# ---- block 1 ----
Block 1, M1 wires:
Supply wires on this layer in grey.
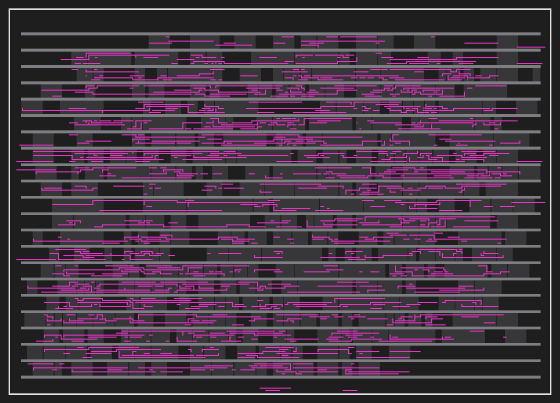

`src/rtl/multicycle_control_unit_pkg.sv`:
```
// Shared definitions for the RISC-V multicycle main controller:
// FSM state encoding, opcode/funct3 constants, ALU control codes,
// ALU-B select codes and the ALU operation class used by the decoder.
package multicycle_control_unit_pkg;

  typedef enum logic [3:0] {
    FETCH     = 4'd0,
    DECODE    = 4'd1,
    MEM_ADDR  = 4'd2,
    MEM_READ  = 4'd3,
    MEM_WB    = 4'd4,
    MEM_WRITE = 4'd5,
    R_EXEC    = 4'd6,
    I_EXEC    = 4'd7,
    R_WB      = 4'd8,
    BRANCH    = 4'd9,
    TRAP      = 4'd10
  } state_t;

  // ALU operation class handed to alu_control_decoder
  typedef enum logic [1:0] {
    ALUOP_ADD   = 2'b00,
    ALUOP_SUB   = 2'b01,
    ALUOP_FUNCT = 2'b10
  } alu_op_t;

  localparam logic [6:0] OP_LOAD   = 7'b0000011;
  localparam logic [6:0] OP_STORE  = 7'b0100011;
  localparam logic [6:0] OP_RTYPE  = 7'b0110011;
  localparam logic [6:0] OP_IMM    = 7'b0010011;
  localparam logic [6:0] OP_BRANCH = 7'b1100011;

  localparam logic [2:0] F3_WORD = 3'b010;
  localparam logic [2:0] F3_ADD  = 3'b000;
  localparam logic [2:0] F3_OR   = 3'b110;
  localparam logic [2:0] F3_AND  = 3'b111;
  localparam logic [2:0] F3_BEQ  = 3'b000;

  localparam logic [3:0] ALU_AND = 4'b0000;
  localparam logic [3:0] ALU_OR  = 4'b0001;
  localparam logic [3:0] ALU_ADD = 4'b0010;
  localparam logic [3:0] ALU_SUB = 4'b0110;

  localparam logic [1:0] SRCB_REG  = 2'b00;
  localparam logic [1:0] SRCB_FOUR = 2'b01;
  localparam logic [1:0] SRCB_IMM  = 2'b10;

endpackage

```
`src/rtl/multicycle_control_unit_alu_control_decoder.sv`:
```
// ALU control decoder: maps the controller's ALU operation class plus
// funct3/funct7b5 to the 4-bit ALU control code.
//   alu_op      in  operation class (ADD, SUB, or decode from funct fields)
//   funct3      in  inst[14:12]
//   funct7b5    in  inst[30]
//   alu_control out ALU control code
//   illegal     out funct combination not supported (FUNCT class only)
module alu_control_decoder
  import multicycle_control_unit_pkg::*;
(
  input  alu_op_t    alu_op,
  input  logic [2:0] funct3,
  input  logic       funct7b5,
  output logic [3:0] alu_control,
  output logic       illegal
);

  always_comb begin
    alu_control = ALU_ADD;
    illegal     = 1'b0;
    case (alu_op)
      ALUOP_ADD: alu_control = ALU_ADD;
      ALUOP_SUB: alu_control = ALU_SUB;
      ALUOP_FUNCT: begin
        case ({funct3, funct7b5})
          {F3_ADD, 1'b0}: alu_control = ALU_ADD;
          {F3_ADD, 1'b1}: alu_control = ALU_SUB;
          {F3_AND, 1'b0}: alu_control = ALU_AND;
          {F3_OR,  1'b0}: alu_control = ALU_OR;
          default:        illegal     = 1'b1;
        endcase
      end
      default: illegal = 1'b1;
    endcase
  end

endmodule

```
`src/rtl/multicycle_control_unit.sv`:
```
// Moore-style main controller for the RISC-V multicycle datapath
// (lw, sw, add, sub, and, or, addi, beq). Traps on unsupported encodings
// and counts retired instructions.
//   clk, reset   clock, synchronous active-high reset
//   inst         current IR contents
//   zero         ALU zero flag
//   pc_write .. reg_write   datapath enables and selects
//   alu_control  4-bit ALU operation
//   halted       high while in TRAP
//   instret      retired-instruction count (wraps)
//   state_dbg    current state encoding
module multicycle_control_unit
  import multicycle_control_unit_pkg::*;
#(
  parameter int unsigned CNT_W = 32
) (
  input  logic             clk,
  input  logic             reset,
  input  logic [31:0]      inst,
  input  logic             zero,
  output logic             pc_write,
  output logic             ior_d,
  output logic             mem_read,
  output logic             mem_write,
  output logic             ir_write,
  output logic             mem_to_reg,
  output logic             pc_source,
  output logic             alu_src_a,
  output logic [1:0]       alu_src_b,
  output logic [3:0]       alu_control,
  output logic             reg_write,
  output logic             halted,
  output logic [CNT_W-1:0] instret,
  output logic [3:0]       state_dbg
);

  state_t     state, state_next;
  alu_op_t    alu_op;
  logic       r_illegal;
  logic       retire;
  logic [6:0] opcode;
  logic [2:0] funct3;
  logic       funct7b5;
  logic       unused_inst;

  assign opcode      = inst[6:0];
  assign funct3      = inst[14:12];
  assign funct7b5    = inst[30];
  assign unused_inst = ^{inst[31], inst[29:15], inst[11:7]};

  // ALU class depends on state only, keeping the decoder out of the
  // main output block's combinational loop.
  assign alu_op = (state == R_EXEC) ? ALUOP_FUNCT :
                  (state == BRANCH) ? ALUOP_SUB   : ALUOP_ADD;

  alu_control_decoder u_alu_dec (
    .alu_op     (alu_op),
    .funct3     (funct3),
    .funct7b5   (funct7b5),
    .alu_control(alu_control),
    .illegal    (r_illegal)
  );

  always_comb begin
    pc_write   = 1'b0;
    ior_d      = 1'b0;
    mem_read   = 1'b0;
    mem_write  = 1'b0;
    ir_write   = 1'b0;
    mem_to_reg = 1'b0;
    pc_source  = 1'b0;
    alu_src_a  = 1'b0;
    alu_src_b  = SRCB_REG;
    reg_write  = 1'b0;
    retire     = 1'b0;
    state_next = state;
    case (state)
      FETCH: begin
        mem_read   = 1'b1;
        ir_write   = 1'b1;
        alu_src_b  = SRCB_FOUR;
        pc_write   = 1'b1;
        state_next = DECODE;
      end
      DECODE: begin
        alu_src_b = SRCB_IMM;
        if      (opcode == OP_LOAD   && funct3 == F3_WORD) state_next = MEM_ADDR;
        else if (opcode == OP_STORE  && funct3 == F3_WORD) state_next = MEM_ADDR;
        else if (opcode == OP_RTYPE)                       state_next = R_EXEC;
        else if (opcode == OP_IMM    && funct3 == F3_ADD)  state_next = I_EXEC;
        else if (opcode == OP_BRANCH && funct3 == F3_BEQ)  state_next = BRANCH;
        else                                               state_next = TRAP;
      end
      MEM_ADDR: begin
        alu_src_a  = 1'b1;
        alu_src_b  = SRCB_IMM;
        state_next = (opcode == OP_STORE) ? MEM_WRITE : MEM_READ;
      end
      MEM_READ: begin
        mem_read   = 1'b1;
        ior_d      = 1'b1;
        state_next = MEM_WB;
      end
      MEM_WB: begin
        reg_write  = 1'b1;
        mem_to_reg = 1'b1;
        retire     = 1'b1;
        state_next = FETCH;
      end
      MEM_WRITE: begin
        mem_write  = 1'b1;
        ior_d      = 1'b1;
        retire     = 1'b1;
        state_next = FETCH;
      end
      R_EXEC: begin
        alu_src_a  = 1'b1;
        state_next = r_illegal ? TRAP : R_WB;
      end
      I_EXEC: begin
        alu_src_a  = 1'b1;
        alu_src_b  = SRCB_IMM;
        state_next = R_WB;
      end
      R_WB: begin
        reg_write  = 1'b1;
        retire     = 1'b1;
        state_next = FETCH;
      end
      BRANCH: begin
        alu_src_a  = 1'b1;
        pc_source  = 1'b1;
        pc_write   = zero;
        retire     = 1'b1;
        state_next = FETCH;
      end
      TRAP:    state_next = TRAP;
      default: state_next = TRAP;
    endcase
    if (reset) begin
      pc_write  = 1'b0;
      mem_read  = 1'b0;
      mem_write = 1'b0;
      ir_write  = 1'b0;
      reg_write = 1'b0;
    end
  end

  always_ff @(posedge clk) begin
    if (reset) begin
      state   <= FETCH;
      instret <= '0;
    end else begin
      state <= state_next;
      if (retire) instret <= instret + 1'b1;
    end
  end

  assign halted    = (state == TRAP);
  assign state_dbg = state;

endmodule

```
`config.mk`:
```
export PLATFORM = sky130hd
export DESIGN_NAME = multicycle_control_unit
export DESIGN_NICKNAME = d
export VERILOG_FILES = /design/src/rtl/multicycle_control_unit_pkg.sv /design/src/rtl/multicycle_control_unit_alu_control_decoder.sv /design/src/rtl/multicycle_control_unit.sv
export SDC_FILE = /design/constraint.sdc
export NUM_CORES = 1
export LEC_CHECK = 0
export CORE_ASPECT_RATIO = 0.7
export CORE_MARGIN = 1.5
export CORE_UTILIZATION = 39
export CTS_CLUSTER_SIZE = 16
export DETAILED_ROUTE_END_ITERATION = 8
export PLACE_DENSITY = 0.77
export REMOVE_ABC_BUFFERS = 1
export SLEW_MARGIN = 20
export SYNTH_ARGS = -nofsm -noshare
export SYNTH_HDL_FRONTEND = slang
export SYNTH_SLANG_ARGS = --single-unit
export TNS_END_PERCENT = 1
```
`constraint.sdc`:
```
create_clock -name clk -period 1.7 [get_ports clk]
set_input_delay 0.255 -clock clk [delete_from_list [all_inputs] [get_ports clk]]
set_output_delay 0.255 -clock clk [all_outputs]
set_load 0.02 [all_outputs]
```
# ---- block 2 ----
**config.mk**
```make
export PLATFORM = sky130hd
export DESIGN_NAME = darkmm_arb
export DESIGN_NICKNAME = d
export VERILOG_FILES = /design/src/rtl/darkmm_arb.sv
export SDC_FILE = /design/constraint.sdc
export NUM_CORES = 1
export LEC_CHECK = 0
export ABC_AREA = 0
export CAP_MARGIN = 5
export CORE_AREA = 2 2 141 143
export CTS_CLUSTER_DIAMETER = 80
export DETAILED_ROUTE_END_ITERATION = 6
export DIE_AREA = 0 0 143 145
export MAX_ROUTING_LAYER = met4
export SKIP_CTS_REPAIR_TIMING = 1
export SLEW_MARGIN = 15
export SYNTH_ARGS = -nofsm -noshare
export SYNTH_HDL_FRONTEND = slang
export SYNTH_SLANG_ARGS = --single-unit
```
**constraint.sdc**
```tcl
create_clock -name XCLK -period 13.7 [get_ports XCLK]
set_clock_uncertainty 0.1 [all_clocks]
set_input_delay 2.055 -clock XCLK [delete_from_list [all_inputs] [get_ports XCLK]]
set_output_delay 2.055 -clock XCLK [all_outputs]
set_load 0.05 [all_outputs]
```
**src/rtl/darkmm_arb.sv**
```systemverilog
// Two-port round-robin arbiter and access sequencer for the darkriscv memory-map bus.
// Serves one registered transaction at a time and adds per-region wait states before the acknowledge.
module darkmm_arb #(
    parameter int unsigned ROM_WS   = 0,
    parameter int unsigned FLASH_WS = 3,
    parameter int unsigned RAM_WS   = 1
) (
    input  logic        XCLK,
    input  logic        XRES,
    input  logic        I_REQ,
    input  logic [31:0] I_ADDR,
    output logic [31:0] I_DATA,
    output logic        I_ACK,
    input  logic        D_REQ,
    input  logic        D_WR,
    input  logic [31:0] D_ADDR,
    input  logic [31:0] D_DATAI,
    output logic [31:0] D_DATAO,
    output logic        D_ACK,
    output logic        M_EN,
    output logic        M_RD,
    output logic        M_WR,
    output logic [31:0] M_ADDR,
    output logic [31:0] M_DATAO,
    input  logic [31:0] M_DATAI,
    output logic        BUSY
);

    typedef enum logic [1:0] {IDLE, ACCESS, RESP} state_t;

    state_t      state, state_nxt;
    logic        grant, grant_d;
    logic        last_d;
    logic [3:0]  cnt;
    logic [31:0] req_addr;

    function automatic logic [3:0] wait_for(input logic [2:0] region);
        case (region)
            3'b000:  return 4'(ROM_WS);
            3'b001:  return 4'(FLASH_WS);
            default: return 4'(RAM_WS);
        endcase
    endfunction

    // NOTE: every always_comb output gets a default first so no path can infer a latch.
    always_comb begin
        state_nxt = state;
        grant     = 1'b0;
        grant_d   = 1'b0;
        case (state)
            IDLE: begin
                if (I_REQ || D_REQ) begin
                    grant     = 1'b1;
                    grant_d   = D_REQ && (!I_REQ || !last_d);
                    state_nxt = ACCESS;
                end
            end
            ACCESS:  if (cnt == 4'd0) state_nxt = RESP;
            RESP:    state_nxt = IDLE;
            default: state_nxt = IDLE;
        endcase
    end

    assign req_addr = grant_d ? D_ADDR : I_ADDR;
    assign BUSY     = (state != IDLE);

    always_ff @(posedge XCLK or posedge XRES) begin
        if (XRES) state <= IDLE;
        else      state <= state_nxt;
    end

    // last_d doubles as the port id of the transaction in flight, since it is updated at grant.
    always_ff @(posedge XCLK or posedge XRES) begin
        if (XRES) begin
            last_d  <= 1'b1;
            cnt     <= 4'd0;
            M_EN    <= 1'b0;
            M_RD    <= 1'b0;
            M_WR    <= 1'b0;
            M_ADDR  <= 32'd0;
            M_DATAO <= 32'd0;
            I_DATA  <= 32'd0;
            D_DATAO <= 32'd0;
            I_ACK   <= 1'b0;
            D_ACK   <= 1'b0;
        end else if (grant) begin
            last_d  <= grant_d;
            cnt     <= wait_for(req_addr[31:29]);
            M_EN    <= 1'b1;
            M_RD    <= !(grant_d && D_WR);
            M_WR    <= grant_d && D_WR;
            M_ADDR  <= req_addr;
            M_DATAO <= grant_d ? D_DATAI : 32'd0;
        end else if (state == ACCESS) begin
            if (cnt == 4'd0) begin
                M_EN  <= 1'b0;
                M_RD  <= 1'b0;
                M_WR  <= 1'b0;
                I_ACK <= !last_d;
                D_ACK <= last_d;
                if (!M_WR) begin
                    if (last_d) D_DATAO <= M_DATAI;
                    else        I_DATA  <= M_DATAI;
                end
            end else begin
                cnt <= cnt - 4'd1;
            end
        end else if (state == RESP) begin
            I_ACK <= 1'b0;
            D_ACK <= 1'b0;
        end
    end

endmodule

```

==> notes/layouts.md <==
Pictures saved along the way, in no particular order.

Where the registers sit.
Plate I
Other cells in grey.
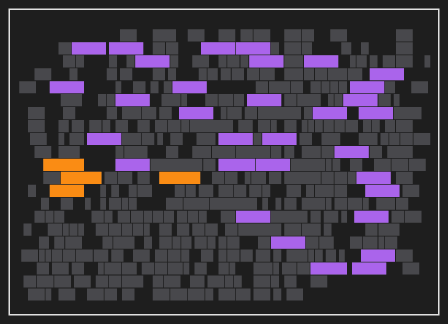
Plate II
Other sequential cells in the stronger grey, the rest of the logic in the fainter grey.
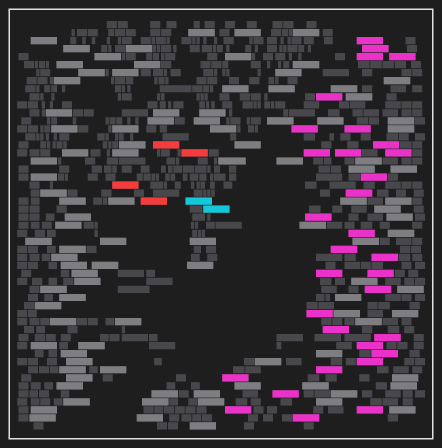
Plate I: block 1
Plate II: block 2
- most sequential cells: Plate II
- most cells: Plate II

Key to Plate I:
Key: orange = state_dbg [sequential cells 4, where middle left]; purple = instret [sequential cells 32]

Block 1, congestion heat map:
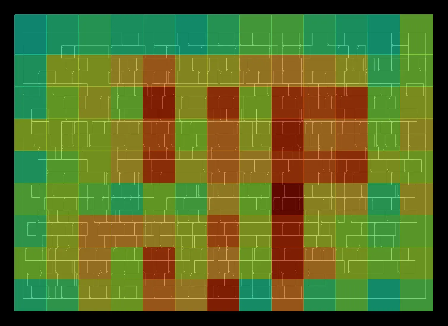
met2 Track Usage GR: 0.343
met1 Track Usage GR: 0.299

About 'M1 wires' of block 1:
358 nets have wire on it. The layer carries 3190 um of wire. The wires run mostly horizontal.
Final Routed Wirelength: 6.92 mm
via count: 2474

==> results.txt, block 1 <==
fresh numbers from the pnr run: status=complete, but fails checks, failing checks=setup timing, final setup TNS=-0.430 ns, first-pass GRT wire length=10.2 mm, endpoints failing setup=14, comb pwr=0.756 mW, Final WS setup=-0.0813 ns, final layout net count=413, Synth Register Bits=36, mux contribution to synthesized area=0.00546, Worst setup startpoint=state_dbg[1], ys async rst share=0, worst hold stages=3, Min Hold Slack=0.492 ns, synth warn=0, Final min period=1.78 ns, Yosys cell types=50, Setup Skew=0.0104 ns, Initial Util=0.417, Synth Area in Adders=0.00607, Net Sw Frac=0.298, IO buf count=64, Synth top cells by count=dfxtp_1 (36), a21oi_1 (28), nor2_1 (20), worst-case hold path end point=state_dbg[2], Synth Area in Compound Gates=0.190, Largest Register=instret, clock root buffer=clkbuf_8, startpoint types=flop
-- block 1: layer usage --
metal,part of all wire,global-route usage
met1,0.46,0.299
met5,0,0
met2,0.45,0.343
met4,0.024,0.0694
met3,0.062,0.0440
-- block 1: worst max-delay path: stages (launching register included) --
cell	delay (ns)
dfxtp_4	0.36
buf_8	0.12
and4b_2	0.31
nand4_4	0.15
buf_12	0.18
or4_4	0.48
a21oi_2	0.12
-- block 1: area by class of cell --
type,count,share of cell area
sequential,36,0.209
inverter,6,0.00640
tap,69,0.0245
clock inverter,2,0.00995
clock buffer,6,0.0206
timing repair buffer,137,0.350
multi-input combinational,191,0.380
Block 2, M1 wires:
Supply wires on this layer in grey.
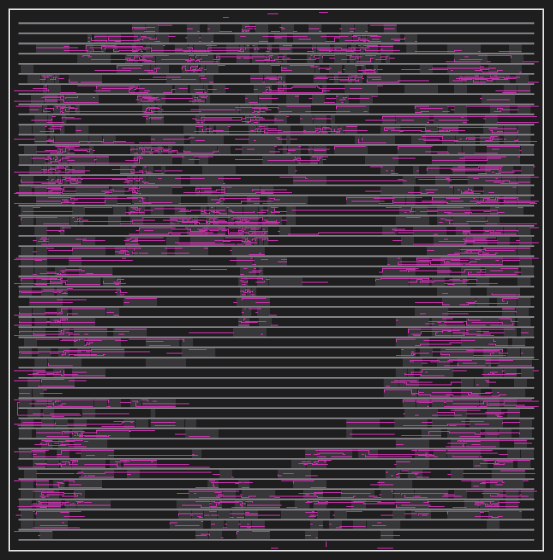
The wires run mostly horizontal. The layer holds 44% of the routed length.
Final Routed Wirelength: 16.1 mm
via count: 4508

Block 2, met2 routing:
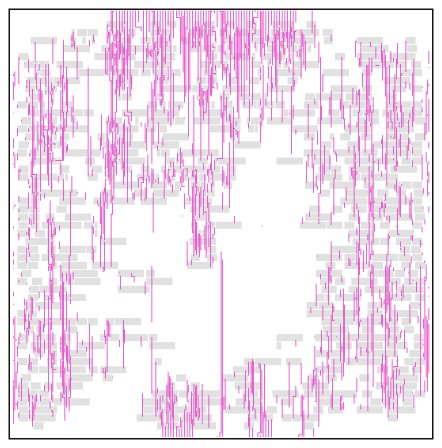
The layer carries 7400 um of wire. The layer holds 46% of the routed length. The wires run mostly vertical.

==> results.txt, block 2 <==
fresh numbers from the pnr run: status=completed, clock sink total=140, register share after synthesis=0.616, endpoints failing setup=0, Cells after Synth=455, WL met3=1.30 mm, largest family of logic cells by area=multiplexers, Die Width=143 um, busiest grt layer=met2, Clk pin slew, worst setup/hold paths=0.06 ns, ANT cells=0, Non-clk bufs=271, Initial Util=0.296, Synth Register Bits=140, cell mode on critical path=nor2_4, MaxCap Viol Count=0, Pwr Total=2.73 mW, Cells after DPL=960, FFs & Latches=140, Worst path top cell family by delay=simple AND/OR/NAND/NOR gates
-- block 2: power groups by stage --
stage | combinational, mW | sequential [mW] | clock, mW
after global placement | 1.55 | 0.732 | 0
final | 1.56 | 0.731 | 0.445
after floorplan | 0.393 | 1.37 | 0
after CTS | 1.57 | 0.734 | 0.458
after detailed placement | 1.57 | 0.736 | 0
after global routing | 1.64 | 0.757 | 0.477
-- block 2: flip-flops by register name, summed over array words and instances (netlist names) --
signal   count
M_WR         1
I_DATA      32
D_ACK        1
M_EN         1
M_ADDR      32
M_RD         1
last_d       1
cnt          4
D_DATAO     32
M_DATAO     32
state        2
I_ACK        1

# ---- block 3 ----
===== src/rtl/addsub_pkg.sv =====
// Shared helpers for the pipelined add/subtract unit: mode encoding, slice width, parameter legality.
package addsub_pkg;

  localparam logic MODE_ADD = 1'b0;
  localparam logic MODE_SUB = 1'b1;

  function automatic int chunk_w(input int width, input int stages);
    return width / stages;
  endfunction

  function automatic bit params_ok(input int width, input int stages);
    return (stages >= 1) && (stages <= width) && ((width % stages) == 0);
  endfunction

endpackage


===== src/rtl/addsub_stage.sv =====
// One CHUNK-bit carry-chain segment; registers sum slice, carry and valid (1 cycle).
// Holds all state while en_i is low; only the last segment produces signed overflow.
module addsub_stage
  import addsub_pkg::*;
#(
  parameter int CHUNK = 4,
  parameter bit LAST  = 1'b0
) (
  input  logic             clk,
  input  logic             rst_n,
  input  logic             en_i,
  input  logic             vld_i,
  input  logic [CHUNK-1:0] a_i,
  input  logic [CHUNK-1:0] b_i,
  input  logic             c_i,
  output logic             vld_o,
  output logic [CHUNK-1:0] sum_o,
  output logic             c_o,
  output logic             ovf_o
);

  logic [CHUNK:0]   sum_d;
  logic [CHUNK-1:0] sum_q;
  logic             vld_q;
  logic             c_q;

  assign sum_d = {1'b0, a_i} + {1'b0, b_i} + {{CHUNK{1'b0}}, c_i};

  always_ff @(posedge clk or negedge rst_n) begin
    if (!rst_n) begin
      vld_q <= 1'b0;
      sum_q <= '0;
      c_q   <= 1'b0;
    end else if (en_i) begin
      vld_q <= vld_i;
      sum_q <= sum_d[CHUNK-1:0];
      c_q   <= sum_d[CHUNK];
    end
  end

  assign vld_o = vld_q;
  assign sum_o = sum_q;
  assign c_o   = c_q;

  if (LAST) begin : g_ovf
    logic ovf_d;
    logic ovf_q;
    // Carry into the MSB is recovered from the MSB sum bit and its two operand bits.
    assign ovf_d = (sum_d[CHUNK-1] ^ a_i[CHUNK-1] ^ b_i[CHUNK-1]) ^ sum_d[CHUNK];
    always_ff @(posedge clk or negedge rst_n) begin
      if (!rst_n) begin
        ovf_q <= 1'b0;
      end else if (en_i) begin
        ovf_q <= ovf_d;
      end
    end
    assign ovf_o = ovf_q;
  end else begin : g_no_ovf
    assign ovf_o = 1'b0;
  end

endmodule


===== src/rtl/pipelined_addsub.sv =====
// WIDTH-bit add/subtract split into STAGES registered carry segments; latency STAGES, 1 op/cycle.
// Single global enable: when the output is held (out_valid && !out_ready) everything freezes and in_ready drops.
module pipelined_addsub
  import addsub_pkg::*;
#(
  parameter int WIDTH  = 16,
  parameter int STAGES = 4
) (
  input  logic             clk,
  input  logic             rst_n,
  input  logic             in_valid,
  output logic             in_ready,
  input  logic [WIDTH-1:0] a,
  input  logic [WIDTH-1:0] b,
  input  logic             cin,
  input  logic             sub,
  output logic             out_valid,
  input  logic             out_ready,
  output logic [WIDTH-1:0] sum,
  output logic             cout,
  output logic             ovf
);

  localparam int CHUNK = chunk_w(WIDTH, STAGES);

  if (!params_ok(WIDTH, STAGES)) begin : g_param_check
    $error("pipelined_addsub: WIDTH must be a multiple of STAGES, with 1 <= STAGES <= WIDTH");
  end

  logic             advance;
  logic [WIDTH-1:0] b_eff;
  logic             c0;

  logic [CHUNK-1:0] stg_a   [STAGES];
  logic [CHUNK-1:0] stg_b   [STAGES];
  logic [CHUNK-1:0] stg_sum [STAGES];
  logic [STAGES-1:0] stg_cin;
  logic [STAGES-1:0] stg_vin;
  logic [STAGES-1:0] stg_c;
  logic [STAGES-1:0] stg_vld;
  logic [STAGES-1:0] stg_ovf;

  assign advance  = !out_valid || out_ready;
  assign in_ready = advance;
  assign b_eff    = (sub == MODE_SUB) ? ~b : b;
  assign c0       = (sub == MODE_SUB) ? 1'b1 : cin;

  for (genvar k = 0; k < STAGES; k++) begin : g_slice
    localparam int DLY = STAGES - 1 - k;

    if (k == 0) begin : g_head
      assign stg_a[k]   = a[k*CHUNK +: CHUNK];
      assign stg_b[k]   = b_eff[k*CHUNK +: CHUNK];
      assign stg_cin[k] = c0;
      assign stg_vin[k] = in_valid;
    end else begin : g_skew
      logic [CHUNK-1:0] a_q [k];
      logic [CHUNK-1:0] b_q [k];
      always_ff @(posedge clk or negedge rst_n) begin
        if (!rst_n) begin
          for (int i = 0; i < k; i++) begin
            a_q[i] <= '0;
            b_q[i] <= '0;
          end
        end else if (advance) begin
          a_q[0] <= a[k*CHUNK +: CHUNK];
          b_q[0] <= b_eff[k*CHUNK +: CHUNK];
          for (int i = 1; i < k; i++) begin
            a_q[i] <= a_q[i-1];
            b_q[i] <= b_q[i-1];
          end
        end
      end
      assign stg_a[k]   = a_q[k-1];
      assign stg_b[k]   = b_q[k-1];
      assign stg_cin[k] = stg_c[k-1];
      assign stg_vin[k] = stg_vld[k-1];
    end

    addsub_stage #(
      .CHUNK (CHUNK),
      .LAST  ((k == STAGES - 1) ? 1'b1 : 1'b0)
    ) u_stage (
      .clk   (clk),
      .rst_n (rst_n),
      .en_i  (advance),
      .vld_i (stg_vin[k]),
      .a_i   (stg_a[k]),
      .b_i   (stg_b[k]),
      .c_i   (stg_cin[k]),
      .vld_o (stg_vld[k]),
      .sum_o (stg_sum[k]),
      .c_o   (stg_c[k]),
      .ovf_o (stg_ovf[k])
    );

    if (DLY == 0) begin : g_no_deskew
      assign sum[k*CHUNK +: CHUNK] = stg_sum[k];
    end else begin : g_deskew
      logic [CHUNK-1:0] dly_q [DLY];
      always_ff @(posedge clk or negedge rst_n) begin
        if (!rst_n) begin
          for (int i = 0; i < DLY; i++) begin
            dly_q[i] <= '0;
          end
        end else if (advance) begin
          dly_q[0] <= stg_sum[k];
          for (int i = 1; i < DLY; i++) begin
            dly_q[i] <= dly_q[i-1];
          end
        end
      end
      assign sum[k*CHUNK +: CHUNK] = dly_q[DLY-1];
    end
  end

  assign out_valid = stg_vld[STAGES-1];
  assign cout      = stg_c[STAGES-1];
  // Only the last segment drives a nonzero overflow flag.
  assign ovf       = |stg_ovf;

endmodule


===== config.mk =====
export PLATFORM = sky130hd
export DESIGN_NAME = pipelined_addsub
export DESIGN_NICKNAME = d
export VERILOG_FILES = /design/src/rtl/addsub_pkg.sv /design/src/rtl/addsub_stage.sv /design/src/rtl/pipelined_addsub.sv
export SDC_FILE = /design/constraint.sdc
export NUM_CORES = 1
export LEC_CHECK = 0
export CORE_ASPECT_RATIO = 1.25
export CORE_MARGIN = 3
export CORE_UTILIZATION = 38
export CTS_CLUSTER_DIAMETER = 80
export CTS_CLUSTER_SIZE = 30
export DETAILED_ROUTE_END_ITERATION = 6
export PLACE_DENSITY = 0.68
export REMOVE_ABC_BUFFERS = 1
export SYNTH_ARGS = -nofsm -noshare
export SYNTH_HDL_FRONTEND = slang
export SYNTH_SLANG_ARGS = --single-unit

===== constraint.sdc =====
create_clock -name clk -period 3.85 [get_ports clk]
set_clock_uncertainty 0.1 [all_clocks]
set_input_delay 0.9625 -clock clk [delete_from_list [all_inputs] [get_ports clk]]
set_output_delay 0.9625 -clock clk [all_outputs]
set_load 0.01 [all_outputs]

# ---- block 4 ----
[config.mk]
export PLATFORM = sky130hd
export DESIGN_NAME = layer_sequencer
export DESIGN_NICKNAME = d
export VERILOG_FILES = /design/src/rtl/layer_pkg.sv /design/src/rtl/layer_sequencer_result_slot.sv /design/src/rtl/layer_sequencer.sv
export SDC_FILE = /design/constraint.sdc
export NUM_CORES = 1
export LEC_CHECK = 0
export CORE_ASPECT_RATIO = 0.75
export CORE_UTILIZATION = 39
export DETAILED_ROUTE_END_ITERATION = 10
export MAX_ROUTING_LAYER = met4
export PLACE_DENSITY = 0.76
export SLEW_MARGIN = 20
export SYNTH_ARGS = -nofsm -noshare
export SYNTH_HDL_FRONTEND = slang
export SYNTH_SLANG_ARGS = --single-unit
[constraint.sdc]
create_clock -name clk -period 2.16 [get_ports clk]
set_clock_uncertainty 0.2 [all_clocks]
set_input_delay 0.432 -clock clk [delete_from_list [all_inputs] [get_ports clk]]
set_output_delay 0.432 -clock clk [all_outputs]
set_load 0.03 [all_outputs]
[src/rtl/layer_pkg.sv]
// ----------------------------------------------------------------------------
// layer_pkg
// Shared constants, field types and the sequencer state encoding for the
// clocked-STDP layer and its sample-level controller.
//   NUM_SPIKES      : input lines per volley
//   TESTING_PERIOD  : inference window length in cycles
//   TIME_PERIOD     : full sample length (inference + STDP window)
//   LOG_TIME_PERIOD : time fields are LOG_TIME_PERIOD+1 bits (MSB = no spike)
//   LOG_NEURONS     : winner field is LOG_NEURONS+1 bits
// ----------------------------------------------------------------------------
package layer_pkg;
    localparam int NUM_SPIKES      = 8;
    localparam int TESTING_PERIOD  = 8;
    localparam int TIME_PERIOD     = 16;
    localparam int LOG_TIME_PERIOD = 4;
    localparam int LOG_NEURONS     = 4;

    typedef logic [LOG_TIME_PERIOD:0] time_t;
    typedef logic [LOG_NEURONS:0]     neuron_t;

    typedef enum logic [1:0] {
        IDLE  = 2'd0,
        TEST  = 2'd1,
        TRAIN = 2'd2
    } seq_state_e;
endpackage

[src/rtl/layer_sequencer_result_slot.sv]
// ----------------------------------------------------------------------------
// result_slot
// Single-entry holding register with a valid/ready output side.
//   clk, rst_l : clock, asynchronous active-low reset
//   load_i     : capture data_i this edge (sets valid_o)
//   data_i     : value to capture
//   valid_o    : slot holds a result
//   ready_i    : consumer takes the result when valid_o && ready_i
//   data_o     : held result (RESET_VAL out of reset)
// Handshake: a transfer happens on each rising edge where valid_o && ready_i;
// valid_o stays high and data_o stable until that edge. A load wins over a
// drain in the same cycle.
// ----------------------------------------------------------------------------
module result_slot #(
    parameter int           W         = 11,
    parameter logic [W-1:0] RESET_VAL = '0
) (
    input  logic         clk,
    input  logic         rst_l,
    input  logic         load_i,
    input  logic [W-1:0] data_i,
    output logic         valid_o,
    input  logic         ready_i,
    output logic [W-1:0] data_o
);
    logic         valid_q;
    logic [W-1:0] data_q;

    always_ff @(posedge clk or negedge rst_l) begin
        if (!rst_l) begin
            valid_q <= 1'b0;
            data_q  <= RESET_VAL;
        end else if (load_i) begin
            valid_q <= 1'b1;
            data_q  <= data_i;
        end else if (valid_q && ready_i) begin
            valid_q <= 1'b0;
        end
    end

    assign valid_o = valid_q;
    assign data_o  = data_q;
endmodule

[src/rtl/layer_sequencer.sv]
// ----------------------------------------------------------------------------
// layer_sequencer
// Sample-level controller for one clocked-STDP layer. Accepts one input volley
// per sample, sweeps time_val through the test window (and the STDP window for
// training samples), captures the layer's winner/output time at the end of
// the test window and presents it on a result handshake. Between samples the
// layer is parked at time_val = TIME_PERIOD-1 with training off.
// Ports:
//   clk, rst_l                     : clock, asynchronous active-low reset
//   in_valid/in_ready              : volley handshake (accept in IDLE only)
//   in_spike_times, in_train       : volley and sample mode (1 = train)
//   layer_time_val, layer_training : sweep and training flag to the layer
//   layer_spike_times              : volley held from accept to next accept
//   layer_out_time, layer_winner   : layer results, sampled at end of test
//   res_valid/res_ready            : result handshake
//   res_time, res_winner, res_trained : captured result and its sample mode
//   sample_count                   : completed samples (wrapping)
//   busy                           : state != IDLE
//   state_dbg                      : current FSM state
// Handshakes: a transfer occurs on each rising edge where valid && ready; the
// producer holds valid and data stable until that edge.
// ----------------------------------------------------------------------------
module layer_sequencer
    import layer_pkg::*;
#(
    parameter int NUM_SPIKES      = layer_pkg::NUM_SPIKES,
    parameter int TESTING_PERIOD  = layer_pkg::TESTING_PERIOD,
    parameter int TIME_PERIOD     = layer_pkg::TIME_PERIOD,
    parameter int LOG_TIME_PERIOD = layer_pkg::LOG_TIME_PERIOD,
    parameter int LOG_NEURONS     = layer_pkg::LOG_NEURONS
) (
    input  logic                                    clk,
    input  logic                                    rst_l,
    input  logic                                    in_valid,
    output logic                                    in_ready,
    input  logic [NUM_SPIKES*(LOG_TIME_PERIOD+1)-1:0] in_spike_times,
    input  logic                                    in_train,
    output logic [LOG_TIME_PERIOD:0]                layer_time_val,
    output logic                                    layer_training,
    output logic [NUM_SPIKES*(LOG_TIME_PERIOD+1)-1:0] layer_spike_times,
    input  logic [LOG_TIME_PERIOD:0]                layer_out_time,
    input  logic [LOG_NEURONS:0]                    layer_winner,
    output logic                                    res_valid,
    input  logic                                    res_ready,
    output logic [LOG_TIME_PERIOD:0]                res_time,
    output logic [LOG_NEURONS:0]                    res_winner,
    output logic                                    res_trained,
    output logic [15:0]                             sample_count,
    output logic                                    busy,
    output seq_state_e                              state_dbg
);
    localparam int TW = LOG_TIME_PERIOD + 1;
    localparam int NW = LOG_NEURONS + 1;
    localparam int SW = NUM_SPIKES * TW;
    localparam int RW = TW + NW + 1;

    localparam logic [TW-1:0] LAST_TEST = TW'(TESTING_PERIOD - 1);
    localparam logic [TW-1:0] LAST_TIME = TW'(TIME_PERIOD - 1);

    generate
        if (TIME_PERIOD != TESTING_PERIOD + NUM_SPIKES) begin : g_bad_period
            $error("layer_sequencer: TIME_PERIOD must equal TESTING_PERIOD + NUM_SPIKES");
        end
    endgenerate

    seq_state_e      state_q;
    logic [TW-1:0]   time_val_q;
    logic            training_q;
    logic            mode_q;
    logic [SW-1:0]   spikes_q;
    logic [15:0]     count_q;

    logic            accept;
    logic            capture;
    logic [RW-1:0]   res_data;

    // A held result only blocks new volleys; a draining one can overlap the
    // accept because the next capture is TESTING_PERIOD cycles away.
    assign in_ready = (state_q == IDLE) && (!res_valid || res_ready);
    assign accept   = in_valid && in_ready;
    assign capture  = (state_q == TEST) && (time_val_q == LAST_TEST);

    always_ff @(posedge clk or negedge rst_l) begin
        if (!rst_l) begin
            state_q    <= IDLE;
            time_val_q <= LAST_TIME;
            training_q <= 1'b0;
            mode_q     <= 1'b0;
            spikes_q   <= '1;
            count_q    <= '0;
        end else begin
            case (state_q)
                IDLE: begin
                    if (accept) begin
                        state_q    <= TEST;
                        time_val_q <= '0;
                        training_q <= in_train;
                        mode_q     <= in_train;
                        spikes_q   <= in_spike_times;
                    end
                end
                TEST: begin
                    if (time_val_q == LAST_TEST) begin
                        if (mode_q) begin
                            state_q    <= TRAIN;
                            time_val_q <= time_val_q + 1'b1;
                        end else begin
                            state_q    <= IDLE;
                            time_val_q <= LAST_TIME;
                            training_q <= 1'b0;
                            count_q    <= count_q + 16'd1;
                        end
                    end else begin
                        time_val_q <= time_val_q + 1'b1;
                    end
                end
                TRAIN: begin
                    if (time_val_q == LAST_TIME) begin
                        // time_val already sits at the parking value
                        state_q    <= IDLE;
                        training_q <= 1'b0;
                        count_q    <= count_q + 16'd1;
                    end else begin
                        time_val_q <= time_val_q + 1'b1;
                    end
                end
                default: begin
                    state_q    <= IDLE;
                    time_val_q <= LAST_TIME;
                    training_q <= 1'b0;
                end
            endcase
        end
    end

    result_slot #(
        .W         (RW),
        .RESET_VAL ({{TW{1'b0}}, {NW{1'b1}}, 1'b0})
    ) u_result_slot (
        .clk     (clk),
        .rst_l   (rst_l),
        .load_i  (capture),
        .data_i  ({layer_out_time, layer_winner, mode_q}),
        .valid_o (res_valid),
        .ready_i (res_ready),
        .data_o  (res_data)
    );

    assign res_time          = res_data[RW-1 -: TW];
    assign res_winner        = res_data[NW:1];
    assign res_trained       = res_data[0];
    assign layer_time_val    = time_val_q;
    assign layer_training    = training_q;
    assign layer_spike_times = spikes_q;
    assign sample_count      = count_q;
    assign busy              = (state_q != IDLE);
    assign state_dbg         = state_q;
endmodule


==> notes/layouts.md <==
Pictures saved along the way, in no particular order.

Met2 routing.
picture 1
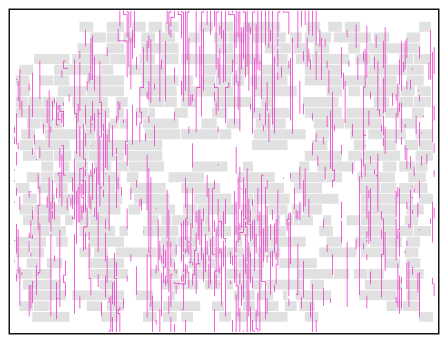
picture 2
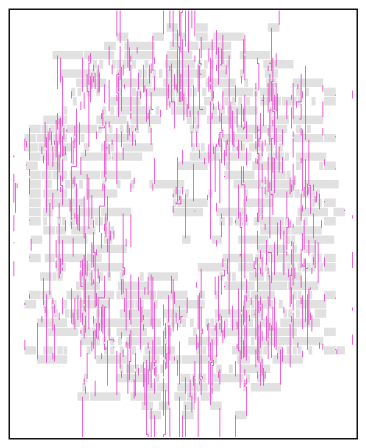
picture 1 -> block 4
picture 2 -> block 3

Key to picture 1:
The wires run mostly vertical. The layer carries 3850 um of wire. 405 nets have wire on it. The layer holds 48% of the routed length.

Block 4, where the registers sit:
Other sequential cells in the stronger grey, the rest of the logic in the fainter grey.
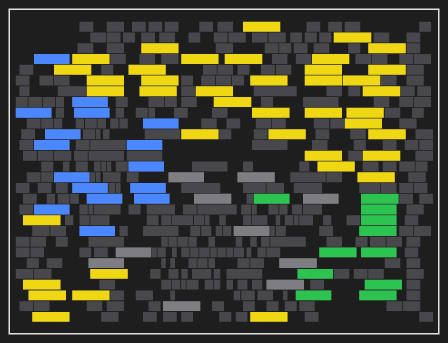
Key: blue = sample_count [sequential cells 16, where middle left]; yellow = layer_spike_times [sequential cells 40, where widely spread]; green = u_result_slot.data_o [sequential cells 11, where lower right]
Another 10 sequential cells are not coloured.

==> results.txt, block 4 <==
fresh numbers from the pnr run: busiest grt layer=met2, Lkg Pwr=2.45 nW, cell row count=28, crit-path max FO=8, final setup TNS=0 ns, Vias/cell=4.91, Synth top cells by count=dfstp_2 (49), mux2_2 (48), dfrtp_1 (28), Overflow after GRT=0, ys async rst share=1.00, Synth Area in Adders=0.0113, Cells after Synth=238, post_cts resized=35, worst-margin pin slew=0.501 ns, WL met3=556 um, R2R Path End=sample_count[1], worst hold stages=1, Post-CTS Setup Inserts=2, status=completed, CTS tree=yes, hold buffer count at CTS=1, gp weighted congestion=0.831, fillers=618, gr usage total=0.188, Mapped Avg Cell Area=13.9 um2, Comb gate area=1280 um2, routed wl met2=3.85 mm, fmax=0.470 GHz, Clk pin slew, worst setup/hold paths=0.06 ns, clk latency late pin=0.32 ns, residual DRC count=0
## block 4: critical path: cells and delay by family (launching register included)
kind,cells,cell delay [ns]
flops,1,0.57
compound gates,1,0.37
mux,1,0.32
buf+inv,2,0.27
fa+ha+maj,1,0.15
simple gates,1,0.13
## block 4: registers in the layout, indices dropped and copies added, names as in the netlist
name,count
mode_q,1
layer_time_val,5
u_result_slot.data_o,11
layer_training,1
sample_count,16
u_result_slot.valid_o,1
state_dbg,2
layer_spike_times,40
## block 4: where the power goes
part	internal [mW]	switching (mW)
sequential	2.37	0.378
clock	1.03	0.561
combinational	1.65	2.08
total	5.05	3.02
Block 3, M1 wires:
Supply wires on this layer in grey.
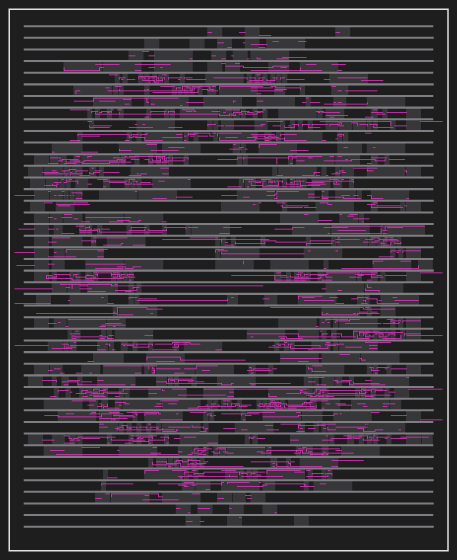
The layer carries 3360 um of wire. The layer holds 44% of the routed length. 507 nets have wire on it.

Block 3, congestion heat map:
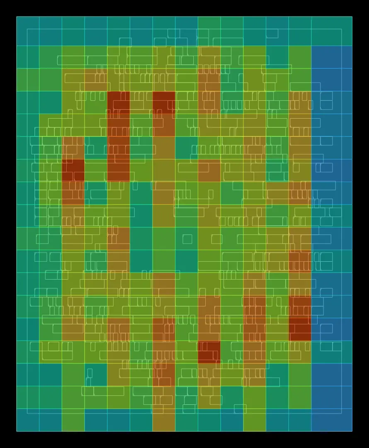
grt met3 use: 0.0288
final core occ: 0.469
gr usage total: 0.130
met2 Track Usage GR: 0.230
busiest grt layer: met2

==> results.txt, block 3 <==
fresh numbers from the pnr run: Lkg Pwr=2.57 nW, FFs & Latches=97, Overflow after GRT=0, WP data arrival=2.12 ns, clock root buffer=clkbuf_16, Critical-path top delay cell=clkdlybuf4s50_1, final layout net count=570, Pwr top=registers, clk latency late pin=0.33 ns, first-pass GRT wire length=13.4 mm, Synth Area in Compound Gates=0.0616, max_slew headroom=0.370, status=completed, yosys cell count=469, Initial Util=0.392, sequential logic power=1.71 mW, clock network area share=0.0503, Die Width=102 um, RR Startpoint=g_slice[3].g_skew.a_q[0], pin count of the biggest net entering global routing=96
[block 3: registers in the layout, indices dropped and copies added (netlist names)]
| signal | flops |
|---|---|
| g_slice.u_stage.vld_o | 4 |
| g_slice.u_stage.c_o | 4 |
| sum | 8 |
| g_slice.g_skew.b_q | 24 |
| g_slice.u_stage.sum_o | 16 |
| g_slice.u_stage.ovf_o | 1 |
| g_slice.g_skew.a_q | 24 |
| g_slice.g_deskew.dly_q | 16 |

# ---- block 5 ----
Block 5, where the registers sit:
Other sequential cells in the stronger grey, the rest of the logic in the fainter grey.
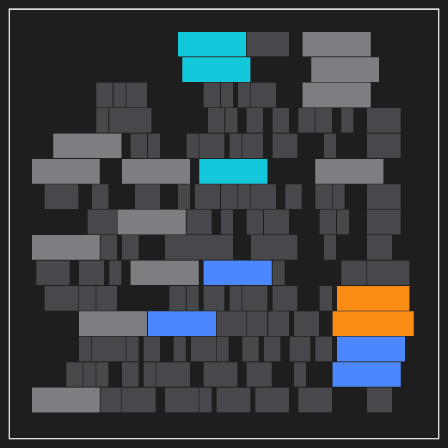

## src/rtl/serial_subtractor_pkg.sv

```systemverilog
// Shared definitions for the bit-serial subtractor: FSM state encoding
// and the default operand width.
package serial_subtractor_pkg;

    localparam int WIDTH_DEFAULT = 4;

    typedef enum logic [1:0] {
        IDLE  = 2'd0,
        SHIFT = 2'd1,
        DONE  = 2'd2
    } state_t;

endpackage

```

## src/rtl/serial_subtractor_full_subtractor.sv

```systemverilog
// One-bit full subtractor: x - y - bin, producing difference and borrow.
module full_subtractor (
    input  logic x,
    input  logic y,
    input  logic bin,
    output logic d,
    output logic bout
);

    assign d    = x ^ y ^ bin;
    assign bout = (~x & y) | (~(x ^ y) & bin);

endmodule

```

## src/rtl/serial_subtractor.sv

```systemverilog
// Bit-serial subtractor: computes a - b one bit per cycle, LSB first,
// through a single full_subtractor cell and a stored borrow.
module serial_subtractor
    import serial_subtractor_pkg::*;
#(
    parameter int WIDTH = WIDTH_DEFAULT
) (
    input  logic             clk,
    input  logic             reset,
    input  logic             start,
    input  logic [WIDTH-1:0] a,
    input  logic [WIDTH-1:0] b,
    output logic [WIDTH-1:0] diff,
    output logic             borrow_out,
    output logic             busy,
    output logic             done
);

    localparam int CNT_W = $clog2(WIDTH);
    localparam logic [CNT_W-1:0] CNT_LAST = CNT_W'(WIDTH - 1);

    state_t             state_q;
    state_t             state_d;
    logic [CNT_W-1:0]   cnt_q;
    logic [WIDTH-1:0]   a_sr;
    logic [WIDTH-1:0]   b_sr;
    // Holds the WIDTH-1 most recent difference bits; the final bit joins
    // them combinationally on the last shift cycle.
    logic [WIDTH-2:0]   res_sr;
    logic               brw_q;
    logic [WIDTH-1:0]   diff_q;
    logic               borrow_q;

    logic               bit_d;
    logic               bit_bout;
    logic [WIDTH-1:0]   res_next;
    logic               accept;
    logic               last_bit;

    full_subtractor u_fs (
        .x    (a_sr[0]),
        .y    (b_sr[0]),
        .bin  (brw_q),
        .d    (bit_d),
        .bout (bit_bout)
    );

    assign res_next = {bit_d, res_sr};
    assign accept   = start && ((state_q == IDLE) || (state_q == DONE));
    assign last_bit = (cnt_q == CNT_LAST);

    // State register; reset forces IDLE ahead of any start request.
    always_ff @(posedge clk) begin
        if (!reset) begin
            state_q <= IDLE;
        end else begin
            state_q <= state_d;
        end
    end

    // Next-state logic: DONE can chain straight into a new SHIFT.
    always_comb begin
        state_d = state_q;
        case (state_q)
            IDLE:    if (start) state_d = SHIFT;
            SHIFT:   if (last_bit) state_d = DONE;
            DONE:    state_d = start ? SHIFT : IDLE;
            default: state_d = IDLE;
        endcase
    end

    // Status outputs decoded directly from the state register.
    always_comb begin
        busy = 1'b0;
        done = 1'b0;
        case (state_q)
            SHIFT:   busy = 1'b1;
            DONE:    done = 1'b1;
            default: ;
        endcase
    end

    // Operand PISOs, result SIPO, borrow flop, bit counter and output hold.
    always_ff @(posedge clk) begin
        if (!reset) begin
            a_sr     <= '0;
            b_sr     <= '0;
            res_sr   <= '0;
            brw_q    <= 1'b0;
            cnt_q    <= '0;
            diff_q   <= '0;
            borrow_q <= 1'b0;
        end else if (accept) begin
            a_sr   <= a;
            b_sr   <= b;
            res_sr <= '0;
            brw_q  <= 1'b0;
            cnt_q  <= '0;
        end else if (state_q == SHIFT) begin
            a_sr   <= {1'b0, a_sr[WIDTH-1:1]};
            b_sr   <= {1'b0, b_sr[WIDTH-1:1]};
            res_sr <= res_next[WIDTH-1:1];
            brw_q  <= bit_bout;
            if (last_bit) begin
                cnt_q    <= '0;
                diff_q   <= res_next;
                borrow_q <= bit_bout;
            end else begin
                cnt_q <= cnt_q + 1'b1;
            end
        end
    end

    assign diff       = diff_q;
    assign borrow_out = borrow_q;

endmodule

```

## config.mk

```make
export PLATFORM = sky130hd
export DESIGN_NAME = serial_subtractor
export DESIGN_NICKNAME = d
export VERILOG_FILES = /design/src/rtl/serial_subtractor_pkg.sv /design/src/rtl/serial_subtractor_full_subtractor.sv /design/src/rtl/serial_subtractor.sv
export SDC_FILE = /design/constraint.sdc
export NUM_CORES = 1
export LEC_CHECK = 0
export CAP_MARGIN = 20
export CORE_MARGIN = 2
export CORE_UTILIZATION = 48
export DETAILED_ROUTE_END_ITERATION = 10
export PLACE_DENSITY = 0.76
export SKIP_CTS_REPAIR_TIMING = 1
export SYNTH_ARGS = -nofsm -noshare
export SYNTH_HDL_FRONTEND = slang
export SYNTH_SLANG_ARGS = --single-unit
```

## constraint.sdc

```tcl
create_clock -name clk -period 1.6 [get_ports clk]
set_clock_uncertainty 0.1 [all_clocks]
set_input_delay 0.16 -clock clk [delete_from_list [all_inputs] [get_ports clk]]
set_output_delay 0.16 -clock clk [all_outputs]
set_load 0.005 [all_outputs]
```

# ---- block 6 ----
## src/rtl/beamform_read_sequencer.sv

```systemverilog
// Walks the filter RAM one word at a time and steps its three 32-bit slices into the beamformer.
// Optional drain watchdog enabled by defining SEQ_TIMEOUT_EN (adds TIMEOUT parameter and timeout_err_o).
//
// state     | meaning
// ----------+------------------------------------------------------------
// S_IDLE    | waiting for go_i with ram_loaded_i
// S_PRIME   | address/rden presented, waiting READ_LAT clocks for RAM q
// S_SLICE   | slice_state 1..3, each held SLICE_HOLD clocks
// S_NEXT    | one clock, address advanced to the next word
// S_DRAIN   | all samples issued, waiting for beamformdone_i
// S_DONE    | one-clock done pulse back to the controller
module beamform_read_sequencer #(
  parameter int NUM_ADDRS  = 180,
  parameter int ADDR_W     = 11,
  parameter int IDX_W      = 16,
  parameter int READ_LAT   = 2,
  parameter int SLICE_HOLD = 2
`ifdef SEQ_TIMEOUT_EN
  , parameter int TIMEOUT  = 4096
`endif
) (
  input  logic              clk_i,
  input  logic              rst_ni,
  input  logic              go_i,
  input  logic              ram_loaded_i,
  input  logic              beamformdone_i,
  output logic [ADDR_W-1:0] readin_address_o,
  output logic              output_read_en_o,
  output logic [1:0]        slice_state_o,
  output logic [IDX_W-1:0]  sample_index_o,
  output logic              startbeamformer_o,
  output logic              busy_o,
  output logic              done_o,
  output logic              timeout_err_o
);

  localparam int HOLD_MAX = (READ_LAT > SLICE_HOLD) ? READ_LAT : SLICE_HOLD;
  localparam int HOLD_W   = (HOLD_MAX > 1) ? $clog2(HOLD_MAX + 1) : 1;
  localparam logic [ADDR_W-1:0] LAST_ADDR = ADDR_W'(NUM_ADDRS - 1);
  localparam logic [HOLD_W-1:0] PRIME_LD  = HOLD_W'(READ_LAT - 1);
  localparam logic [HOLD_W-1:0] SLICE_LD  = HOLD_W'(SLICE_HOLD - 1);

  typedef enum logic [2:0] {
    S_IDLE, S_PRIME, S_SLICE, S_NEXT, S_DRAIN, S_DONE
  } state_e;

  state_e              state_q, state_d;
  logic [ADDR_W-1:0]   addr_q, addr_d;
  logic [IDX_W-1:0]    idx_q, idx_d;
  logic [1:0]          slice_q, slice_d;
  logic [HOLD_W-1:0]   hold_q, hold_d;
  logic [IDX_W-1:0]    idx_inc;

`ifdef SEQ_TIMEOUT_EN
  localparam int TMR_W = (TIMEOUT > 1) ? $clog2(TIMEOUT) : 1;
  localparam logic [TMR_W-1:0] TMR_LD = TMR_W'(TIMEOUT - 1);
  logic [TMR_W-1:0]    tmr_q, tmr_d;
  logic                err_q, err_d;
`endif

  // Saturating increment: the index never wraps back to 0 inside a frame.
  assign idx_inc = (idx_q == {IDX_W{1'b1}}) ? idx_q : idx_q + IDX_W'(1);

  always_ff @(posedge clk_i or negedge rst_ni) begin
    if (!rst_ni) begin
      state_q <= S_IDLE;
      addr_q  <= '0;
      idx_q   <= '0;
      slice_q <= '0;
      hold_q  <= '0;
`ifdef SEQ_TIMEOUT_EN
      tmr_q   <= '0;
      err_q   <= 1'b0;
`endif
    end else begin
      state_q <= state_d;
      addr_q  <= addr_d;
      idx_q   <= idx_d;
      slice_q <= slice_d;
      hold_q  <= hold_d;
`ifdef SEQ_TIMEOUT_EN
      tmr_q   <= tmr_d;
      err_q   <= err_d;
`endif
    end
  end

  always_comb begin
    state_d = state_q;
    addr_d  = addr_q;
    idx_d   = idx_q;
    slice_d = slice_q;
    hold_d  = hold_q;
`ifdef SEQ_TIMEOUT_EN
    tmr_d   = tmr_q;
    err_d   = err_q;
`endif
    case (state_q)
      S_IDLE: begin
        if (go_i && ram_loaded_i) begin
          state_d = S_PRIME;
          addr_d  = '0;
          idx_d   = '0;
          slice_d = 2'd0;
          hold_d  = PRIME_LD;
`ifdef SEQ_TIMEOUT_EN
          err_d   = 1'b0;
`endif
        end
      end
      S_PRIME: begin
        if (hold_q == '0) begin
          state_d = S_SLICE;
          slice_d = 2'd1;
          hold_d  = SLICE_LD;
        end else begin
          hold_d  = hold_q - HOLD_W'(1);
        end
      end
      S_SLICE: begin
        if (hold_q != '0) begin
          hold_d  = hold_q - HOLD_W'(1);
        end else if (slice_q != 2'd3) begin
          slice_d = slice_q + 2'd1;
          idx_d   = idx_inc;
          hold_d  = SLICE_LD;
        end else if (addr_q == LAST_ADDR) begin
          // Last sample index is kept on the bus through the drain.
          state_d = S_DRAIN;
          slice_d = 2'd0;
`ifdef SEQ_TIMEOUT_EN
          tmr_d   = TMR_LD;
`endif
        end else begin
          state_d = S_NEXT;
          slice_d = 2'd0;
          addr_d  = addr_q + ADDR_W'(1);
          idx_d   = idx_inc;
        end
      end
      S_NEXT: begin
        state_d = S_PRIME;
        hold_d  = PRIME_LD;
      end
      S_DRAIN: begin
        if (beamformdone_i) begin
          state_d = S_DONE;
`ifdef SEQ_TIMEOUT_EN
        end else if (tmr_q == '0) begin
          state_d = S_DONE;
          err_d   = 1'b1;
        end else begin
          tmr_d   = tmr_q - TMR_W'(1);
`endif
        end
      end
      S_DONE:  state_d = S_IDLE;
      default: state_d = S_IDLE;
    endcase
  end

  always_comb begin
    output_read_en_o  = 1'b0;
    startbeamformer_o = 1'b0;
    busy_o            = 1'b0;
    done_o            = 1'b0;
    case (state_q)
      S_PRIME: begin
        output_read_en_o  = 1'b1;
        busy_o            = 1'b1;
        // Beamformer is enabled from the first slice on, so only the very first prime keeps it off.
        startbeamformer_o = (addr_q != '0);
      end
      S_SLICE, S_NEXT: begin
        output_read_en_o  = 1'b1;
        busy_o            = 1'b1;
        startbeamformer_o = 1'b1;
      end
      S_DRAIN: begin
        busy_o            = 1'b1;
        startbeamformer_o = 1'b1;
      end
      S_DONE:  done_o = 1'b1;
      default: ;
    endcase
  end

  assign readin_address_o = addr_q;
  assign slice_state_o    = slice_q;
  assign sample_index_o   = idx_q;
`ifdef SEQ_TIMEOUT_EN
  assign timeout_err_o    = err_q;
`else
  assign timeout_err_o    = 1'b0;
`endif

endmodule

```

## config.mk

```make
export PLATFORM = sky130hd
export DESIGN_NAME = beamform_read_sequencer
export DESIGN_NICKNAME = d
export VERILOG_FILES = /design/src/rtl/beamform_read_sequencer.sv
export SDC_FILE = /design/constraint.sdc
export NUM_CORES = 1
export LEC_CHECK = 0
export CORE_MARGIN = 5
export CORE_UTILIZATION = 25
export CTS_BUF_LIST = sky130_fd_sc_hd__clkbuf_4 sky130_fd_sc_hd__clkbuf_8 sky130_fd_sc_hd__clkbuf_16
export CTS_CLUSTER_SIZE = 28
export DETAILED_ROUTE_END_ITERATION = 12
export RECOVER_POWER = 25
export SYNTH_ARGS = -nofsm -noshare
export SYNTH_HDL_FRONTEND = slang
export SYNTH_SLANG_ARGS = --single-unit
```

## constraint.sdc

```tcl
create_clock -name clk_i -period 2.75 [get_ports clk_i]
set_input_delay 0.4125 -clock clk_i [delete_from_list [all_inputs] [get_ports clk_i]]
set_output_delay 0.4125 -clock clk_i [all_outputs]
set_load 0.05 [all_outputs]
```

Block 6, where the registers sit:
Other sequential cells in the stronger grey, the rest of the logic in the fainter grey.
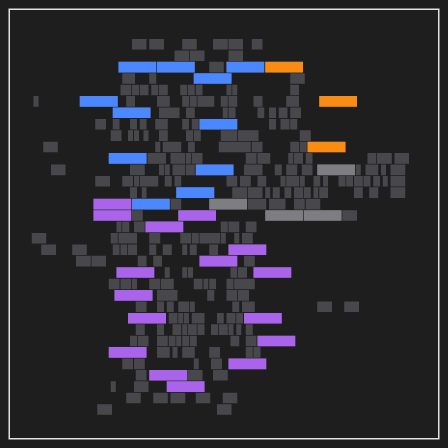
Key: orange = state_q [sequential cells 3]; blue = readin_address_o [sequential cells 11, where top centre]; purple = sample_index_o [sequential cells 16]

==> results.txt, block 6 <==
fresh numbers from the pnr run: largest class=logic gates, Final ANT Viol Nets=0, WP data arrival=2.08 ns, MaxCap Viol Count=1, core area=8220 um2, FFs & Latches=34, clock network area share=0.0294, RSZ-0062 raised after global routing=no, area grow syn2layout=26.6%, endpoints failing setup=0, Clk pwr share=0.222, failing checks=capacitance limit, slew limit, Net Sw Frac=0.428, via count=2060, CP endpoint=busy_o, ANT cells=0, Initial DRT Pass Iterations=4, fin. max-slew vios=35, status=complete, but fails checks, Cells after Synth=241, proportion of layout cells with a drive suffix above 1=0.0857, RR Startpoint=readin_address_o[2]
-- block 6: stage by stage --
stage	util	power [mW]	instance area [um2]	setup slack [ns]	std cells
3_5_place_dp	0.317	1.27	2610	0.272	378
4_1_cts	0.327	1.64	2680	0.232	385
2_1_floorplan	-	1.05	2120	0.246	241
5_1_grt	0.326	1.70	2680	0.0883	385
6_report	0.326	1.62	2680	0.260	385
3_3_place_gp	0.317	1.27	2610	0.322	378
Block 5, met2 routing:
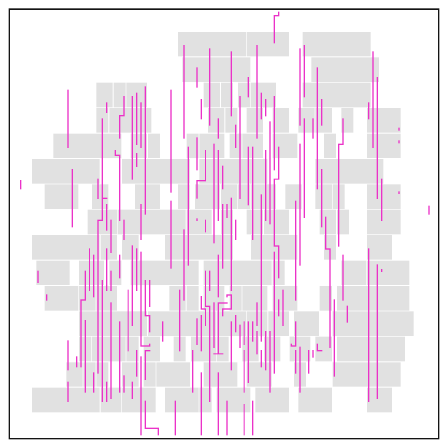
The longest straight run is 16.3 um. The wires run mostly vertical.
via count: 736
Final Routed Wirelength: 1.66 mm
met2 Track Usage GR: 0.285

About 'where the registers sit' of block 5:
Key: cyan = res_sr [sequential cells 3]; blue = b_sr [sequential cells 4]; orange = state_q [sequential cells 2]
Another 12 sequential cells are not coloured.

==> results.txt, block 5 <==
fresh numbers from the pnr run: status=completed, Pwr Total=0.954 mW, Synth top cells by count=nand2_1 (23), dfxtp_1 (21), a21oi_1 (13), yosys cell count=98, register share after synthesis=0.501, Psw=0.236 mW, RR Startpoint=state_q[0], Final WS setup=0.213 ns, Die Width=45.8 um, met1 Track Usage GR=0.233, Chip Height=45.8 um, cell row count=15, placed cell area=1040 um2, Initial Util=0.497, P_clk=0.245 mW, Reg2Reg Depth=5, routed wl met2=806 um, I/O Pins=18, MaxCap Viol Count=0
[block 5: logic make-up (layout without fill, tap and decap cells)]
logic type / after synthesis / count (layout) / synth area share
buf+inv: 9 / 33 / 0.0671
compound gates: 25 / 25 / 0.174
simple gates: 41 / 41 / 0.219
fa+ha+maj: 2 / 2 / 0.0387
flops: 21 / 21 / 0.501
[block 5: cell type report]
type | instances | area (um2) | area share
sequential | 21 | 425 | 0.388
multi-input combinational | 68 | 370 | 0.338
timing repair buffer | 25 | 235 | 0.215
clock buffer | 4 | 26.3 | 0.0240
tap | 17 | 21.3 | 0.0194
inverter | 4 | 17.5 | 0.0160

==> notes/layouts.md <==
Pictures saved along the way, in no particular order.

Port wiring.
image #1
The bar under the picture is 20 um long.
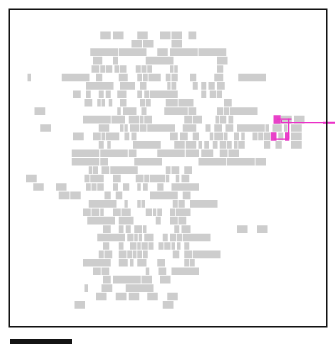
image #2
The bar under the picture is 10 um long.
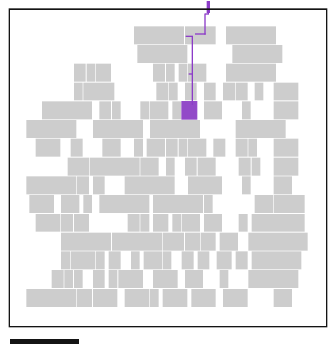
- block 5 = image #2
- block 6 = image #1
The one with the largest die is image #1.


# ---- block 7 ----
Block 7, congestion heat map:
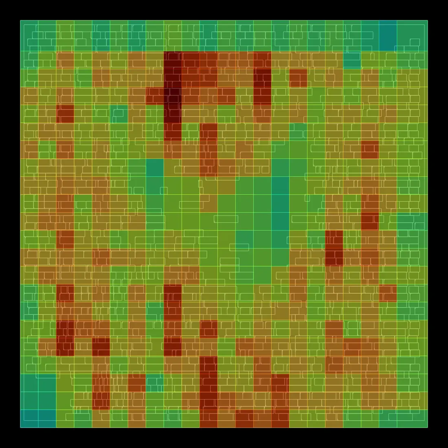

## config.mk

```make
export PLATFORM = sky130hd
export DESIGN_NAME = demux_of_destiny_flat
export DESIGN_NICKNAME = d
export VERILOG_FILES = /design/src/rtl/demux_of_destiny_if.sv /design/src/rtl/demux_of_destiny.sv /design/src/flat_wrapper.sv
export SDC_FILE = /design/constraint.sdc
export NUM_CORES = 1
export LEC_CHECK = 0
export CORE_UTILIZATION = 48
export CTS_CLUSTER_SIZE = 12
export DETAILED_ROUTE_END_ITERATION = 16
export PLACE_DENSITY = 0.8
export SLEW_MARGIN = 5
export SYNTH_ARGS = -nofsm -noshare
export SYNTH_HDL_FRONTEND = slang
export SYNTH_SLANG_ARGS = --single-unit
export TNS_END_PERCENT = 1
```

## constraint.sdc

```tcl
create_clock -name clk -period 2.1 [get_ports clk]
set_input_delay 0.42 -clock clk [delete_from_list [all_inputs] [get_ports clk]]
set_output_delay 0.42 -clock clk [all_outputs]
set_load 0.02 [all_outputs]
```

## src/rtl/demux_of_destiny_if.sv

```systemverilog
// Valid/ready bundle between the ALU result source and the 1-to-8 distributor.
// The master drives the input word and the consumer ready lines; the slave is the distributor.
interface demux_of_destiny_if #(
  parameter int WIDTH = 32,
  parameter int NCH   = 8
);
  logic                 in_valid;
  logic                 in_ready;
  logic [WIDTH-1:0]     in_data;
  logic [3:0]           in_sel;
  logic [NCH-1:0]       out_valid;
  logic [NCH-1:0]       out_ready;
  logic [NCH*WIDTH-1:0] out_data;

  modport master (
    output in_valid, in_data, in_sel, out_ready,
    input  in_ready, out_valid, out_data
  );

  modport slave (
    input  in_valid, in_data, in_sel, out_ready,
    output in_ready, out_valid, out_data
  );
endinterface

```

## src/rtl/demux_of_destiny.sv

```systemverilog
// Registered 1-to-8 distributor: one word per cycle is steered into a one-deep buffer per channel.
// Illegal selects (8-15) are accepted and discarded, raising a sticky flag and a saturating drop count.
module demux_of_destiny #(
  parameter int WIDTH = 32,
  parameter int NCH   = 8
) (
  input  logic               clk,
  input  logic               rst_n,
  demux_of_destiny_if.slave  bus,
  input  logic               clear_err,
  output logic               err_sel,
  output logic [7:0]         drop_count
);

  logic [NCH-1:0]       valid_q, valid_d;
  logic [NCH*WIDTH-1:0] data_q, data_d;
  logic                 err_q, err_d;
  logic [7:0]           cnt_q, cnt_d;
  logic                 sel_legal;
  logic [2:0]           sel_idx;
  logic                 in_ready;
  logic                 accept;

  always_comb begin
    sel_legal = !bus.in_sel[3];
    sel_idx   = bus.in_sel[2:0];
    in_ready  = 1'b1;
    if (sel_legal) begin
      in_ready = !valid_q[sel_idx] || bus.out_ready[sel_idx];
    end
    accept = bus.in_valid && in_ready;

    // Drain first, then let a same-cycle load overwrite so a busy channel never bubbles.
    valid_d = valid_q & ~bus.out_ready;
    data_d  = data_q;
    if (accept && sel_legal) begin
      valid_d[sel_idx]               = 1'b1;
      data_d[sel_idx*WIDTH +: WIDTH] = bus.in_data;
    end

    err_d = err_q;
    cnt_d = cnt_q;
    if (clear_err) begin
      err_d = 1'b0;
      cnt_d = 8'd0;
    end
    // A drop in the clearing cycle still sets the flag, but the count stays cleared.
    if (accept && !sel_legal) begin
      err_d = 1'b1;
      if (!clear_err && cnt_q != 8'hFF) begin
        cnt_d = cnt_q + 8'd1;
      end
    end
  end

  always_ff @(posedge clk or negedge rst_n) begin
    if (!rst_n) begin
      valid_q <= '0;
      data_q  <= '0;
      err_q   <= 1'b0;
      cnt_q   <= 8'd0;
    end else begin
      valid_q <= valid_d;
      data_q  <= data_d;
      err_q   <= err_d;
      cnt_q   <= cnt_d;
    end
  end

  assign bus.in_ready  = in_ready;
  assign bus.out_valid = valid_q;
  assign bus.out_data  = data_q;
  assign err_sel       = err_q;
  assign drop_count    = cnt_q;

endmodule

```

## src/flat_wrapper.sv

```systemverilog
// flat-port wrapper written by rule: the top's interface ports become plain ports
module demux_of_destiny_flat 
#(
  parameter int WIDTH = 32,
  parameter int NCH   = 8
)
  (clk, rst_n, clear_err, err_sel, drop_count, bus_in_valid, bus_in_data, bus_in_sel, bus_out_ready, bus_in_ready, bus_out_valid, bus_out_data);
  demux_of_destiny_if #(.WIDTH(WIDTH), .NCH(NCH)) bus_i ();
  input  logic clk;
  input  logic rst_n;
  input  logic clear_err;
  output logic err_sel;
  output logic [7:0] drop_count;
  input wire logic [$bits(bus_i.in_valid)-1:0] bus_in_valid;
  input wire logic [$bits(bus_i.in_data)-1:0] bus_in_data;
  input wire logic [$bits(bus_i.in_sel)-1:0] bus_in_sel;
  input wire logic [$bits(bus_i.out_ready)-1:0] bus_out_ready;
  output wire logic [$bits(bus_i.in_ready)-1:0] bus_in_ready;
  output wire logic [$bits(bus_i.out_valid)-1:0] bus_out_valid;
  output wire logic [$bits(bus_i.out_data)-1:0] bus_out_data;
  assign bus_i.in_valid = bus_in_valid;
  assign bus_i.in_data = bus_in_data;
  assign bus_i.in_sel = bus_in_sel;
  assign bus_i.out_ready = bus_out_ready;
  assign bus_in_ready = bus_i.in_ready;
  assign bus_out_valid = bus_i.out_valid;
  assign bus_out_data = bus_i.out_data;
  demux_of_destiny #(.WIDTH(WIDTH), .NCH(NCH)) u_core (.clk(clk), .rst_n(rst_n), .bus(bus_i), .clear_err(clear_err), .err_sel(err_sel), .drop_count(drop_count));
endmodule
```

# ---- block 8 ----
<file path="config.mk">
export PLATFORM = sky130hd
export DESIGN_NAME = c3po_egress_buf
export DESIGN_NICKNAME = d
export VERILOG_FILES = /design/src/rtl/c3po_egress_buf.sv
export SDC_FILE = /design/constraint.sdc
export NUM_CORES = 2
export LEC_CHECK = 0
export CAP_MARGIN = 20
export CELL_PAD_IN_SITES_DETAIL_PLACEMENT = 0
export CELL_PAD_IN_SITES_GLOBAL_PLACEMENT = 2
export CORE_UTILIZATION = 54
export CTS_CLUSTER_DIAMETER = 150
export DETAILED_ROUTE_END_ITERATION = 12
export DONT_BUFFER_PORTS = 1
export PLACE_DENSITY_LB_ADDON = 0.3
export RECOVER_POWER = 25
export REMOVE_ABC_BUFFERS = 1
export SETUP_SLACK_MARGIN = 0.4
export SYNTH_ARGS = -nofsm -noshare
export SYNTH_HDL_FRONTEND = slang
export SYNTH_MEMORY_MAX_BITS = 65536
export SYNTH_SLANG_ARGS = --single-unit
</file>
<file path="constraint.sdc">
create_clock -name sig_clock -period 21 [get_ports sig_clock]
set_input_delay 2.1 -clock sig_clock [delete_from_list [all_inputs] [get_ports sig_clock]]
set_output_delay 2.1 -clock sig_clock [all_outputs]
set_load 0.05 [all_outputs]
</file>
<file path="src/rtl/c3po_egress_buf.sv">
// c3po_egress_buf: store-and-forward egress buffer; a packet is released only once its eop beat is written.
// Define C3PO_EGRESS_STATS_EN to build the saturating packet/drop/error counters; otherwise they read 0.
module c3po_egress_buf #(
  parameter int unsigned DEPTH_P    = 16,
  parameter int unsigned CNT_SIZE_P = 8
) (
  input  logic                  sig_clock,
  input  logic                  sig_reset,
  input  logic                  sig_i_sop,
  input  logic                  sig_i_eop,
  input  logic                  sig_i_val,
  input  logic [7:0]            sig_i_vbc,
  input  logic [255:0]          sig_i_data,
  output logic                  sig_buf_ready,
  output logic                  sig_d_sop,
  output logic                  sig_d_eop,
  output logic                  sig_d_val,
  output logic [7:0]            sig_d_vbc,
  output logic [255:0]          sig_d_data,
  input  logic                  sig_d_ready,
  output logic [CNT_SIZE_P-1:0] sig_pkt_cnt,
  output logic [CNT_SIZE_P-1:0] sig_drop_cnt,
  output logic [CNT_SIZE_P-1:0] sig_err_cnt
);
  localparam int unsigned AW = $clog2(DEPTH_P);
  localparam int unsigned PW = AW + 1;
  localparam int unsigned EW = 266;

  typedef enum logic [1:0] {IDLE, PKT, DISCARD} state_e;

  state_e        state_q, state_d;
  logic [PW-1:0] wr_ptr_q, wr_ptr_d;
  logic [PW-1:0] commit_ptr_q, commit_ptr_d;
  logic [PW-1:0] rd_ptr_q, rd_ptr_d;
  logic          bad_q, bad_d;
  logic [EW-1:0] mem_q [DEPTH_P];
  logic [EW-1:0] d_beat_q, d_beat_d;
  logic          d_val_q, d_val_d;
  logic          full, beat_bad, store, load;
  logic [PW-1:0] waddr;
  logic          pkt_inc, drop_inc, err_inc;

  assign full     = (wr_ptr_q - rd_ptr_q) == PW'(DEPTH_P);
  assign beat_bad = (sig_i_vbc == 8'd0) || (sig_i_vbc > 8'd32) ||
                    ((sig_i_vbc != 8'd32) && !sig_i_eop);
  // A sop always restarts at the last commit point, which also covers aborting an open packet.
  assign waddr    = sig_i_sop ? commit_ptr_q : wr_ptr_q;

  always_ff @(posedge sig_clock) begin
    if (sig_reset) begin
      state_q      <= IDLE;
      wr_ptr_q     <= '0;
      commit_ptr_q <= '0;
      bad_q        <= 1'b0;
    end else begin
      state_q      <= state_d;
      wr_ptr_q     <= wr_ptr_d;
      commit_ptr_q <= commit_ptr_d;
      bad_q        <= bad_d;
    end
  end

  always_comb begin
    state_d      = state_q;
    wr_ptr_d     = wr_ptr_q;
    commit_ptr_d = commit_ptr_q;
    bad_d        = bad_q;
    store        = 1'b0;
    pkt_inc      = 1'b0;
    drop_inc     = 1'b0;
    err_inc      = 1'b0;
    if (sig_i_val) begin
      if (sig_i_sop) begin
        if (state_q != IDLE) err_inc = 1'b1;
        wr_ptr_d = commit_ptr_q;
        if (full) begin
          drop_inc = 1'b1;
          state_d  = sig_i_eop ? IDLE : DISCARD;
        end else begin
          store = 1'b1;
          if (!sig_i_eop) begin
            wr_ptr_d = commit_ptr_q + PW'(1);
            bad_d    = beat_bad;
            state_d  = PKT;
          end else begin
            state_d = IDLE;
            if (beat_bad) begin
              drop_inc = 1'b1;
            end else begin
              wr_ptr_d     = commit_ptr_q + PW'(1);
              commit_ptr_d = commit_ptr_q + PW'(1);
              pkt_inc      = 1'b1;
            end
          end
        end
      end else begin
        unique case (state_q)
          IDLE: err_inc = 1'b1;
          PKT: begin
            if (full) begin
              drop_inc = 1'b1;
              wr_ptr_d = commit_ptr_q;
              state_d  = sig_i_eop ? IDLE : DISCARD;
            end else begin
              store = 1'b1;
              if (!sig_i_eop) begin
                wr_ptr_d = wr_ptr_q + PW'(1);
                bad_d    = bad_q | beat_bad;
              end else begin
                state_d = IDLE;
                if (bad_q || beat_bad) begin
                  drop_inc = 1'b1;
                  wr_ptr_d = commit_ptr_q;
                end else begin
                  wr_ptr_d     = wr_ptr_q + PW'(1);
                  commit_ptr_d = wr_ptr_q + PW'(1);
                  pkt_inc      = 1'b1;
                end
              end
            end
          end
          DISCARD: if (sig_i_eop) state_d = IDLE;
          default: state_d = IDLE;
        endcase
      end
    end
  end

  always_comb begin
    sig_buf_ready = !full || (state_q == DISCARD);
  end

  always_ff @(posedge sig_clock) begin
    if (store) mem_q[waddr[AW-1:0]] <= {sig_i_sop, sig_i_eop, sig_i_vbc, sig_i_data};
  end

  assign load = (rd_ptr_q != commit_ptr_q) && (!d_val_q || sig_d_ready);

  always_comb begin
    rd_ptr_d = rd_ptr_q;
    d_beat_d = d_beat_q;
    d_val_d  = d_val_q;
    if (load) begin
      rd_ptr_d = rd_ptr_q + PW'(1);
      d_beat_d = mem_q[rd_ptr_q[AW-1:0]];
      d_val_d  = 1'b1;
    end else if (sig_d_ready) begin
      d_val_d = 1'b0;
    end
  end

  always_ff @(posedge sig_clock) begin
    if (sig_reset) begin
      rd_ptr_q <= '0;
      d_beat_q <= '0;
      d_val_q  <= 1'b0;
    end else begin
      rd_ptr_q <= rd_ptr_d;
      d_beat_q <= d_beat_d;
      d_val_q  <= d_val_d;
    end
  end

  assign {sig_d_sop, sig_d_eop, sig_d_vbc, sig_d_data} = d_beat_q;
  assign sig_d_val = d_val_q;

`ifdef C3PO_EGRESS_STATS_EN
  logic [CNT_SIZE_P-1:0] pkt_cnt_q, drop_cnt_q, err_cnt_q;

  always_ff @(posedge sig_clock) begin
    if (sig_reset) begin
      pkt_cnt_q  <= '0;
      drop_cnt_q <= '0;
      err_cnt_q  <= '0;
    end else begin
      if (pkt_inc && !(&pkt_cnt_q))   pkt_cnt_q  <= pkt_cnt_q + CNT_SIZE_P'(1);
      if (drop_inc && !(&drop_cnt_q)) drop_cnt_q <= drop_cnt_q + CNT_SIZE_P'(1);
      if (err_inc && !(&err_cnt_q))   err_cnt_q  <= err_cnt_q + CNT_SIZE_P'(1);
    end
  end

  assign sig_pkt_cnt  = pkt_cnt_q;
  assign sig_drop_cnt = drop_cnt_q;
  assign sig_err_cnt  = err_cnt_q;
`else
  logic unused_stats;
  assign unused_stats = pkt_inc ^ drop_inc ^ err_inc;
  assign sig_pkt_cnt  = '0;
  assign sig_drop_cnt = '0;
  assign sig_err_cnt  = '0;
`endif
endmodule

</file>
# ---- block 9 ----
===== src/rtl/gcn_index_sequencer.sv =====
// gcn_index_sequencer
//   Walks the (row, col, k) loop nest for one GCN dense matmul pass,
//   out[row][col] = sum_k feat[row][k] * wgt[k][col], and emits one
//   beat per valid/ready handshake carrying the indices plus flat feature
//   and weight SRAM addresses. The addresses are kept up to date with
//   incremental adders (running row base and strides), not multipliers.
//
// Ports
//   clk, reset            clock; asynchronous active-high reset
//   start, abort          pass control from the layer controller
//   num_rows/cols/k       run-time loop bounds, sampled on an accepted start
//   ready / valid         beat handshake toward the SRAM ports and MAC array
//   row_idx/col_idx/k_idx current indices
//   feat_addr, wgt_addr   row*num_k + k, k*num_cols + col
//   first_k, last_k       accumulator clear / result write markers
//   last                  final beat of the pass
//   busy, done            not idle; one-cycle end-of-pass pulse
//   err_bound             sticky flag for a start with an illegal bound
module gcn_index_sequencer #(
  parameter int MAX_ROWS = 6,
  parameter int MAX_COLS = 3,
  parameter int MAX_K    = 96,
  parameter int ROW_W    = $clog2(MAX_ROWS),
  parameter int COL_W    = $clog2(MAX_COLS),
  parameter int K_W      = $clog2(MAX_K),
  parameter int FADDR_W  = $clog2(MAX_ROWS*MAX_K),
  parameter int WADDR_W  = $clog2(MAX_K*MAX_COLS)
) (
  input  logic               clk,
  input  logic               reset,
  input  logic               start,
  input  logic               abort,
  input  logic [ROW_W:0]     num_rows,
  input  logic [COL_W:0]     num_cols,
  input  logic [K_W:0]       num_k,
  input  logic               ready,
  output logic               valid,
  output logic [ROW_W-1:0]   row_idx,
  output logic [COL_W-1:0]   col_idx,
  output logic [K_W-1:0]     k_idx,
  output logic [FADDR_W-1:0] feat_addr,
  output logic [WADDR_W-1:0] wgt_addr,
  output logic               first_k,
  output logic               last_k,
  output logic               last,
  output logic               busy,
  output logic               done,
  output logic               err_bound
);

  typedef enum logic [1:0] {S_IDLE, S_RUN, S_DONE} state_t;

  // Bounds are stored pre-decremented (for wrap compares) and zero-extended
  // to address width (as adder strides), so nothing is resized per beat.
  typedef struct packed {
    logic [ROW_W-1:0]   row_last;
    logic [COL_W-1:0]   col_last;
    logic [K_W-1:0]     k_last;
    logic [FADDR_W-1:0] fstride;  // num_k: feature row pitch
    logic [WADDR_W-1:0] wstride;  // num_cols: weight row pitch
  } bounds_t;

  state_t             state, state_nxt;
  bounds_t            bnd, bnd_nxt;
  logic [ROW_W-1:0]   row_nxt;
  logic [COL_W-1:0]   col_nxt;
  logic [K_W-1:0]     k_nxt;
  logic [FADDR_W-1:0] feat_nxt, row_base, base_nxt;
  logic [WADDR_W-1:0] wgt_nxt;
  logic               err_nxt;
  logic               bad_bound, clear_idx;
  logic               k_wrap, col_wrap, row_wrap;

  assign bad_bound = (num_rows == '0) || (num_rows > (ROW_W+1)'(MAX_ROWS)) ||
                     (num_cols == '0) || (num_cols > (COL_W+1)'(MAX_COLS)) ||
                     (num_k    == '0) || (num_k    > (K_W+1)'(MAX_K));

  assign k_wrap   = (k_idx   == bnd.k_last);
  assign col_wrap = (col_idx == bnd.col_last);
  assign row_wrap = (row_idx == bnd.row_last);

  assign valid     = (state == S_RUN);
  assign busy      = (state != S_IDLE);
  assign done      = (state == S_DONE);
  assign first_k   = valid && (k_idx == '0);
  assign last_k    = valid && k_wrap;
  assign last      = last_k && col_wrap && row_wrap;

  always_ff @(posedge clk or posedge reset) begin
    if (reset) begin
      state     <= S_IDLE;
      bnd       <= '0;
      row_idx   <= '0;
      col_idx   <= '0;
      k_idx     <= '0;
      feat_addr <= '0;
      wgt_addr  <= '0;
      row_base  <= '0;
      err_bound <= 1'b0;
    end else begin
      state     <= state_nxt;
      bnd       <= bnd_nxt;
      row_idx   <= row_nxt;
      col_idx   <= col_nxt;
      k_idx     <= k_nxt;
      feat_addr <= feat_nxt;
      wgt_addr  <= wgt_nxt;
      row_base  <= base_nxt;
      err_bound <= err_nxt;
    end
  end

  always_comb begin
    state_nxt = state;
    bnd_nxt   = bnd;
    row_nxt   = row_idx;
    col_nxt   = col_idx;
    k_nxt     = k_idx;
    feat_nxt  = feat_addr;
    wgt_nxt   = wgt_addr;
    base_nxt  = row_base;
    err_nxt   = err_bound;
    clear_idx = 1'b0;
    case (state)
      S_IDLE: begin
        // abort outranks start even here, so a coincident pair does nothing
        if (start && !abort) begin
          if (bad_bound) begin
            err_nxt   = 1'b1;
            state_nxt = S_DONE;
          end else begin
            err_nxt          = 1'b0;
            state_nxt        = S_RUN;
            clear_idx        = 1'b1;
            bnd_nxt.row_last = ROW_W'(num_rows - (ROW_W+1)'(1));
            bnd_nxt.col_last = COL_W'(num_cols - (COL_W+1)'(1));
            bnd_nxt.k_last   = K_W'(num_k - (K_W+1)'(1));
            bnd_nxt.fstride  = FADDR_W'(num_k);
            bnd_nxt.wstride  = WADDR_W'(num_cols);
          end
        end
      end
      S_RUN: begin
        if (abort) begin
          state_nxt = S_IDLE;
          clear_idx = 1'b1;
        end else if (ready) begin
          if (!k_wrap) begin
            k_nxt    = k_idx + K_W'(1);
            feat_nxt = feat_addr + FADDR_W'(1);
            wgt_nxt  = wgt_addr + bnd.wstride;
          end else if (!col_wrap) begin
            // new column: weight walk restarts at row 0 of that column,
            // feature walk restarts at the head of the current row
            k_nxt    = '0;
            col_nxt  = col_idx + COL_W'(1);
            wgt_nxt  = WADDR_W'(col_idx) + WADDR_W'(1);
            feat_nxt = row_base;
          end else if (!row_wrap) begin
            k_nxt    = '0;
            col_nxt  = '0;
            row_nxt  = row_idx + ROW_W'(1);
            base_nxt = row_base + bnd.fstride;
            feat_nxt = row_base + bnd.fstride;
            wgt_nxt  = '0;
          end else begin
            state_nxt = S_DONE;
            clear_idx = 1'b1;
          end
        end
      end
      S_DONE: begin
        state_nxt = S_IDLE;
        clear_idx = 1'b1;
      end
      default: state_nxt = S_IDLE;
    endcase
    if (clear_idx) begin
      row_nxt  = '0;
      col_nxt  = '0;
      k_nxt    = '0;
      feat_nxt = '0;
      wgt_nxt  = '0;
      base_nxt = '0;
    end
  end

endmodule

===== config.mk =====
export PLATFORM = sky130hd
export DESIGN_NAME = gcn_index_sequencer
export DESIGN_NICKNAME = d
export VERILOG_FILES = /design/src/rtl/gcn_index_sequencer.sv
export SDC_FILE = /design/constraint.sdc
export NUM_CORES = 1
export LEC_CHECK = 0
export ABC_CLOCK_PERIOD_IN_PS = 2500
export CAP_MARGIN = 10
export CORE_MARGIN = 2
export CORE_UTILIZATION = 30
export CTS_CLUSTER_SIZE = 25
export DETAILED_ROUTE_END_ITERATION = 8
export PLACE_DENSITY_LB_ADDON = 0.15
export RECOVER_POWER = 100
export SYNTH_ARGS = -nofsm -noshare
export SYNTH_HDL_FRONTEND = slang
export SYNTH_SLANG_ARGS = --single-unit

===== constraint.sdc =====
create_clock -name clk -period 2.5 [get_ports clk]
set_clock_uncertainty 0.2 [all_clocks]
set_input_delay 0.375 -clock clk [delete_from_list [all_inputs] [get_ports clk]]
set_output_delay 0.375 -clock clk [all_outputs]
set_load 0.05 [all_outputs]

Block 9, M1 wires:
Supply wires on this layer in grey.
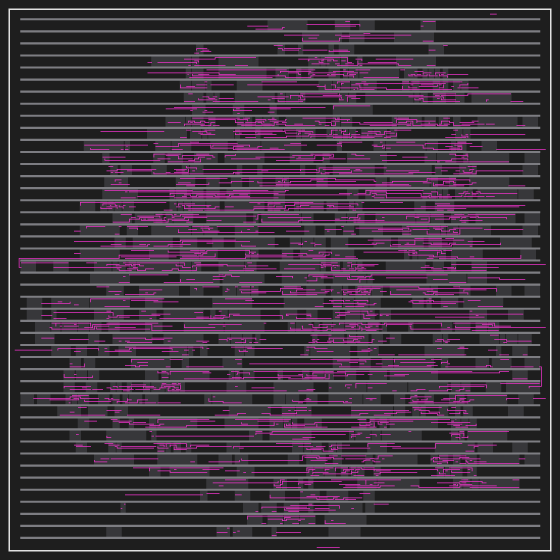
The layer carries 6270 um of wire. The layer holds 50% of the routed length. 573 nets have wire on it. The wires run mostly horizontal. The longest straight run is 40.0 um.
via count: 3809
Final Routed Wirelength: 12.5 mm
met1 Track Usage GR: 0.256

==> results.txt, block 9 <==
fresh numbers from the pnr run: worst hold stages=3, endpoints failing setup=1, most instantiated library cell after synthesis=dfrtp_1, # H-tree levels=3, fillers=1359, Worst Hold Class=primary input to flop, MaxCap Viol Count=0, Clk pin slew, worst setup/hold paths=0.06 ns, startpoint types=flop, Final min period=2.51 ns, Simple-Gate Fraction of Synth Area=0.189, Largest Register=bnd, pre-CTS setup slack=-0.565 ns, hold buffer count at CTS=0, status=complete, but fails checks, FFs & Latches=67, failing checks=setup timing, clk latency late pin=0.34 ns, NonClk Buf Share=0.213, Post-Syn Area=4160 um2, Clk pwr share=0.300, Final WS setup=-0.00536 ns, R2R Setup Slk=0.01 ns, pin count of the biggest net entering global routing=37, Hold Startpoint=num_k[0], core area=13700 um2, ANT cells=0
==> block 9: worst max-delay path: cells and delay by family (launching register included) <==
| kind | cells | cell delay, ns |
|---|---|---|
| and+or+nand+nor | 3 | 0.69 |
| DFF | 1 | 0.40 |
| buffers and inverters | 2 | 0.31 |
| xor gates and xnor gates | 1 | 0.19 |
==> block 9: repair_timing <==
item	4_1_cts	5_1_grt
hold endpoints to repair	0	0
endpoints found under the setup margin	66	55
setup buffers	21	5
pin swaps	12	11
gates resized	28	38
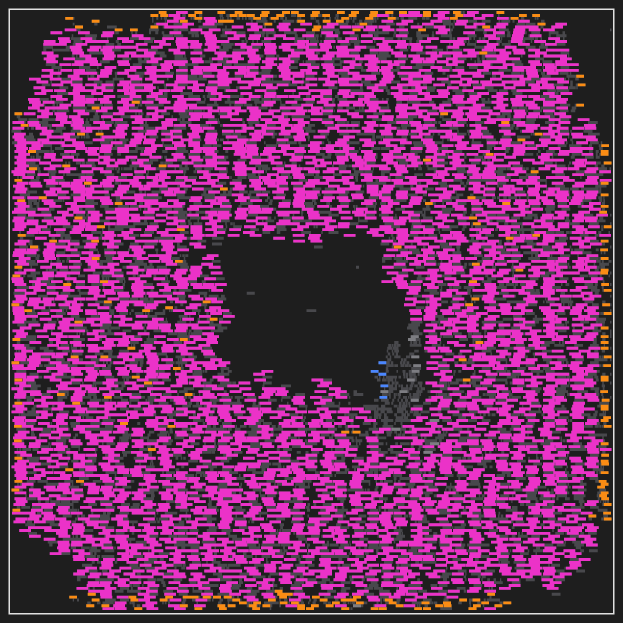
Block 8: where the registers sit
Other sequential cells in the stronger grey, the rest of the logic in the fainter grey.
Key: blue = commit_ptr_q [sequential cells 5]; magenta = mem_q [sequential cells 4256, where widely spread]; orange = d_beat_q [sequential cells 266, where widely spread]
Seq/total area: 0.697
final core occ: 0.604
register area: 134000 um2

==> results.txt, block 8 <==
fresh numbers from the pnr run: Critical-path top delay cell=dfxtp_4, via count=81250, crit-path max FO=91, proportion of layout cells with a drive suffix above 1=0.223, Final WS setup=13.31 ns, Post-CTS Setup Inserts=0, Cells after DPL=12035, Yosys top cell by area=edfxtp_1, comb pwr=2.05 mW, Avg WL per Cell=31.6 um, Synth top area share=0.742, clock network area share=0.0790, ANT cells=7, R2R Path End=mem_q[7][106], status=completed
==> block 8: how the worst max path moves through the flow <==
stage | slack, ns | end | cells after the start | start
global placement | 13.02 | mem_q[7][83] | 12 | rd_ptr_q[1]
floorplan | -42.65 | d_beat_q[0] | 5 | rd_ptr_q[0]
detailed placement | 13.28 | mem_q[7][9] | 12 | rd_ptr_q[1]
finish | 13.31 | mem_q[7][106] | 12 | rd_ptr_q[1]
CTS | 13.27 | mem_q[7][87] | 12 | rd_ptr_q[1]
global route | 13.07 | mem_q[7][87] | 12 | rd_ptr_q[1]
Block 7, met2 routing:
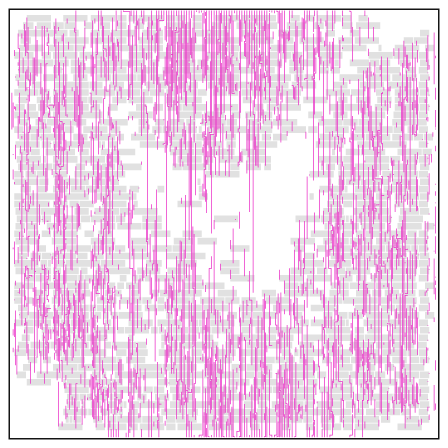
The layer holds 48% of the routed length. The layer carries 14600 um of wire. 1103 nets have wire on it. The longest straight run is 62.9 um.
via count: 7349
Final Routed Wirelength: 30.3 mm
met2 Track Usage GR: 0.410

## Picture notes: 'congestion heat map' of block 7
gr usage total: 0.246
grt met3 use: 0.0681
met1 Track Usage GR: 0.313
Avg WL per Cell: 21.0 um
final core occ: 0.713

==> results.txt, block 7 <==
fresh numbers from the pnr run: initial DRC count=248, cell row count=56, # H-tree levels=1, synth warn=0, pin count of the biggest net entering global routing=56, ANT cells=0, Clk pin slew, worst setup/hold paths=0.06 ns, Pwr Total=19.9 mW, Combinational Power Share=0.378, Yosys cell types=43, clock network area share=0.0533, failing checks=setup timing, first-pass GRT wire length=45.8 mm, endpoints failing setup=8, Mapped Avg Cell Area=16.2 um2, Net Sw Frac=0.321, Critical Path Sink Type=primary output, status=complete, but fails checks, Final WS setup=-0.0298 ns, Psw=6.39 mW, Worst Hold Class=primary input to asynchronous set/reset pin, largest class=registers, CLK BUF=44, xor/xnor share=0.00305, register area=6830 um2, clock root buffer=clkbuf_16, Cells after DPL=1377, Final ANT Viol Nets=0, Internal=13.5 mW, Simple-Gate Fraction of Synth Area=0.0265
-- block 7: final timing paths --
check                                           end  depth (start not counted)                      from  slack, ns
max                                    bus_in_ready                          5   u_core.bus.out_valid[1]      -0.03
min                         u_core.bus.out_data[47]                          2                     rst_n       0.41
max reg2reg                u_core.bus.out_data[220]                          9   u_core.bus.out_valid[6]      -0.01
min reg2reg                u_core.bus.out_data[232]                          1  u_core.bus.out_data[232]       0.48
max in group asynchronous  u_core.bus.out_data[237]                          3                     rst_n       1.00
min in group clk            u_core.bus.out_valid[4]                          4             bus_in_sel[0]       0.48

# ---- block 10 ----
[config.mk]
export PLATFORM = sky130hd
export DESIGN_NAME = cpu64_l1_plru_n
export DESIGN_NICKNAME = d
export VERILOG_FILES = /design/src/rtl/cpu64_l1_plru_n.sv
export SDC_FILE = /design/constraint.sdc
export NUM_CORES = 1
export LEC_CHECK = 0
export CAP_MARGIN = 20
export CORE_ASPECT_RATIO = 1.1
export CORE_MARGIN = 3
export CORE_UTILIZATION = 30
export CTS_BUF_LIST = sky130_fd_sc_hd__clkbuf_8
export CTS_CLUSTER_SIZE = 8
export DETAILED_ROUTE_END_ITERATION = 8
export GPL_TIMING_DRIVEN = 0
export MAX_ROUTING_LAYER = met4
export PLACE_DENSITY = 0.48
export SLEW_MARGIN = 15
export SYNTH_ARGS = -nofsm -noshare
export SYNTH_HDL_FRONTEND = slang
export SYNTH_SLANG_ARGS = --single-unit
[constraint.sdc]
create_clock -name clk_i -period 6.34 [get_ports clk_i]
set_clock_uncertainty 0.05 [all_clocks]
set_input_delay 0.951 -clock clk_i [delete_from_list [all_inputs] [get_ports clk_i]]
set_output_delay 0.951 -clock clk_i [all_outputs]
set_load 0.02 [all_outputs]
[src/rtl/cpu64_l1_plru_n.sv]
// Tree-PLRU replacement engine for the L1 arrays, any power-of-two way count.
// Holds WAYS-1 tree bits per set (heap nodes 1..WAYS-1, 0 = left subtree LRU).
// A victim request is answered one cycle later through registered outputs.
// An init sweep clears one set per cycle after reset or on init_i.
// Optional build macro: CPU64_L1_PLRU_VICTIM_TOUCH_EN. When it is defined, a
// delivered victim is touched automatically so that repeated misses to one set
// rotate through its ways.
module cpu64_l1_plru_n #(
    parameter int unsigned SETS    = 64,
    parameter int unsigned WAYS    = 8,
    parameter int unsigned INDEX_W = 6,
    parameter int unsigned WAY_W   = 3
) (
    input  logic               clk_i,
    input  logic               rst_i,
    input  logic               init_i,
    output logic               busy_o,
    input  logic               access_i,
    input  logic [INDEX_W-1:0] access_set_i,
    input  logic [WAY_W-1:0]   access_way_i,
    input  logic               victim_req_i,
    input  logic [INDEX_W-1:0] victim_set_i,
    input  logic [WAYS-1:0]    valid_i,
    input  logic [WAYS-1:0]    lock_i,
    output logic               victim_vld_o,
    output logic [WAY_W-1:0]   victim_way_o,
    output logic               victim_none_o
);

    typedef enum logic [0:0] {StIdle, StInit} state_e;

    state_e             state_q, state_d;
    logic [INDEX_W-1:0] cnt_q, cnt_d;
    logic               busy;

    logic [WAYS-1:1]    tree_q [SETS];

    logic [WAYS-1:1]    vic_tree;
    logic [WAYS-1:0]    cand;
    logic [WAY_W-1:0]   vic_way;
    logic               vic_none;
    logic               req_ok;

    logic               vld_q;
    logic [WAY_W-1:0]   way_q;
    logic               none_q;

`ifdef CPU64_L1_PLRU_VICTIM_TOUCH_EN
    logic [INDEX_W-1:0] vset_q;
    logic               auto_touch;
`endif

    // Mark way w MRU: each node on its path points away from the path taken.
    function automatic logic [WAYS-1:1] touch_fn(input logic [WAYS-1:1] t,
                                                 input logic [WAY_W-1:0] w);
        logic [WAYS-1:1] r;
        int unsigned     n;
        r = t;
        n = 1;
        for (int unsigned l = 0; l < WAY_W; l++) begin
            r[n] = ~w[WAY_W-1-l];
            n    = (n << 1) | {31'b0, w[WAY_W-1-l]};
        end
        return r;
    endfunction

    // Follow the LRU pointers, steering away from fully locked subtrees.
    function automatic logic [WAY_W-1:0] walk_fn(input logic [WAYS-1:1] t,
                                                 input logic [WAYS-1:0] lock);
        int unsigned n, base, span, half;
        logic        go_right, left_locked, right_locked;
        n    = 1;
        base = 0;
        span = WAYS;
        for (int unsigned l = 0; l < WAY_W; l++) begin
            half         = span >> 1;
            left_locked  = 1'b1;
            right_locked = 1'b1;
            for (int unsigned i = 0; i < WAYS; i++) begin
                if (i >= base && i < base + half && !lock[i]) left_locked = 1'b0;
                if (i >= base + half && i < base + span && !lock[i]) right_locked = 1'b0;
            end
            go_right = t[n];
            if (go_right && right_locked) begin
                go_right = 1'b0;
            end else if (!go_right && left_locked) begin
                go_right = 1'b1;
            end
            if (go_right) base = base + half;
            n    = (n << 1) | {31'b0, go_right};
            span = half;
        end
        return WAY_W'(base);
    endfunction

    // Reset is folded into busy so the reset cycle itself reports busy.
    assign busy   = rst_i | (state_q == StInit);
    assign busy_o = busy;
    assign req_ok = victim_req_i & ~busy;

`ifdef CPU64_L1_PLRU_VICTIM_TOUCH_EN
    // An explicit touch to the same set in the pulse cycle overrides the auto-touch.
    assign auto_touch = vld_q & ~none_q & ~busy & ~(access_i & (access_set_i == vset_q));
`endif

    // Init FSM next state: sweep counter runs 0..SETS-1, init_i restarts it.
    always_comb begin
        state_d = state_q;
        cnt_d   = cnt_q;
        unique case (state_q)
            StIdle: begin
                if (init_i) begin
                    state_d = StInit;
                    cnt_d   = '0;
                end
            end
            StInit: begin
                if (init_i) begin
                    cnt_d = '0;
                end else if (cnt_q == INDEX_W'(SETS - 1)) begin
                    state_d = StIdle;
                    cnt_d   = '0;
                end else begin
                    cnt_d = cnt_q + 1'b1;
                end
            end
            default: begin
                state_d = StIdle;
                cnt_d   = '0;
            end
        endcase
    end

    // Init FSM state register with synchronous reset into the sweep.
    always_ff @(posedge clk_i) begin
        if (rst_i) begin
            state_q <= StInit;
            cnt_q   <= '0;
        end else begin
            state_q <= state_d;
            cnt_q   <= cnt_d;
        end
    end

    // Victim selection: lowest free way first, otherwise the lock-aware tree walk.
    always_comb begin
        vic_tree = tree_q[victim_set_i];
`ifdef CPU64_L1_PLRU_VICTIM_TOUCH_EN
        // Forward the auto-touch so a back-to-back request sees it.
        if (auto_touch && (vset_q == victim_set_i)) begin
            vic_tree = touch_fn(vic_tree, way_q);
        end
`endif
        cand     = ~valid_i & ~lock_i;
        vic_none = &lock_i;
        vic_way  = walk_fn(vic_tree, lock_i);
        if (|cand) begin
            for (int i = WAYS - 1; i >= 0; i--) begin
                if (cand[i]) vic_way = WAY_W'(i);
            end
        end
        if (vic_none) vic_way = '0;
    end

    // Victim response registers: one pulse per accepted request.
    always_ff @(posedge clk_i) begin
        if (rst_i) begin
            vld_q  <= 1'b0;
            way_q  <= '0;
            none_q <= 1'b0;
`ifdef CPU64_L1_PLRU_VICTIM_TOUCH_EN
            vset_q <= '0;
`endif
        end else begin
            vld_q <= req_ok;
            if (req_ok) begin
                way_q  <= vic_way;
                none_q <= vic_none;
`ifdef CPU64_L1_PLRU_VICTIM_TOUCH_EN
                vset_q <= victim_set_i;
`endif
            end
        end
    end

    // Tree storage: cleared by the sweep, otherwise updated by touches.
    always_ff @(posedge clk_i) begin
        if (!rst_i) begin
            if (state_q == StInit) begin
                tree_q[cnt_q] <= '0;
            end else begin
`ifdef CPU64_L1_PLRU_VICTIM_TOUCH_EN
                if (auto_touch) tree_q[vset_q] <= touch_fn(tree_q[vset_q], way_q);
`endif
                if (access_i) begin
                    tree_q[access_set_i] <= touch_fn(tree_q[access_set_i], access_way_i);
                end
            end
        end
    end

    assign victim_vld_o  = vld_q;
    assign victim_way_o  = way_q;
    assign victim_none_o = none_q;

endmodule

# ---- block 11 ----
`src/rtl/inst_slot_packer.sv`:
```
// Serial-to-parallel instruction packer: fills slots 0..INPUT_SLOT-1 in order from a
// valid/ready stream and offers each sealed line, with a per-slot valid mask, downstream.
module inst_slot_packer #(
    parameter int INPUT_SLOT  = 4,
    parameter int INST_LENGTH = 32
) (
    input  logic                                   clk,
    input  logic                                   rst,
    input  logic [INST_LENGTH-1:0]                 inst_in,
    input  logic                                   inst_valid,
    output logic                                   inst_ready,
    input  logic                                   flush_in,
    output logic [INPUT_SLOT-1:0][INST_LENGTH-1:0] line_out,
    output logic [INPUT_SLOT-1:0]                  line_mask,
    output logic                                   line_valid,
    input  logic                                   line_ready,
    output logic [$clog2(INPUT_SLOT):0]            fill_count
);

    localparam int PW = $clog2(INPUT_SLOT);
    localparam logic [PW-1:0] LAST_SLOT = PW'(INPUT_SLOT - 1);

    // state | meaning
    // FILL  | building a line, accepting one instruction per cycle
    // HOLD  | sealed line offered; a transfer may start the next line in the same cycle
    typedef enum logic {FILL, HOLD} state_t;

    state_t                                 state_q, state_d;
    logic [PW-1:0]                          wr_ptr_q, wr_ptr_d;
    logic [PW:0]                            fill_count_q, fill_count_d;
    logic [INPUT_SLOT-1:0][INST_LENGTH-1:0] slots_q, slots_d;
    logic [INPUT_SLOT-1:0]                  mask_q, mask_d;
    logic                                   accept;

    assign inst_ready = (state_q == FILL) | line_ready;
    assign accept     = inst_valid & inst_ready;
    assign line_valid = (state_q == HOLD);
    assign line_out   = slots_q;
    assign line_mask  = mask_q;
    assign fill_count = fill_count_q;

    always_comb begin
        state_d      = state_q;
        wr_ptr_d     = wr_ptr_q;
        fill_count_d = fill_count_q;
        slots_d      = slots_q;
        mask_d       = mask_q;
        case (state_q)
            FILL: begin
                if (accept) begin
                    slots_d[wr_ptr_q] = inst_in;
                    mask_d[wr_ptr_q]  = 1'b1;
                    fill_count_d      = fill_count_q + 1'b1;
                    if (wr_ptr_q == LAST_SLOT || flush_in) begin
                        state_d  = HOLD;
                        wr_ptr_d = '0;
                    end else begin
                        wr_ptr_d = wr_ptr_q + 1'b1;
                    end
                end else if (flush_in && fill_count_q != '0) begin
                    state_d  = HOLD;
                    wr_ptr_d = '0;
                end
            end
            HOLD: begin
                if (line_ready) begin
                    state_d      = FILL;
                    slots_d      = '0;
                    mask_d       = '0;
                    fill_count_d = '0;
                    wr_ptr_d     = '0;
                    // Back-to-back: the instruction taken during the transfer opens the next line.
                    if (inst_valid) begin
                        slots_d[0]   = inst_in;
                        mask_d[0]    = 1'b1;
                        fill_count_d = (PW+1)'(1);
                        if (flush_in) begin
                            state_d = HOLD;
                        end else begin
                            wr_ptr_d = PW'(1);
                        end
                    end
                end
            end
            default: state_d = FILL;
        endcase
    end

    always_ff @(posedge clk) begin
        if (rst) begin
            state_q      <= FILL;
            wr_ptr_q     <= '0;
            fill_count_q <= '0;
            slots_q      <= '0;
            mask_q       <= '0;
        end else begin
            state_q      <= state_d;
            wr_ptr_q     <= wr_ptr_d;
            fill_count_q <= fill_count_d;
            slots_q      <= slots_d;
            mask_q       <= mask_d;
        end
    end

endmodule
```
`config.mk`:
```
export PLATFORM = sky130hd
export DESIGN_NAME = inst_slot_packer
export DESIGN_NICKNAME = d
export VERILOG_FILES = /design/src/rtl/inst_slot_packer.sv
export SDC_FILE = /design/constraint.sdc
export NUM_CORES = 1
export LEC_CHECK = 0
export CAP_MARGIN = 10
export CORE_MARGIN = 4
export CORE_UTILIZATION = 48
export DETAILED_ROUTE_END_ITERATION = 6
export PLACE_DENSITY = 0.86
export SETUP_SLACK_MARGIN = 0.2
export SLEW_MARGIN = 30
export SYNTH_ARGS = -nofsm -noshare
export SYNTH_HDL_FRONTEND = slang
export SYNTH_SLANG_ARGS = --single-unit
```
`constraint.sdc`:
```
create_clock -name clk -period 3 [get_ports clk]
set_input_delay 0.6 -clock clk [delete_from_list [all_inputs] [get_ports clk]]
set_output_delay 0.6 -clock clk [all_outputs]
set_load 0.005 [all_outputs]
```
# ---- block 12 ----
<file path="src/rtl/frame_tx_scheduler.sv">
// frame_tx_scheduler
//   Streams the completed bank of a double-banked pixel BRAM to the Ethernet
//   packet transmitter. There is one packet per row: a 4-byte header
//   (frame_id, row[15:8], row[7:0], read bank) followed by ACTIVE_COLS RGB
//   triplets. A frame-start pulse swaps the write/read banks. While a frame
//   is being sent, one further frame-start is held as pending. Any more are
//   counted as dropped.
//
// Ports
//   clk125MHz       sole clock
//   resetn          synchronous active-low reset
//   start_frame     one-cycle frame-start pulse (already in clk125MHz domain)
//   wr_bank         bank the pixel writer fills
//   rd_en/rd_addr   BRAM read strobe and word address
//   rd_data         {r,g,b}, valid the cycle after rd_en
//   pkt_req/pkt_ack packet request and one-cycle grant
//   tx_valid/tx_data/tx_last  byte stream to the transmitter
//   frame_id        id of the frame being sent
//   busy            high whenever the scheduler is not idle
//   dropped_frames  saturating count of discarded frame-start pulses
module frame_tx_scheduler #(
  parameter int unsigned ACTIVE_COLS = 320,
  parameter int unsigned ACTIVE_ROWS = 180,
  parameter int unsigned ADDR_W      = 17,
  parameter int unsigned GAP_CYCLES  = 12
) (
  input  logic              clk125MHz,
  input  logic              resetn,
  input  logic              start_frame,
  output logic              wr_bank,
  output logic              rd_en,
  output logic [ADDR_W-1:0] rd_addr,
  input  logic [23:0]       rd_data,
  output logic              pkt_req,
  input  logic              pkt_ack,
  output logic              tx_valid,
  output logic [7:0]        tx_data,
  output logic              tx_last,
  output logic [7:0]        frame_id,
  output logic              busy,
  output logic [7:0]        dropped_frames
);

  typedef enum logic [2:0] {
    S_IDLE,
    S_REQ,
    S_HDR,
    S_PIX,
    S_GAP
  } state_t;

  localparam logic [ADDR_W-1:0] BANK_WORDS = ADDR_W'(ACTIVE_COLS * ACTIVE_ROWS);
  localparam logic [ADDR_W-1:0] COLS_W     = ADDR_W'(ACTIVE_COLS);
  localparam logic [9:0]        LAST_COL   = 10'(ACTIVE_COLS - 1);
  localparam logic [9:0]        LAST_ROW   = 10'(ACTIVE_ROWS - 1);
  localparam int unsigned       GAP_W      = $clog2(GAP_CYCLES) + 1;
  localparam logic [GAP_W-1:0]  GAP_LAST   = GAP_W'(GAP_CYCLES - 1);

  state_t            state;
  logic              pending;
  logic              started;
  logic              rd_bank;
  logic [9:0]        row;
  logic [9:0]        col;
  logic [1:0]        phase;
  logic [1:0]        hdr_idx;
  logic [GAP_W-1:0]  gap_cnt;
  logic [7:0]        hdr_byte;
  logic [23:0]       pix_hold;
  logic              rd_en_d;

  logic [15:0]       row16;
  logic [ADDR_W-1:0] row_addr;
  logic [23:0]       pix_src;
  logic [7:0]        pix_byte;

  assign row16    = 16'(row);
  assign row_addr = (rd_bank ? BANK_WORDS : '0) + ADDR_W'(row) * COLS_W;

  // Pixel 0 is read on the last header byte, so its r byte has to come
  // straight from rd_data. Every later pixel is read two cycles ahead of its
  // r byte and is served from the holding register.
  always_comb begin
    pix_src = pix_hold;
    if (col == '0 && phase == 2'd0) pix_src = rd_data;
    unique case (phase)
      2'd0:    pix_byte = pix_src[23:16];
      2'd1:    pix_byte = pix_src[15:8];
      default: pix_byte = pix_src[7:0];
    endcase
    tx_data = (state == S_PIX) ? pix_byte : hdr_byte;
  end

  always_ff @(posedge clk125MHz) begin
    if (!resetn) begin
      state          <= S_IDLE;
      pending        <= 1'b0;
      started        <= 1'b0;
      rd_bank        <= 1'b0;
      row            <= '0;
      col            <= '0;
      phase          <= '0;
      hdr_idx        <= '0;
      gap_cnt        <= '0;
      hdr_byte       <= '0;
      pix_hold       <= '0;
      rd_en_d        <= 1'b0;
      wr_bank        <= 1'b0;
      rd_en          <= 1'b0;
      rd_addr        <= '0;
      pkt_req        <= 1'b0;
      tx_valid       <= 1'b0;
      tx_last        <= 1'b0;
      frame_id       <= '0;
      busy           <= 1'b0;
      dropped_frames <= '0;
    end else begin
      rd_en   <= 1'b0;
      rd_en_d <= rd_en;
      if (rd_en_d) pix_hold <= rd_data;

      // Extra frame-starts while the frame is in progress: the first one is
      // remembered, the rest are counted and discarded.
      if (state != S_IDLE && start_frame) begin
        if (!pending) begin
          pending <= 1'b1;
        end else if (dropped_frames != 8'hFF) begin
          dropped_frames <= dropped_frames + 8'd1;
        end
      end

      unique case (state)
        S_IDLE: begin
          if (start_frame || pending) begin
            wr_bank <= ~wr_bank;
            rd_bank <= wr_bank;
            row     <= '0;
            pending <= 1'b0;
            started <= 1'b1;
            if (started) frame_id <= frame_id + 8'd1;
            pkt_req <= 1'b1;
            busy    <= 1'b1;
            state   <= S_REQ;
          end
        end

        S_REQ: begin
          if (pkt_ack) begin
            pkt_req  <= 1'b0;
            tx_valid <= 1'b1;
            hdr_byte <= frame_id;
            hdr_idx  <= '0;
            state    <= S_HDR;
          end
        end

        S_HDR: begin
          hdr_idx <= hdr_idx + 2'd1;
          unique case (hdr_idx)
            2'd0: hdr_byte <= row16[15:8];
            2'd1: hdr_byte <= row16[7:0];
            2'd2: begin
              hdr_byte <= {7'b0, rd_bank};
              rd_en    <= 1'b1;
              rd_addr  <= row_addr;
            end
            default: begin
              hdr_byte <= '0;
              col      <= '0;
              phase    <= '0;
              state    <= S_PIX;
            end
          endcase
        end

        S_PIX: begin
          unique case (phase)
            2'd0: begin
              phase <= 2'd1;
              // Next pixel is read during this pixel's g byte.
              if (col != LAST_COL) begin
                rd_en   <= 1'b1;
                rd_addr <= rd_addr + ADDR_W'(1);
              end
            end
            2'd1: begin
              phase <= 2'd2;
              if (col == LAST_COL) tx_last <= 1'b1;
            end
            default: begin
              phase <= 2'd0;
              if (col == LAST_COL) begin
                col      <= '0;
                tx_valid <= 1'b0;
                tx_last  <= 1'b0;
                gap_cnt  <= '0;
                state    <= S_GAP;
              end else begin
                col <= col + 10'd1;
              end
            end
          endcase
        end

        S_GAP: begin
          if (gap_cnt == GAP_LAST) begin
            if (row < LAST_ROW) begin
              row     <= row + 10'd1;
              pkt_req <= 1'b1;
              state   <= S_REQ;
            end else begin
              busy  <= 1'b0;
              state <= S_IDLE;
            end
          end else begin
            gap_cnt <= gap_cnt + GAP_W'(1);
          end
        end

        default: begin
          state <= S_IDLE;
        end
      endcase
    end
  end

endmodule

</file>
<file path="config.mk">
export PLATFORM = sky130hd
export DESIGN_NAME = frame_tx_scheduler
export DESIGN_NICKNAME = d
export VERILOG_FILES = /design/src/rtl/frame_tx_scheduler.sv
export SDC_FILE = /design/constraint.sdc
export NUM_CORES = 1
export LEC_CHECK = 0
export ABC_AREA = 1
export CAP_MARGIN = 20
export CORE_UTILIZATION = 40
export CTS_BUF_LIST = sky130_fd_sc_hd__clkbuf_2 sky130_fd_sc_hd__clkbuf_4 sky130_fd_sc_hd__clkbuf_8
export DETAILED_ROUTE_END_ITERATION = 10
export PLACE_DENSITY_LB_ADDON = 0.15
export SYNTH_ARGS = -nofsm -noshare
export SYNTH_HDL_FRONTEND = slang
export SYNTH_SLANG_ARGS = --single-unit
</file>
<file path="constraint.sdc">
create_clock -name clk125MHz -period 4.05 [get_ports clk125MHz]
set_input_delay 1.215 -clock clk125MHz [delete_from_list [all_inputs] [get_ports clk125MHz]]
set_output_delay 1.215 -clock clk125MHz [all_outputs]
set_load 0.005 [all_outputs]
</file>
Block 11, M1 wires:
Supply wires on this layer in grey.
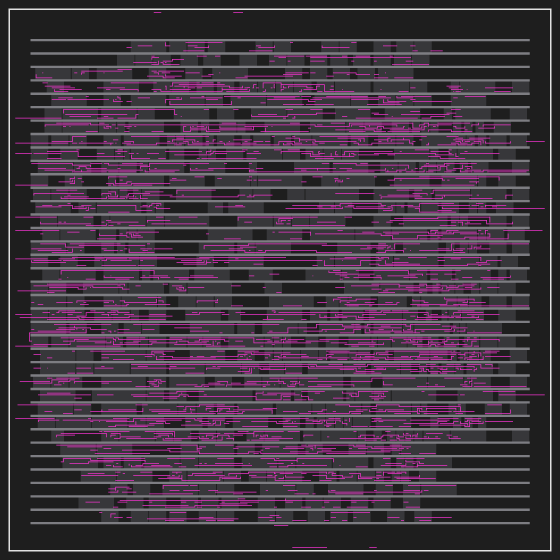
The wires run mostly horizontal. The layer holds 39% of the routed length. The longest straight run is 54.7 um.

==> results.txt, block 11 <==
fresh numbers from the pnr run: Yosys cell types=30, Avg WL per Cell=21.3 um, Final ANT Viol Nets=0, Worst Hold Class=primary input to flop, Dominant flop cell=dfxtp_1, gr usage total=0.259, Max clock buf depth=2, Lkg Pwr=2.54 nW, MaxCap Viol Count=0, ys async rst share=0, WP data arrival=1.97 ns, # H-tree levels=4, Post-synth EDFFs=0, initial DRC count=267, Log Warnings=30, CP Depth=3, cell mode on critical path=clkdlybuf4s50_1, residual DRC count=0, Vias/cell=6.15, Mapped Avg Cell Area=11.4 um2, Setup Skew=0.00918 ns, NonClk Buf Share=0.252, crit-path max FO=5, status=completed, most instantiated library cell after synthesis=dfxtp_1, Combinational Power Share=0.101
[block 11: logic make-up after synthesis]
group,Yosys count
buffers and inverters,55
AND-OR/OR-AND,153
flip-flops,138
multiplexers,1
AND/OR/NAND/NOR,82
adder cells (fa/ha/maj),6
[block 11: per-layer routing]
| metal | part of all wire | vias up | wire length (um) | global-route usage |
|---|---|---|---|---|
| li1 | - | 2017 | - | - |
| met1 | 0.39 | 2221 | 6100 | 0.324 |
| met2 | 0.49 | 242 | 7630 | 0.423 |
| met3 | 0.096 | 26 | 1500 | 0.0834 |
| met4 | 0.023 | 0 | 357 | 0.0899 |
| met5 | 0 | - | 0 | 0 |
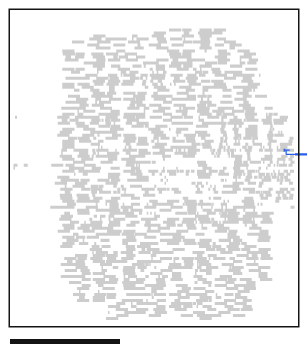
Block 10: port wiring
The bar under the picture is 100 um long.
Key: blue = victim_req_i [bits 1, direction input, end cells 1, buffers 1, wire 17.9 um]

==> results.txt, block 10 <==
fresh numbers from the pnr run: status=completed, Post-Syn Area=21400 um2, register area=13700 um2, Reg2Reg Depth=6, Yosys cell types=54, Synth Register Bits=460, Chip Height=286 um, Pwr Total=6.26 mW, final setup TNS=0 ns, xor/xnor share=0.000819, Design Area, Final=24800 um2, max_slew headroom=0.195, Dominant flop cell=edfxtp_1, Final Routed Wirelength=75.4 mm, hold buffer count at CTS=0, gp weighted congestion=0.987, WL met3=5.53 mm, Log Warnings=26, Internal=4.72 mW, Cells after Synth=1133, WP data arrival=6.49 ns
==> block 10: worst max-delay path, stage by stage <==
cell	delay, ns
clkdlybuf4s50_1	0.71
buf_4	0.34
buf_4	0.33
buf_4	0.35
buf_4	0.34
buf_4	0.36
buf_2	0.55
mux4_2	0.57
a221oi_1	0.69
o22ai_1	0.18
a211oi_1	0.42
mux2i_1	0.13
mux2i_1	0.27
o211ai_1	0.14
o311ai_1	0.09
Block 12, M1 wires:
Supply wires on this layer in grey.
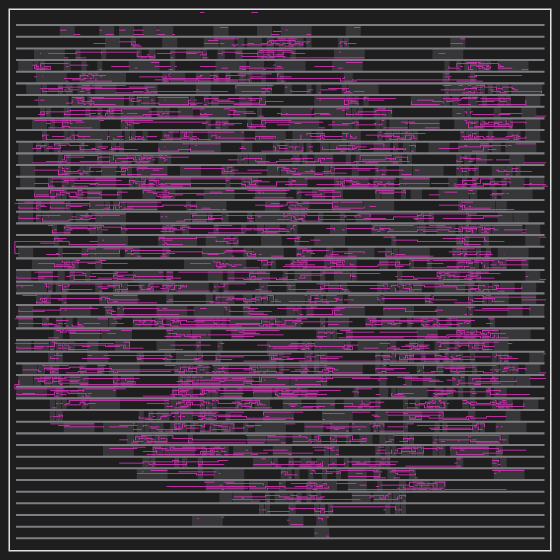
The longest straight run is 38.2 um. The layer carries 7670 um of wire.

==> results.txt, block 12 <==
fresh numbers from the pnr run: status=completed, Net Sw Frac=0.383, maximum vdd ir drop=0.250 mV, Mapped Avg Cell Area=7.02 um2, area grow syn2layout=16.6%, grt met3 use=0.0450, WP data arrival=2.70 ns, Initial Util=0.416, fin. max-slew vios=0, P_clk=0.626 mW, Post-Syn Area=6140 um2, Clk pwr share=0.207, MaxCap Viol Count=0, Synth Register Bits=107, antenna violations before repair=0, Chip Height=126 um, final setup TNS=0 ns, critical path, cell by cell=clkdlybuf4s50_1 > a22o_1 > o21ai_0 > nor2_1 > nor2_1 > nor2_1 > clkdlybuf4s50_1, core area=14800 um2, Die Width=126 um, Cells after DPL=1111, worst-margin pin slew=0.736 ns
-- block 12: metrics by stage --
step            util  power [mW]  cell area (um2)
3_3_place_gp   0.474        2.42             6990
3_5_place_dp   0.474        2.42             6990
5_1_grt        0.486        3.24             7160
4_1_cts        0.485        3.05             7160
2_1_floorplan      -        2.03             6140
6_report       0.486        3.02             7160
-- block 12: state kept, by name, summed over array words and instances (netlist names), 2 cells and up --
signal	cells
col	10
rd_addr	17
pix_hold	24
state	3
hdr_byte	8
frame_id	8
gap_cnt	5
phase	2
hdr_idx	2
row	10
dropped_frames	8

## Gallery

Met2 routing.
(a)
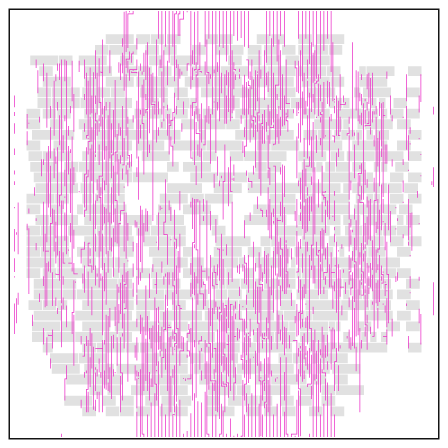
(b)
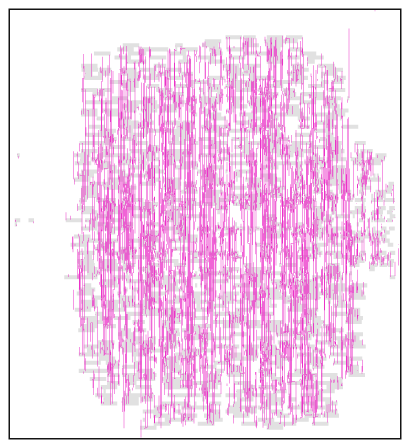
(c)
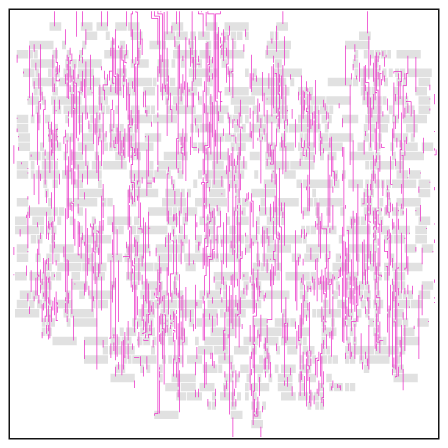
- block 10 = (b)
- block 12 = (c)
- block 11 = (a)


# ---- block 13 ----
Block 13, congestion heat map:
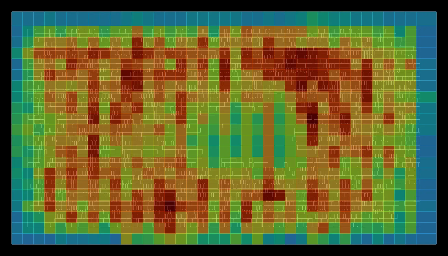
Block 13, M1 wires:
Supply wires on this layer in grey.
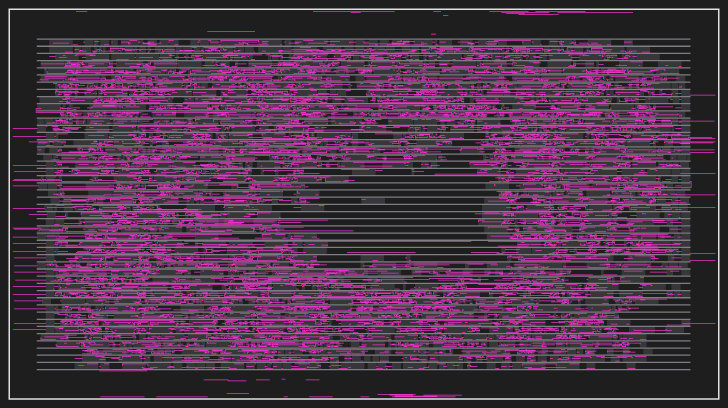
File: src/rtl/tlut_pkg.sv
// Shared types and defaults for the tlutMul input register pipeline.
package tlut_pkg;

   localparam int N_ELEM_DEF = 16;
   localparam int W_DEF      = 8;
   localparam int DEPTH_DEF  = 2;

   typedef logic [W_DEF-1:0]          lane_t;
   typedef lane_t [N_ELEM_DEF-1:0]    vec_t;

   // Zero every lane whose mask bit is clear.
   function automatic vec_t apply_mask(input vec_t vec, input logic [N_ELEM_DEF-1:0] mask);
      vec_t res;
      for (int i = 0; i < N_ELEM_DEF; i++)
         res[i] = mask[i] ? vec[i] : '0;
      return res;
   endfunction

endpackage

File: src/rtl/register_input_skid.sv
// Stage 0 of the input pipe: main register plus one-entry skid, registered ready.
module register_input_skid #(
   parameter int VEC_W = 128
) (
   input  logic             clk,
   input  logic             rst_n,
   input  logic             flush,
   input  logic             in_valid,
   output logic             in_ready,
   input  logic [VEC_W-1:0] in_data,
   output logic             out_valid,
   input  logic             out_ready,
   output logic [VEC_W-1:0] out_data
);

   logic             main_valid;
   logic             skid_valid;
   logic             ready_q;
   logic [VEC_W-1:0] main_data;
   logic [VEC_W-1:0] skid_data;
   logic             accept;
   logic             main_free;

   assign accept    = in_valid & ready_q;
   assign main_free = ~main_valid | out_ready;

   // ready_q mirrors ~skid_valid so out_ready never reaches in_ready combinationally.
   always_ff @(posedge clk or negedge rst_n) begin
      if (!rst_n) begin
         main_valid <= 1'b0;
         skid_valid <= 1'b0;
         ready_q    <= 1'b1;
         main_data  <= '0;
         skid_data  <= '0;
      end else if (flush) begin
         main_valid <= 1'b0;
         skid_valid <= 1'b0;
         ready_q    <= 1'b1;
      end else if (main_free) begin
         if (skid_valid) begin
            main_data  <= skid_data;
            main_valid <= 1'b1;
            skid_valid <= 1'b0;
            ready_q    <= 1'b1;
         end else begin
            main_valid <= accept;
            if (accept)
               main_data <= in_data;
         end
      end else if (accept) begin
         skid_data  <= in_data;
         skid_valid <= 1'b1;
         ready_q    <= 1'b0;
      end
   end

   assign in_ready  = ready_q;
   assign out_valid = main_valid;
   assign out_data  = main_data;

endmodule

File: src/rtl/register_input_pipe.sv
// Elastic input register pipe: masked capture, skid stage, DEPTH-1 bubble-collapsing
// stages, synchronous flush and occupancy count.
module register_input_pipe
   import tlut_pkg::*;
#(
   parameter int N_ELEM = N_ELEM_DEF,
   parameter int W      = W_DEF,
   parameter int DEPTH  = DEPTH_DEF
) (
   input  logic                          clk,
   input  logic                          rst_n,
   input  logic                          in_valid,
   output logic                          in_ready,
   input  logic [N_ELEM*W-1:0]           in_data,
   input  logic [N_ELEM-1:0]             lane_mask,
   input  logic                          flush,
   output logic                          out_valid,
   input  logic                          out_ready,
   output logic [N_ELEM*W-1:0]           out_data,
   output logic [$clog2(DEPTH+2)-1:0]    occupancy
);

   localparam int VEC_W = N_ELEM * W;
   localparam int OCC_W = $clog2(DEPTH + 2);

   logic [VEC_W-1:0] masked;
   logic [DEPTH-1:0] stg_valid;
   logic [VEC_W-1:0] stg_data [DEPTH];
   logic [DEPTH:1]   adv;
   logic [OCC_W-1:0] occ_q;
   logic             accept;
   logic             drain;

   always_comb begin
      masked = '0;
      for (int i = 0; i < N_ELEM; i++)
         if (lane_mask[i])
            masked[i*W +: W] = in_data[i*W +: W];
   end

   // adv[k]: stage k may load this edge (empty, or its own contents move on).
   always_comb begin
      logic chain;
      adv         = '0;
      chain       = out_ready;
      adv[DEPTH]  = chain;
      for (int k = DEPTH - 1; k >= 1; k--) begin
         chain  = ~stg_valid[k] | chain;
         adv[k] = chain;
      end
   end

   register_input_skid #(
      .VEC_W(VEC_W)
   ) u_skid (
      .clk       (clk),
      .rst_n     (rst_n),
      .flush     (flush),
      .in_valid  (in_valid),
      .in_ready  (in_ready),
      .in_data   (masked),
      .out_valid (stg_valid[0]),
      .out_ready (adv[1]),
      .out_data  (stg_data[0])
   );

   for (genvar k = 1; k < DEPTH; k++) begin : g_stage
      logic             v_q;
      logic [VEC_W-1:0] d_q;

      always_ff @(posedge clk or negedge rst_n) begin
         if (!rst_n) begin
            v_q <= 1'b0;
            d_q <= '0;
         end else if (flush) begin
            v_q <= 1'b0;
         end else if (adv[k]) begin
            v_q <= stg_valid[k-1];
            if (stg_valid[k-1])
               d_q <= stg_data[k-1];
         end
      end

      assign stg_valid[k] = v_q;
      assign stg_data[k]  = d_q;
   end

   assign out_valid = stg_valid[DEPTH-1];
   assign out_data  = stg_data[DEPTH-1];

   assign accept = in_valid & in_ready;
   assign drain  = out_valid & out_ready;

   always_ff @(posedge clk or negedge rst_n) begin
      if (!rst_n)
         occ_q <= '0;
      else if (flush)
         occ_q <= '0;
      else
         occ_q <= occ_q + {{(OCC_W-1){1'b0}}, accept} - {{(OCC_W-1){1'b0}}, drain};
   end

   assign occupancy = occ_q;

endmodule

File: config.mk
export PLATFORM = sky130hd
export DESIGN_NAME = register_input_pipe
export DESIGN_NICKNAME = d
export VERILOG_FILES = /design/src/rtl/tlut_pkg.sv /design/src/rtl/register_input_skid.sv /design/src/rtl/register_input_pipe.sv
export SDC_FILE = /design/constraint.sdc
export NUM_CORES = 1
export LEC_CHECK = 0
export ABC_AREA = 1
export CAP_MARGIN = 20
export CORE_AREA = 10 10 258 137
export DETAILED_ROUTE_END_ITERATION = 8
export DIE_AREA = 0 0 268 147
export GPL_TIMING_DRIVEN = 0
export PLACE_DENSITY = 0.94
export SYNTH_ARGS = -nofsm -noshare
export SYNTH_HDL_FRONTEND = slang
export SYNTH_SLANG_ARGS = --single-unit
export TNS_END_PERCENT = 100
File: constraint.sdc
create_clock -name clk -period 2.1 [get_ports clk]
set_clock_uncertainty 0.05 [all_clocks]
set_input_delay 0.42 -clock clk [delete_from_list [all_inputs] [get_ports clk]]
set_output_delay 0.42 -clock clk [all_outputs]
set_load 0.01 [all_outputs]
==> results.txt <==
fresh numbers from the pnr run: sequential logic power=9.16 mW, endpoints failing setup=0, largest family of logic cells by area=simple AND/OR/NAND/NOR gates, xor/xnor share=0.000497, post_cts resized=3, synthesized net count=2268, CTS buffer count=36, CP required=1.63 ns, Final WS setup=0.0443 ns, clk latency late pin=0.54 ns, Worst Hold Class=primary input to flop, fmax=0.486 GHz, status=completed, IO buf count=264, final hold vios=0, Post-CTS Setup Inserts=1, Final ANT Viol Nets=0, first-pass GRT wire length=83.7 mm
Notes on 'congestion heat map' of block 13 above:
met2 Track Usage GR: 0.436
grt met3 use: 0.0550
met1 Track Usage GR: 0.338
gr usage total: 0.264

Notes on 'M1 wires' of block 13 above:
The layer carries 21.1 mm of wire. The layer holds 40% of the routed length.

==> routing by layer <==
metal	vias up	routed length (um)	share of wire	global-route usage
li1	7283	-	-	-
met1	7745	21100	0.40	0.338
met2	861	25100	0.47	0.436
met3	168	4750	0.089	0.0550
met4	0	2100	0.040	0.100
met5	-	0	0	0
==> per-stage QoR <==
step                      cells  hold WS (ns)
after floorplan            2117        0.0744
after global placement     2789         0.406
after detailed placement   2792         0.409
after CTS                  2859         0.207
after global routing       2861         0.240
final                      2861         0.221


==> notes/layouts.md <==
Pictures saved along the way, in no particular order.

Port wiring.
panel A
The bar under the picture is 20 um long.
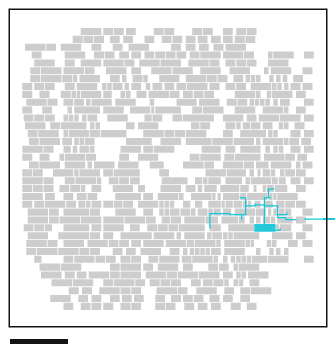
panel B
The bar under the picture is 20 um long.
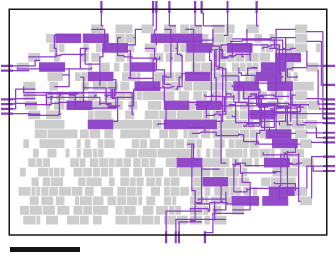
panel C
The bar under the picture is 50 um long.
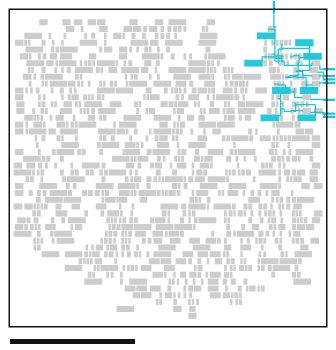
panel D
The bar under the picture is 20 um long.
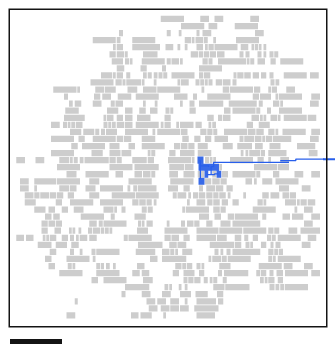
panel E
The bar under the picture is 20 um long.
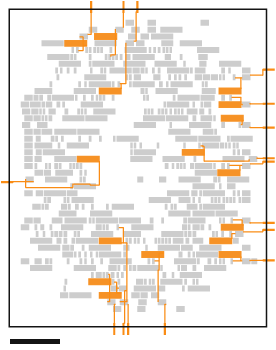
panel F
The bar under the picture is 100 um long.
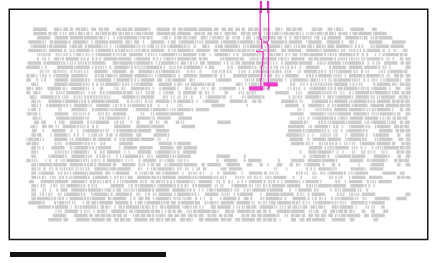
panel C: block 12
panel A: block 11
panel D: block 9
panel F: block 13
panel B: block 1
panel E: block 3
Of these, most cells: panel F
Of these, largest die: panel F

Key to panel E:
Key: orange = sum [bits 16, direction output, end cells 16, buffers 16, wire 365 um]


==> layout pictures side by side <==
Port wiring.
shot_01.png
The bar under the picture is 20 um long.
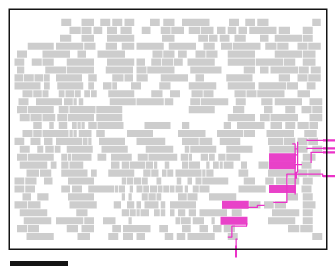
shot_02.png
The bar under the picture is 50 um long.
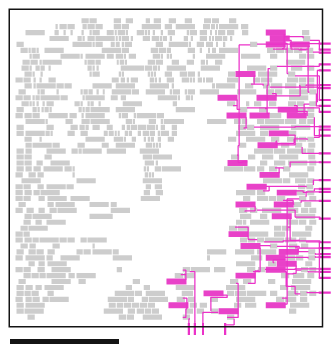
shot_03.png
The bar under the picture is 50 um long.
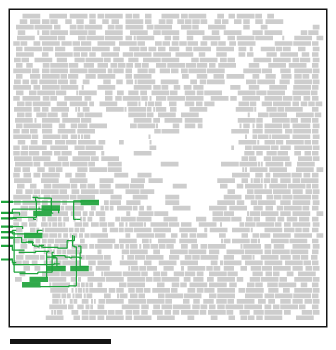
shot_04.png
The bar under the picture is 200 um long.
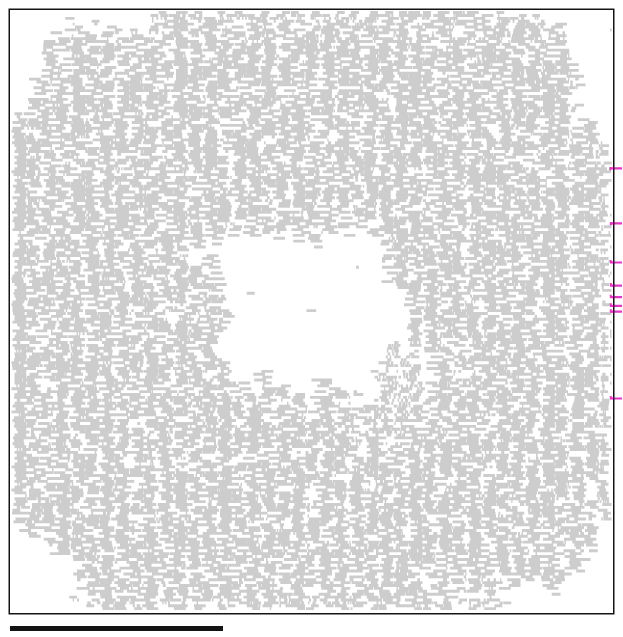
The one with the fewest cells is shot_01.png.
The one with the most cells is shot_04.png.
- shot_02.png = block 2
- shot_01.png = block 4
- shot_04.png = block 8
- shot_03.png = block 7

Key to shot_04.png:
Key: magenta = sig_drop_cnt [bits 8, direction output, end cells 8, buffers 0, wire 15.2 um]

Power and IR drop assume default switching activity.
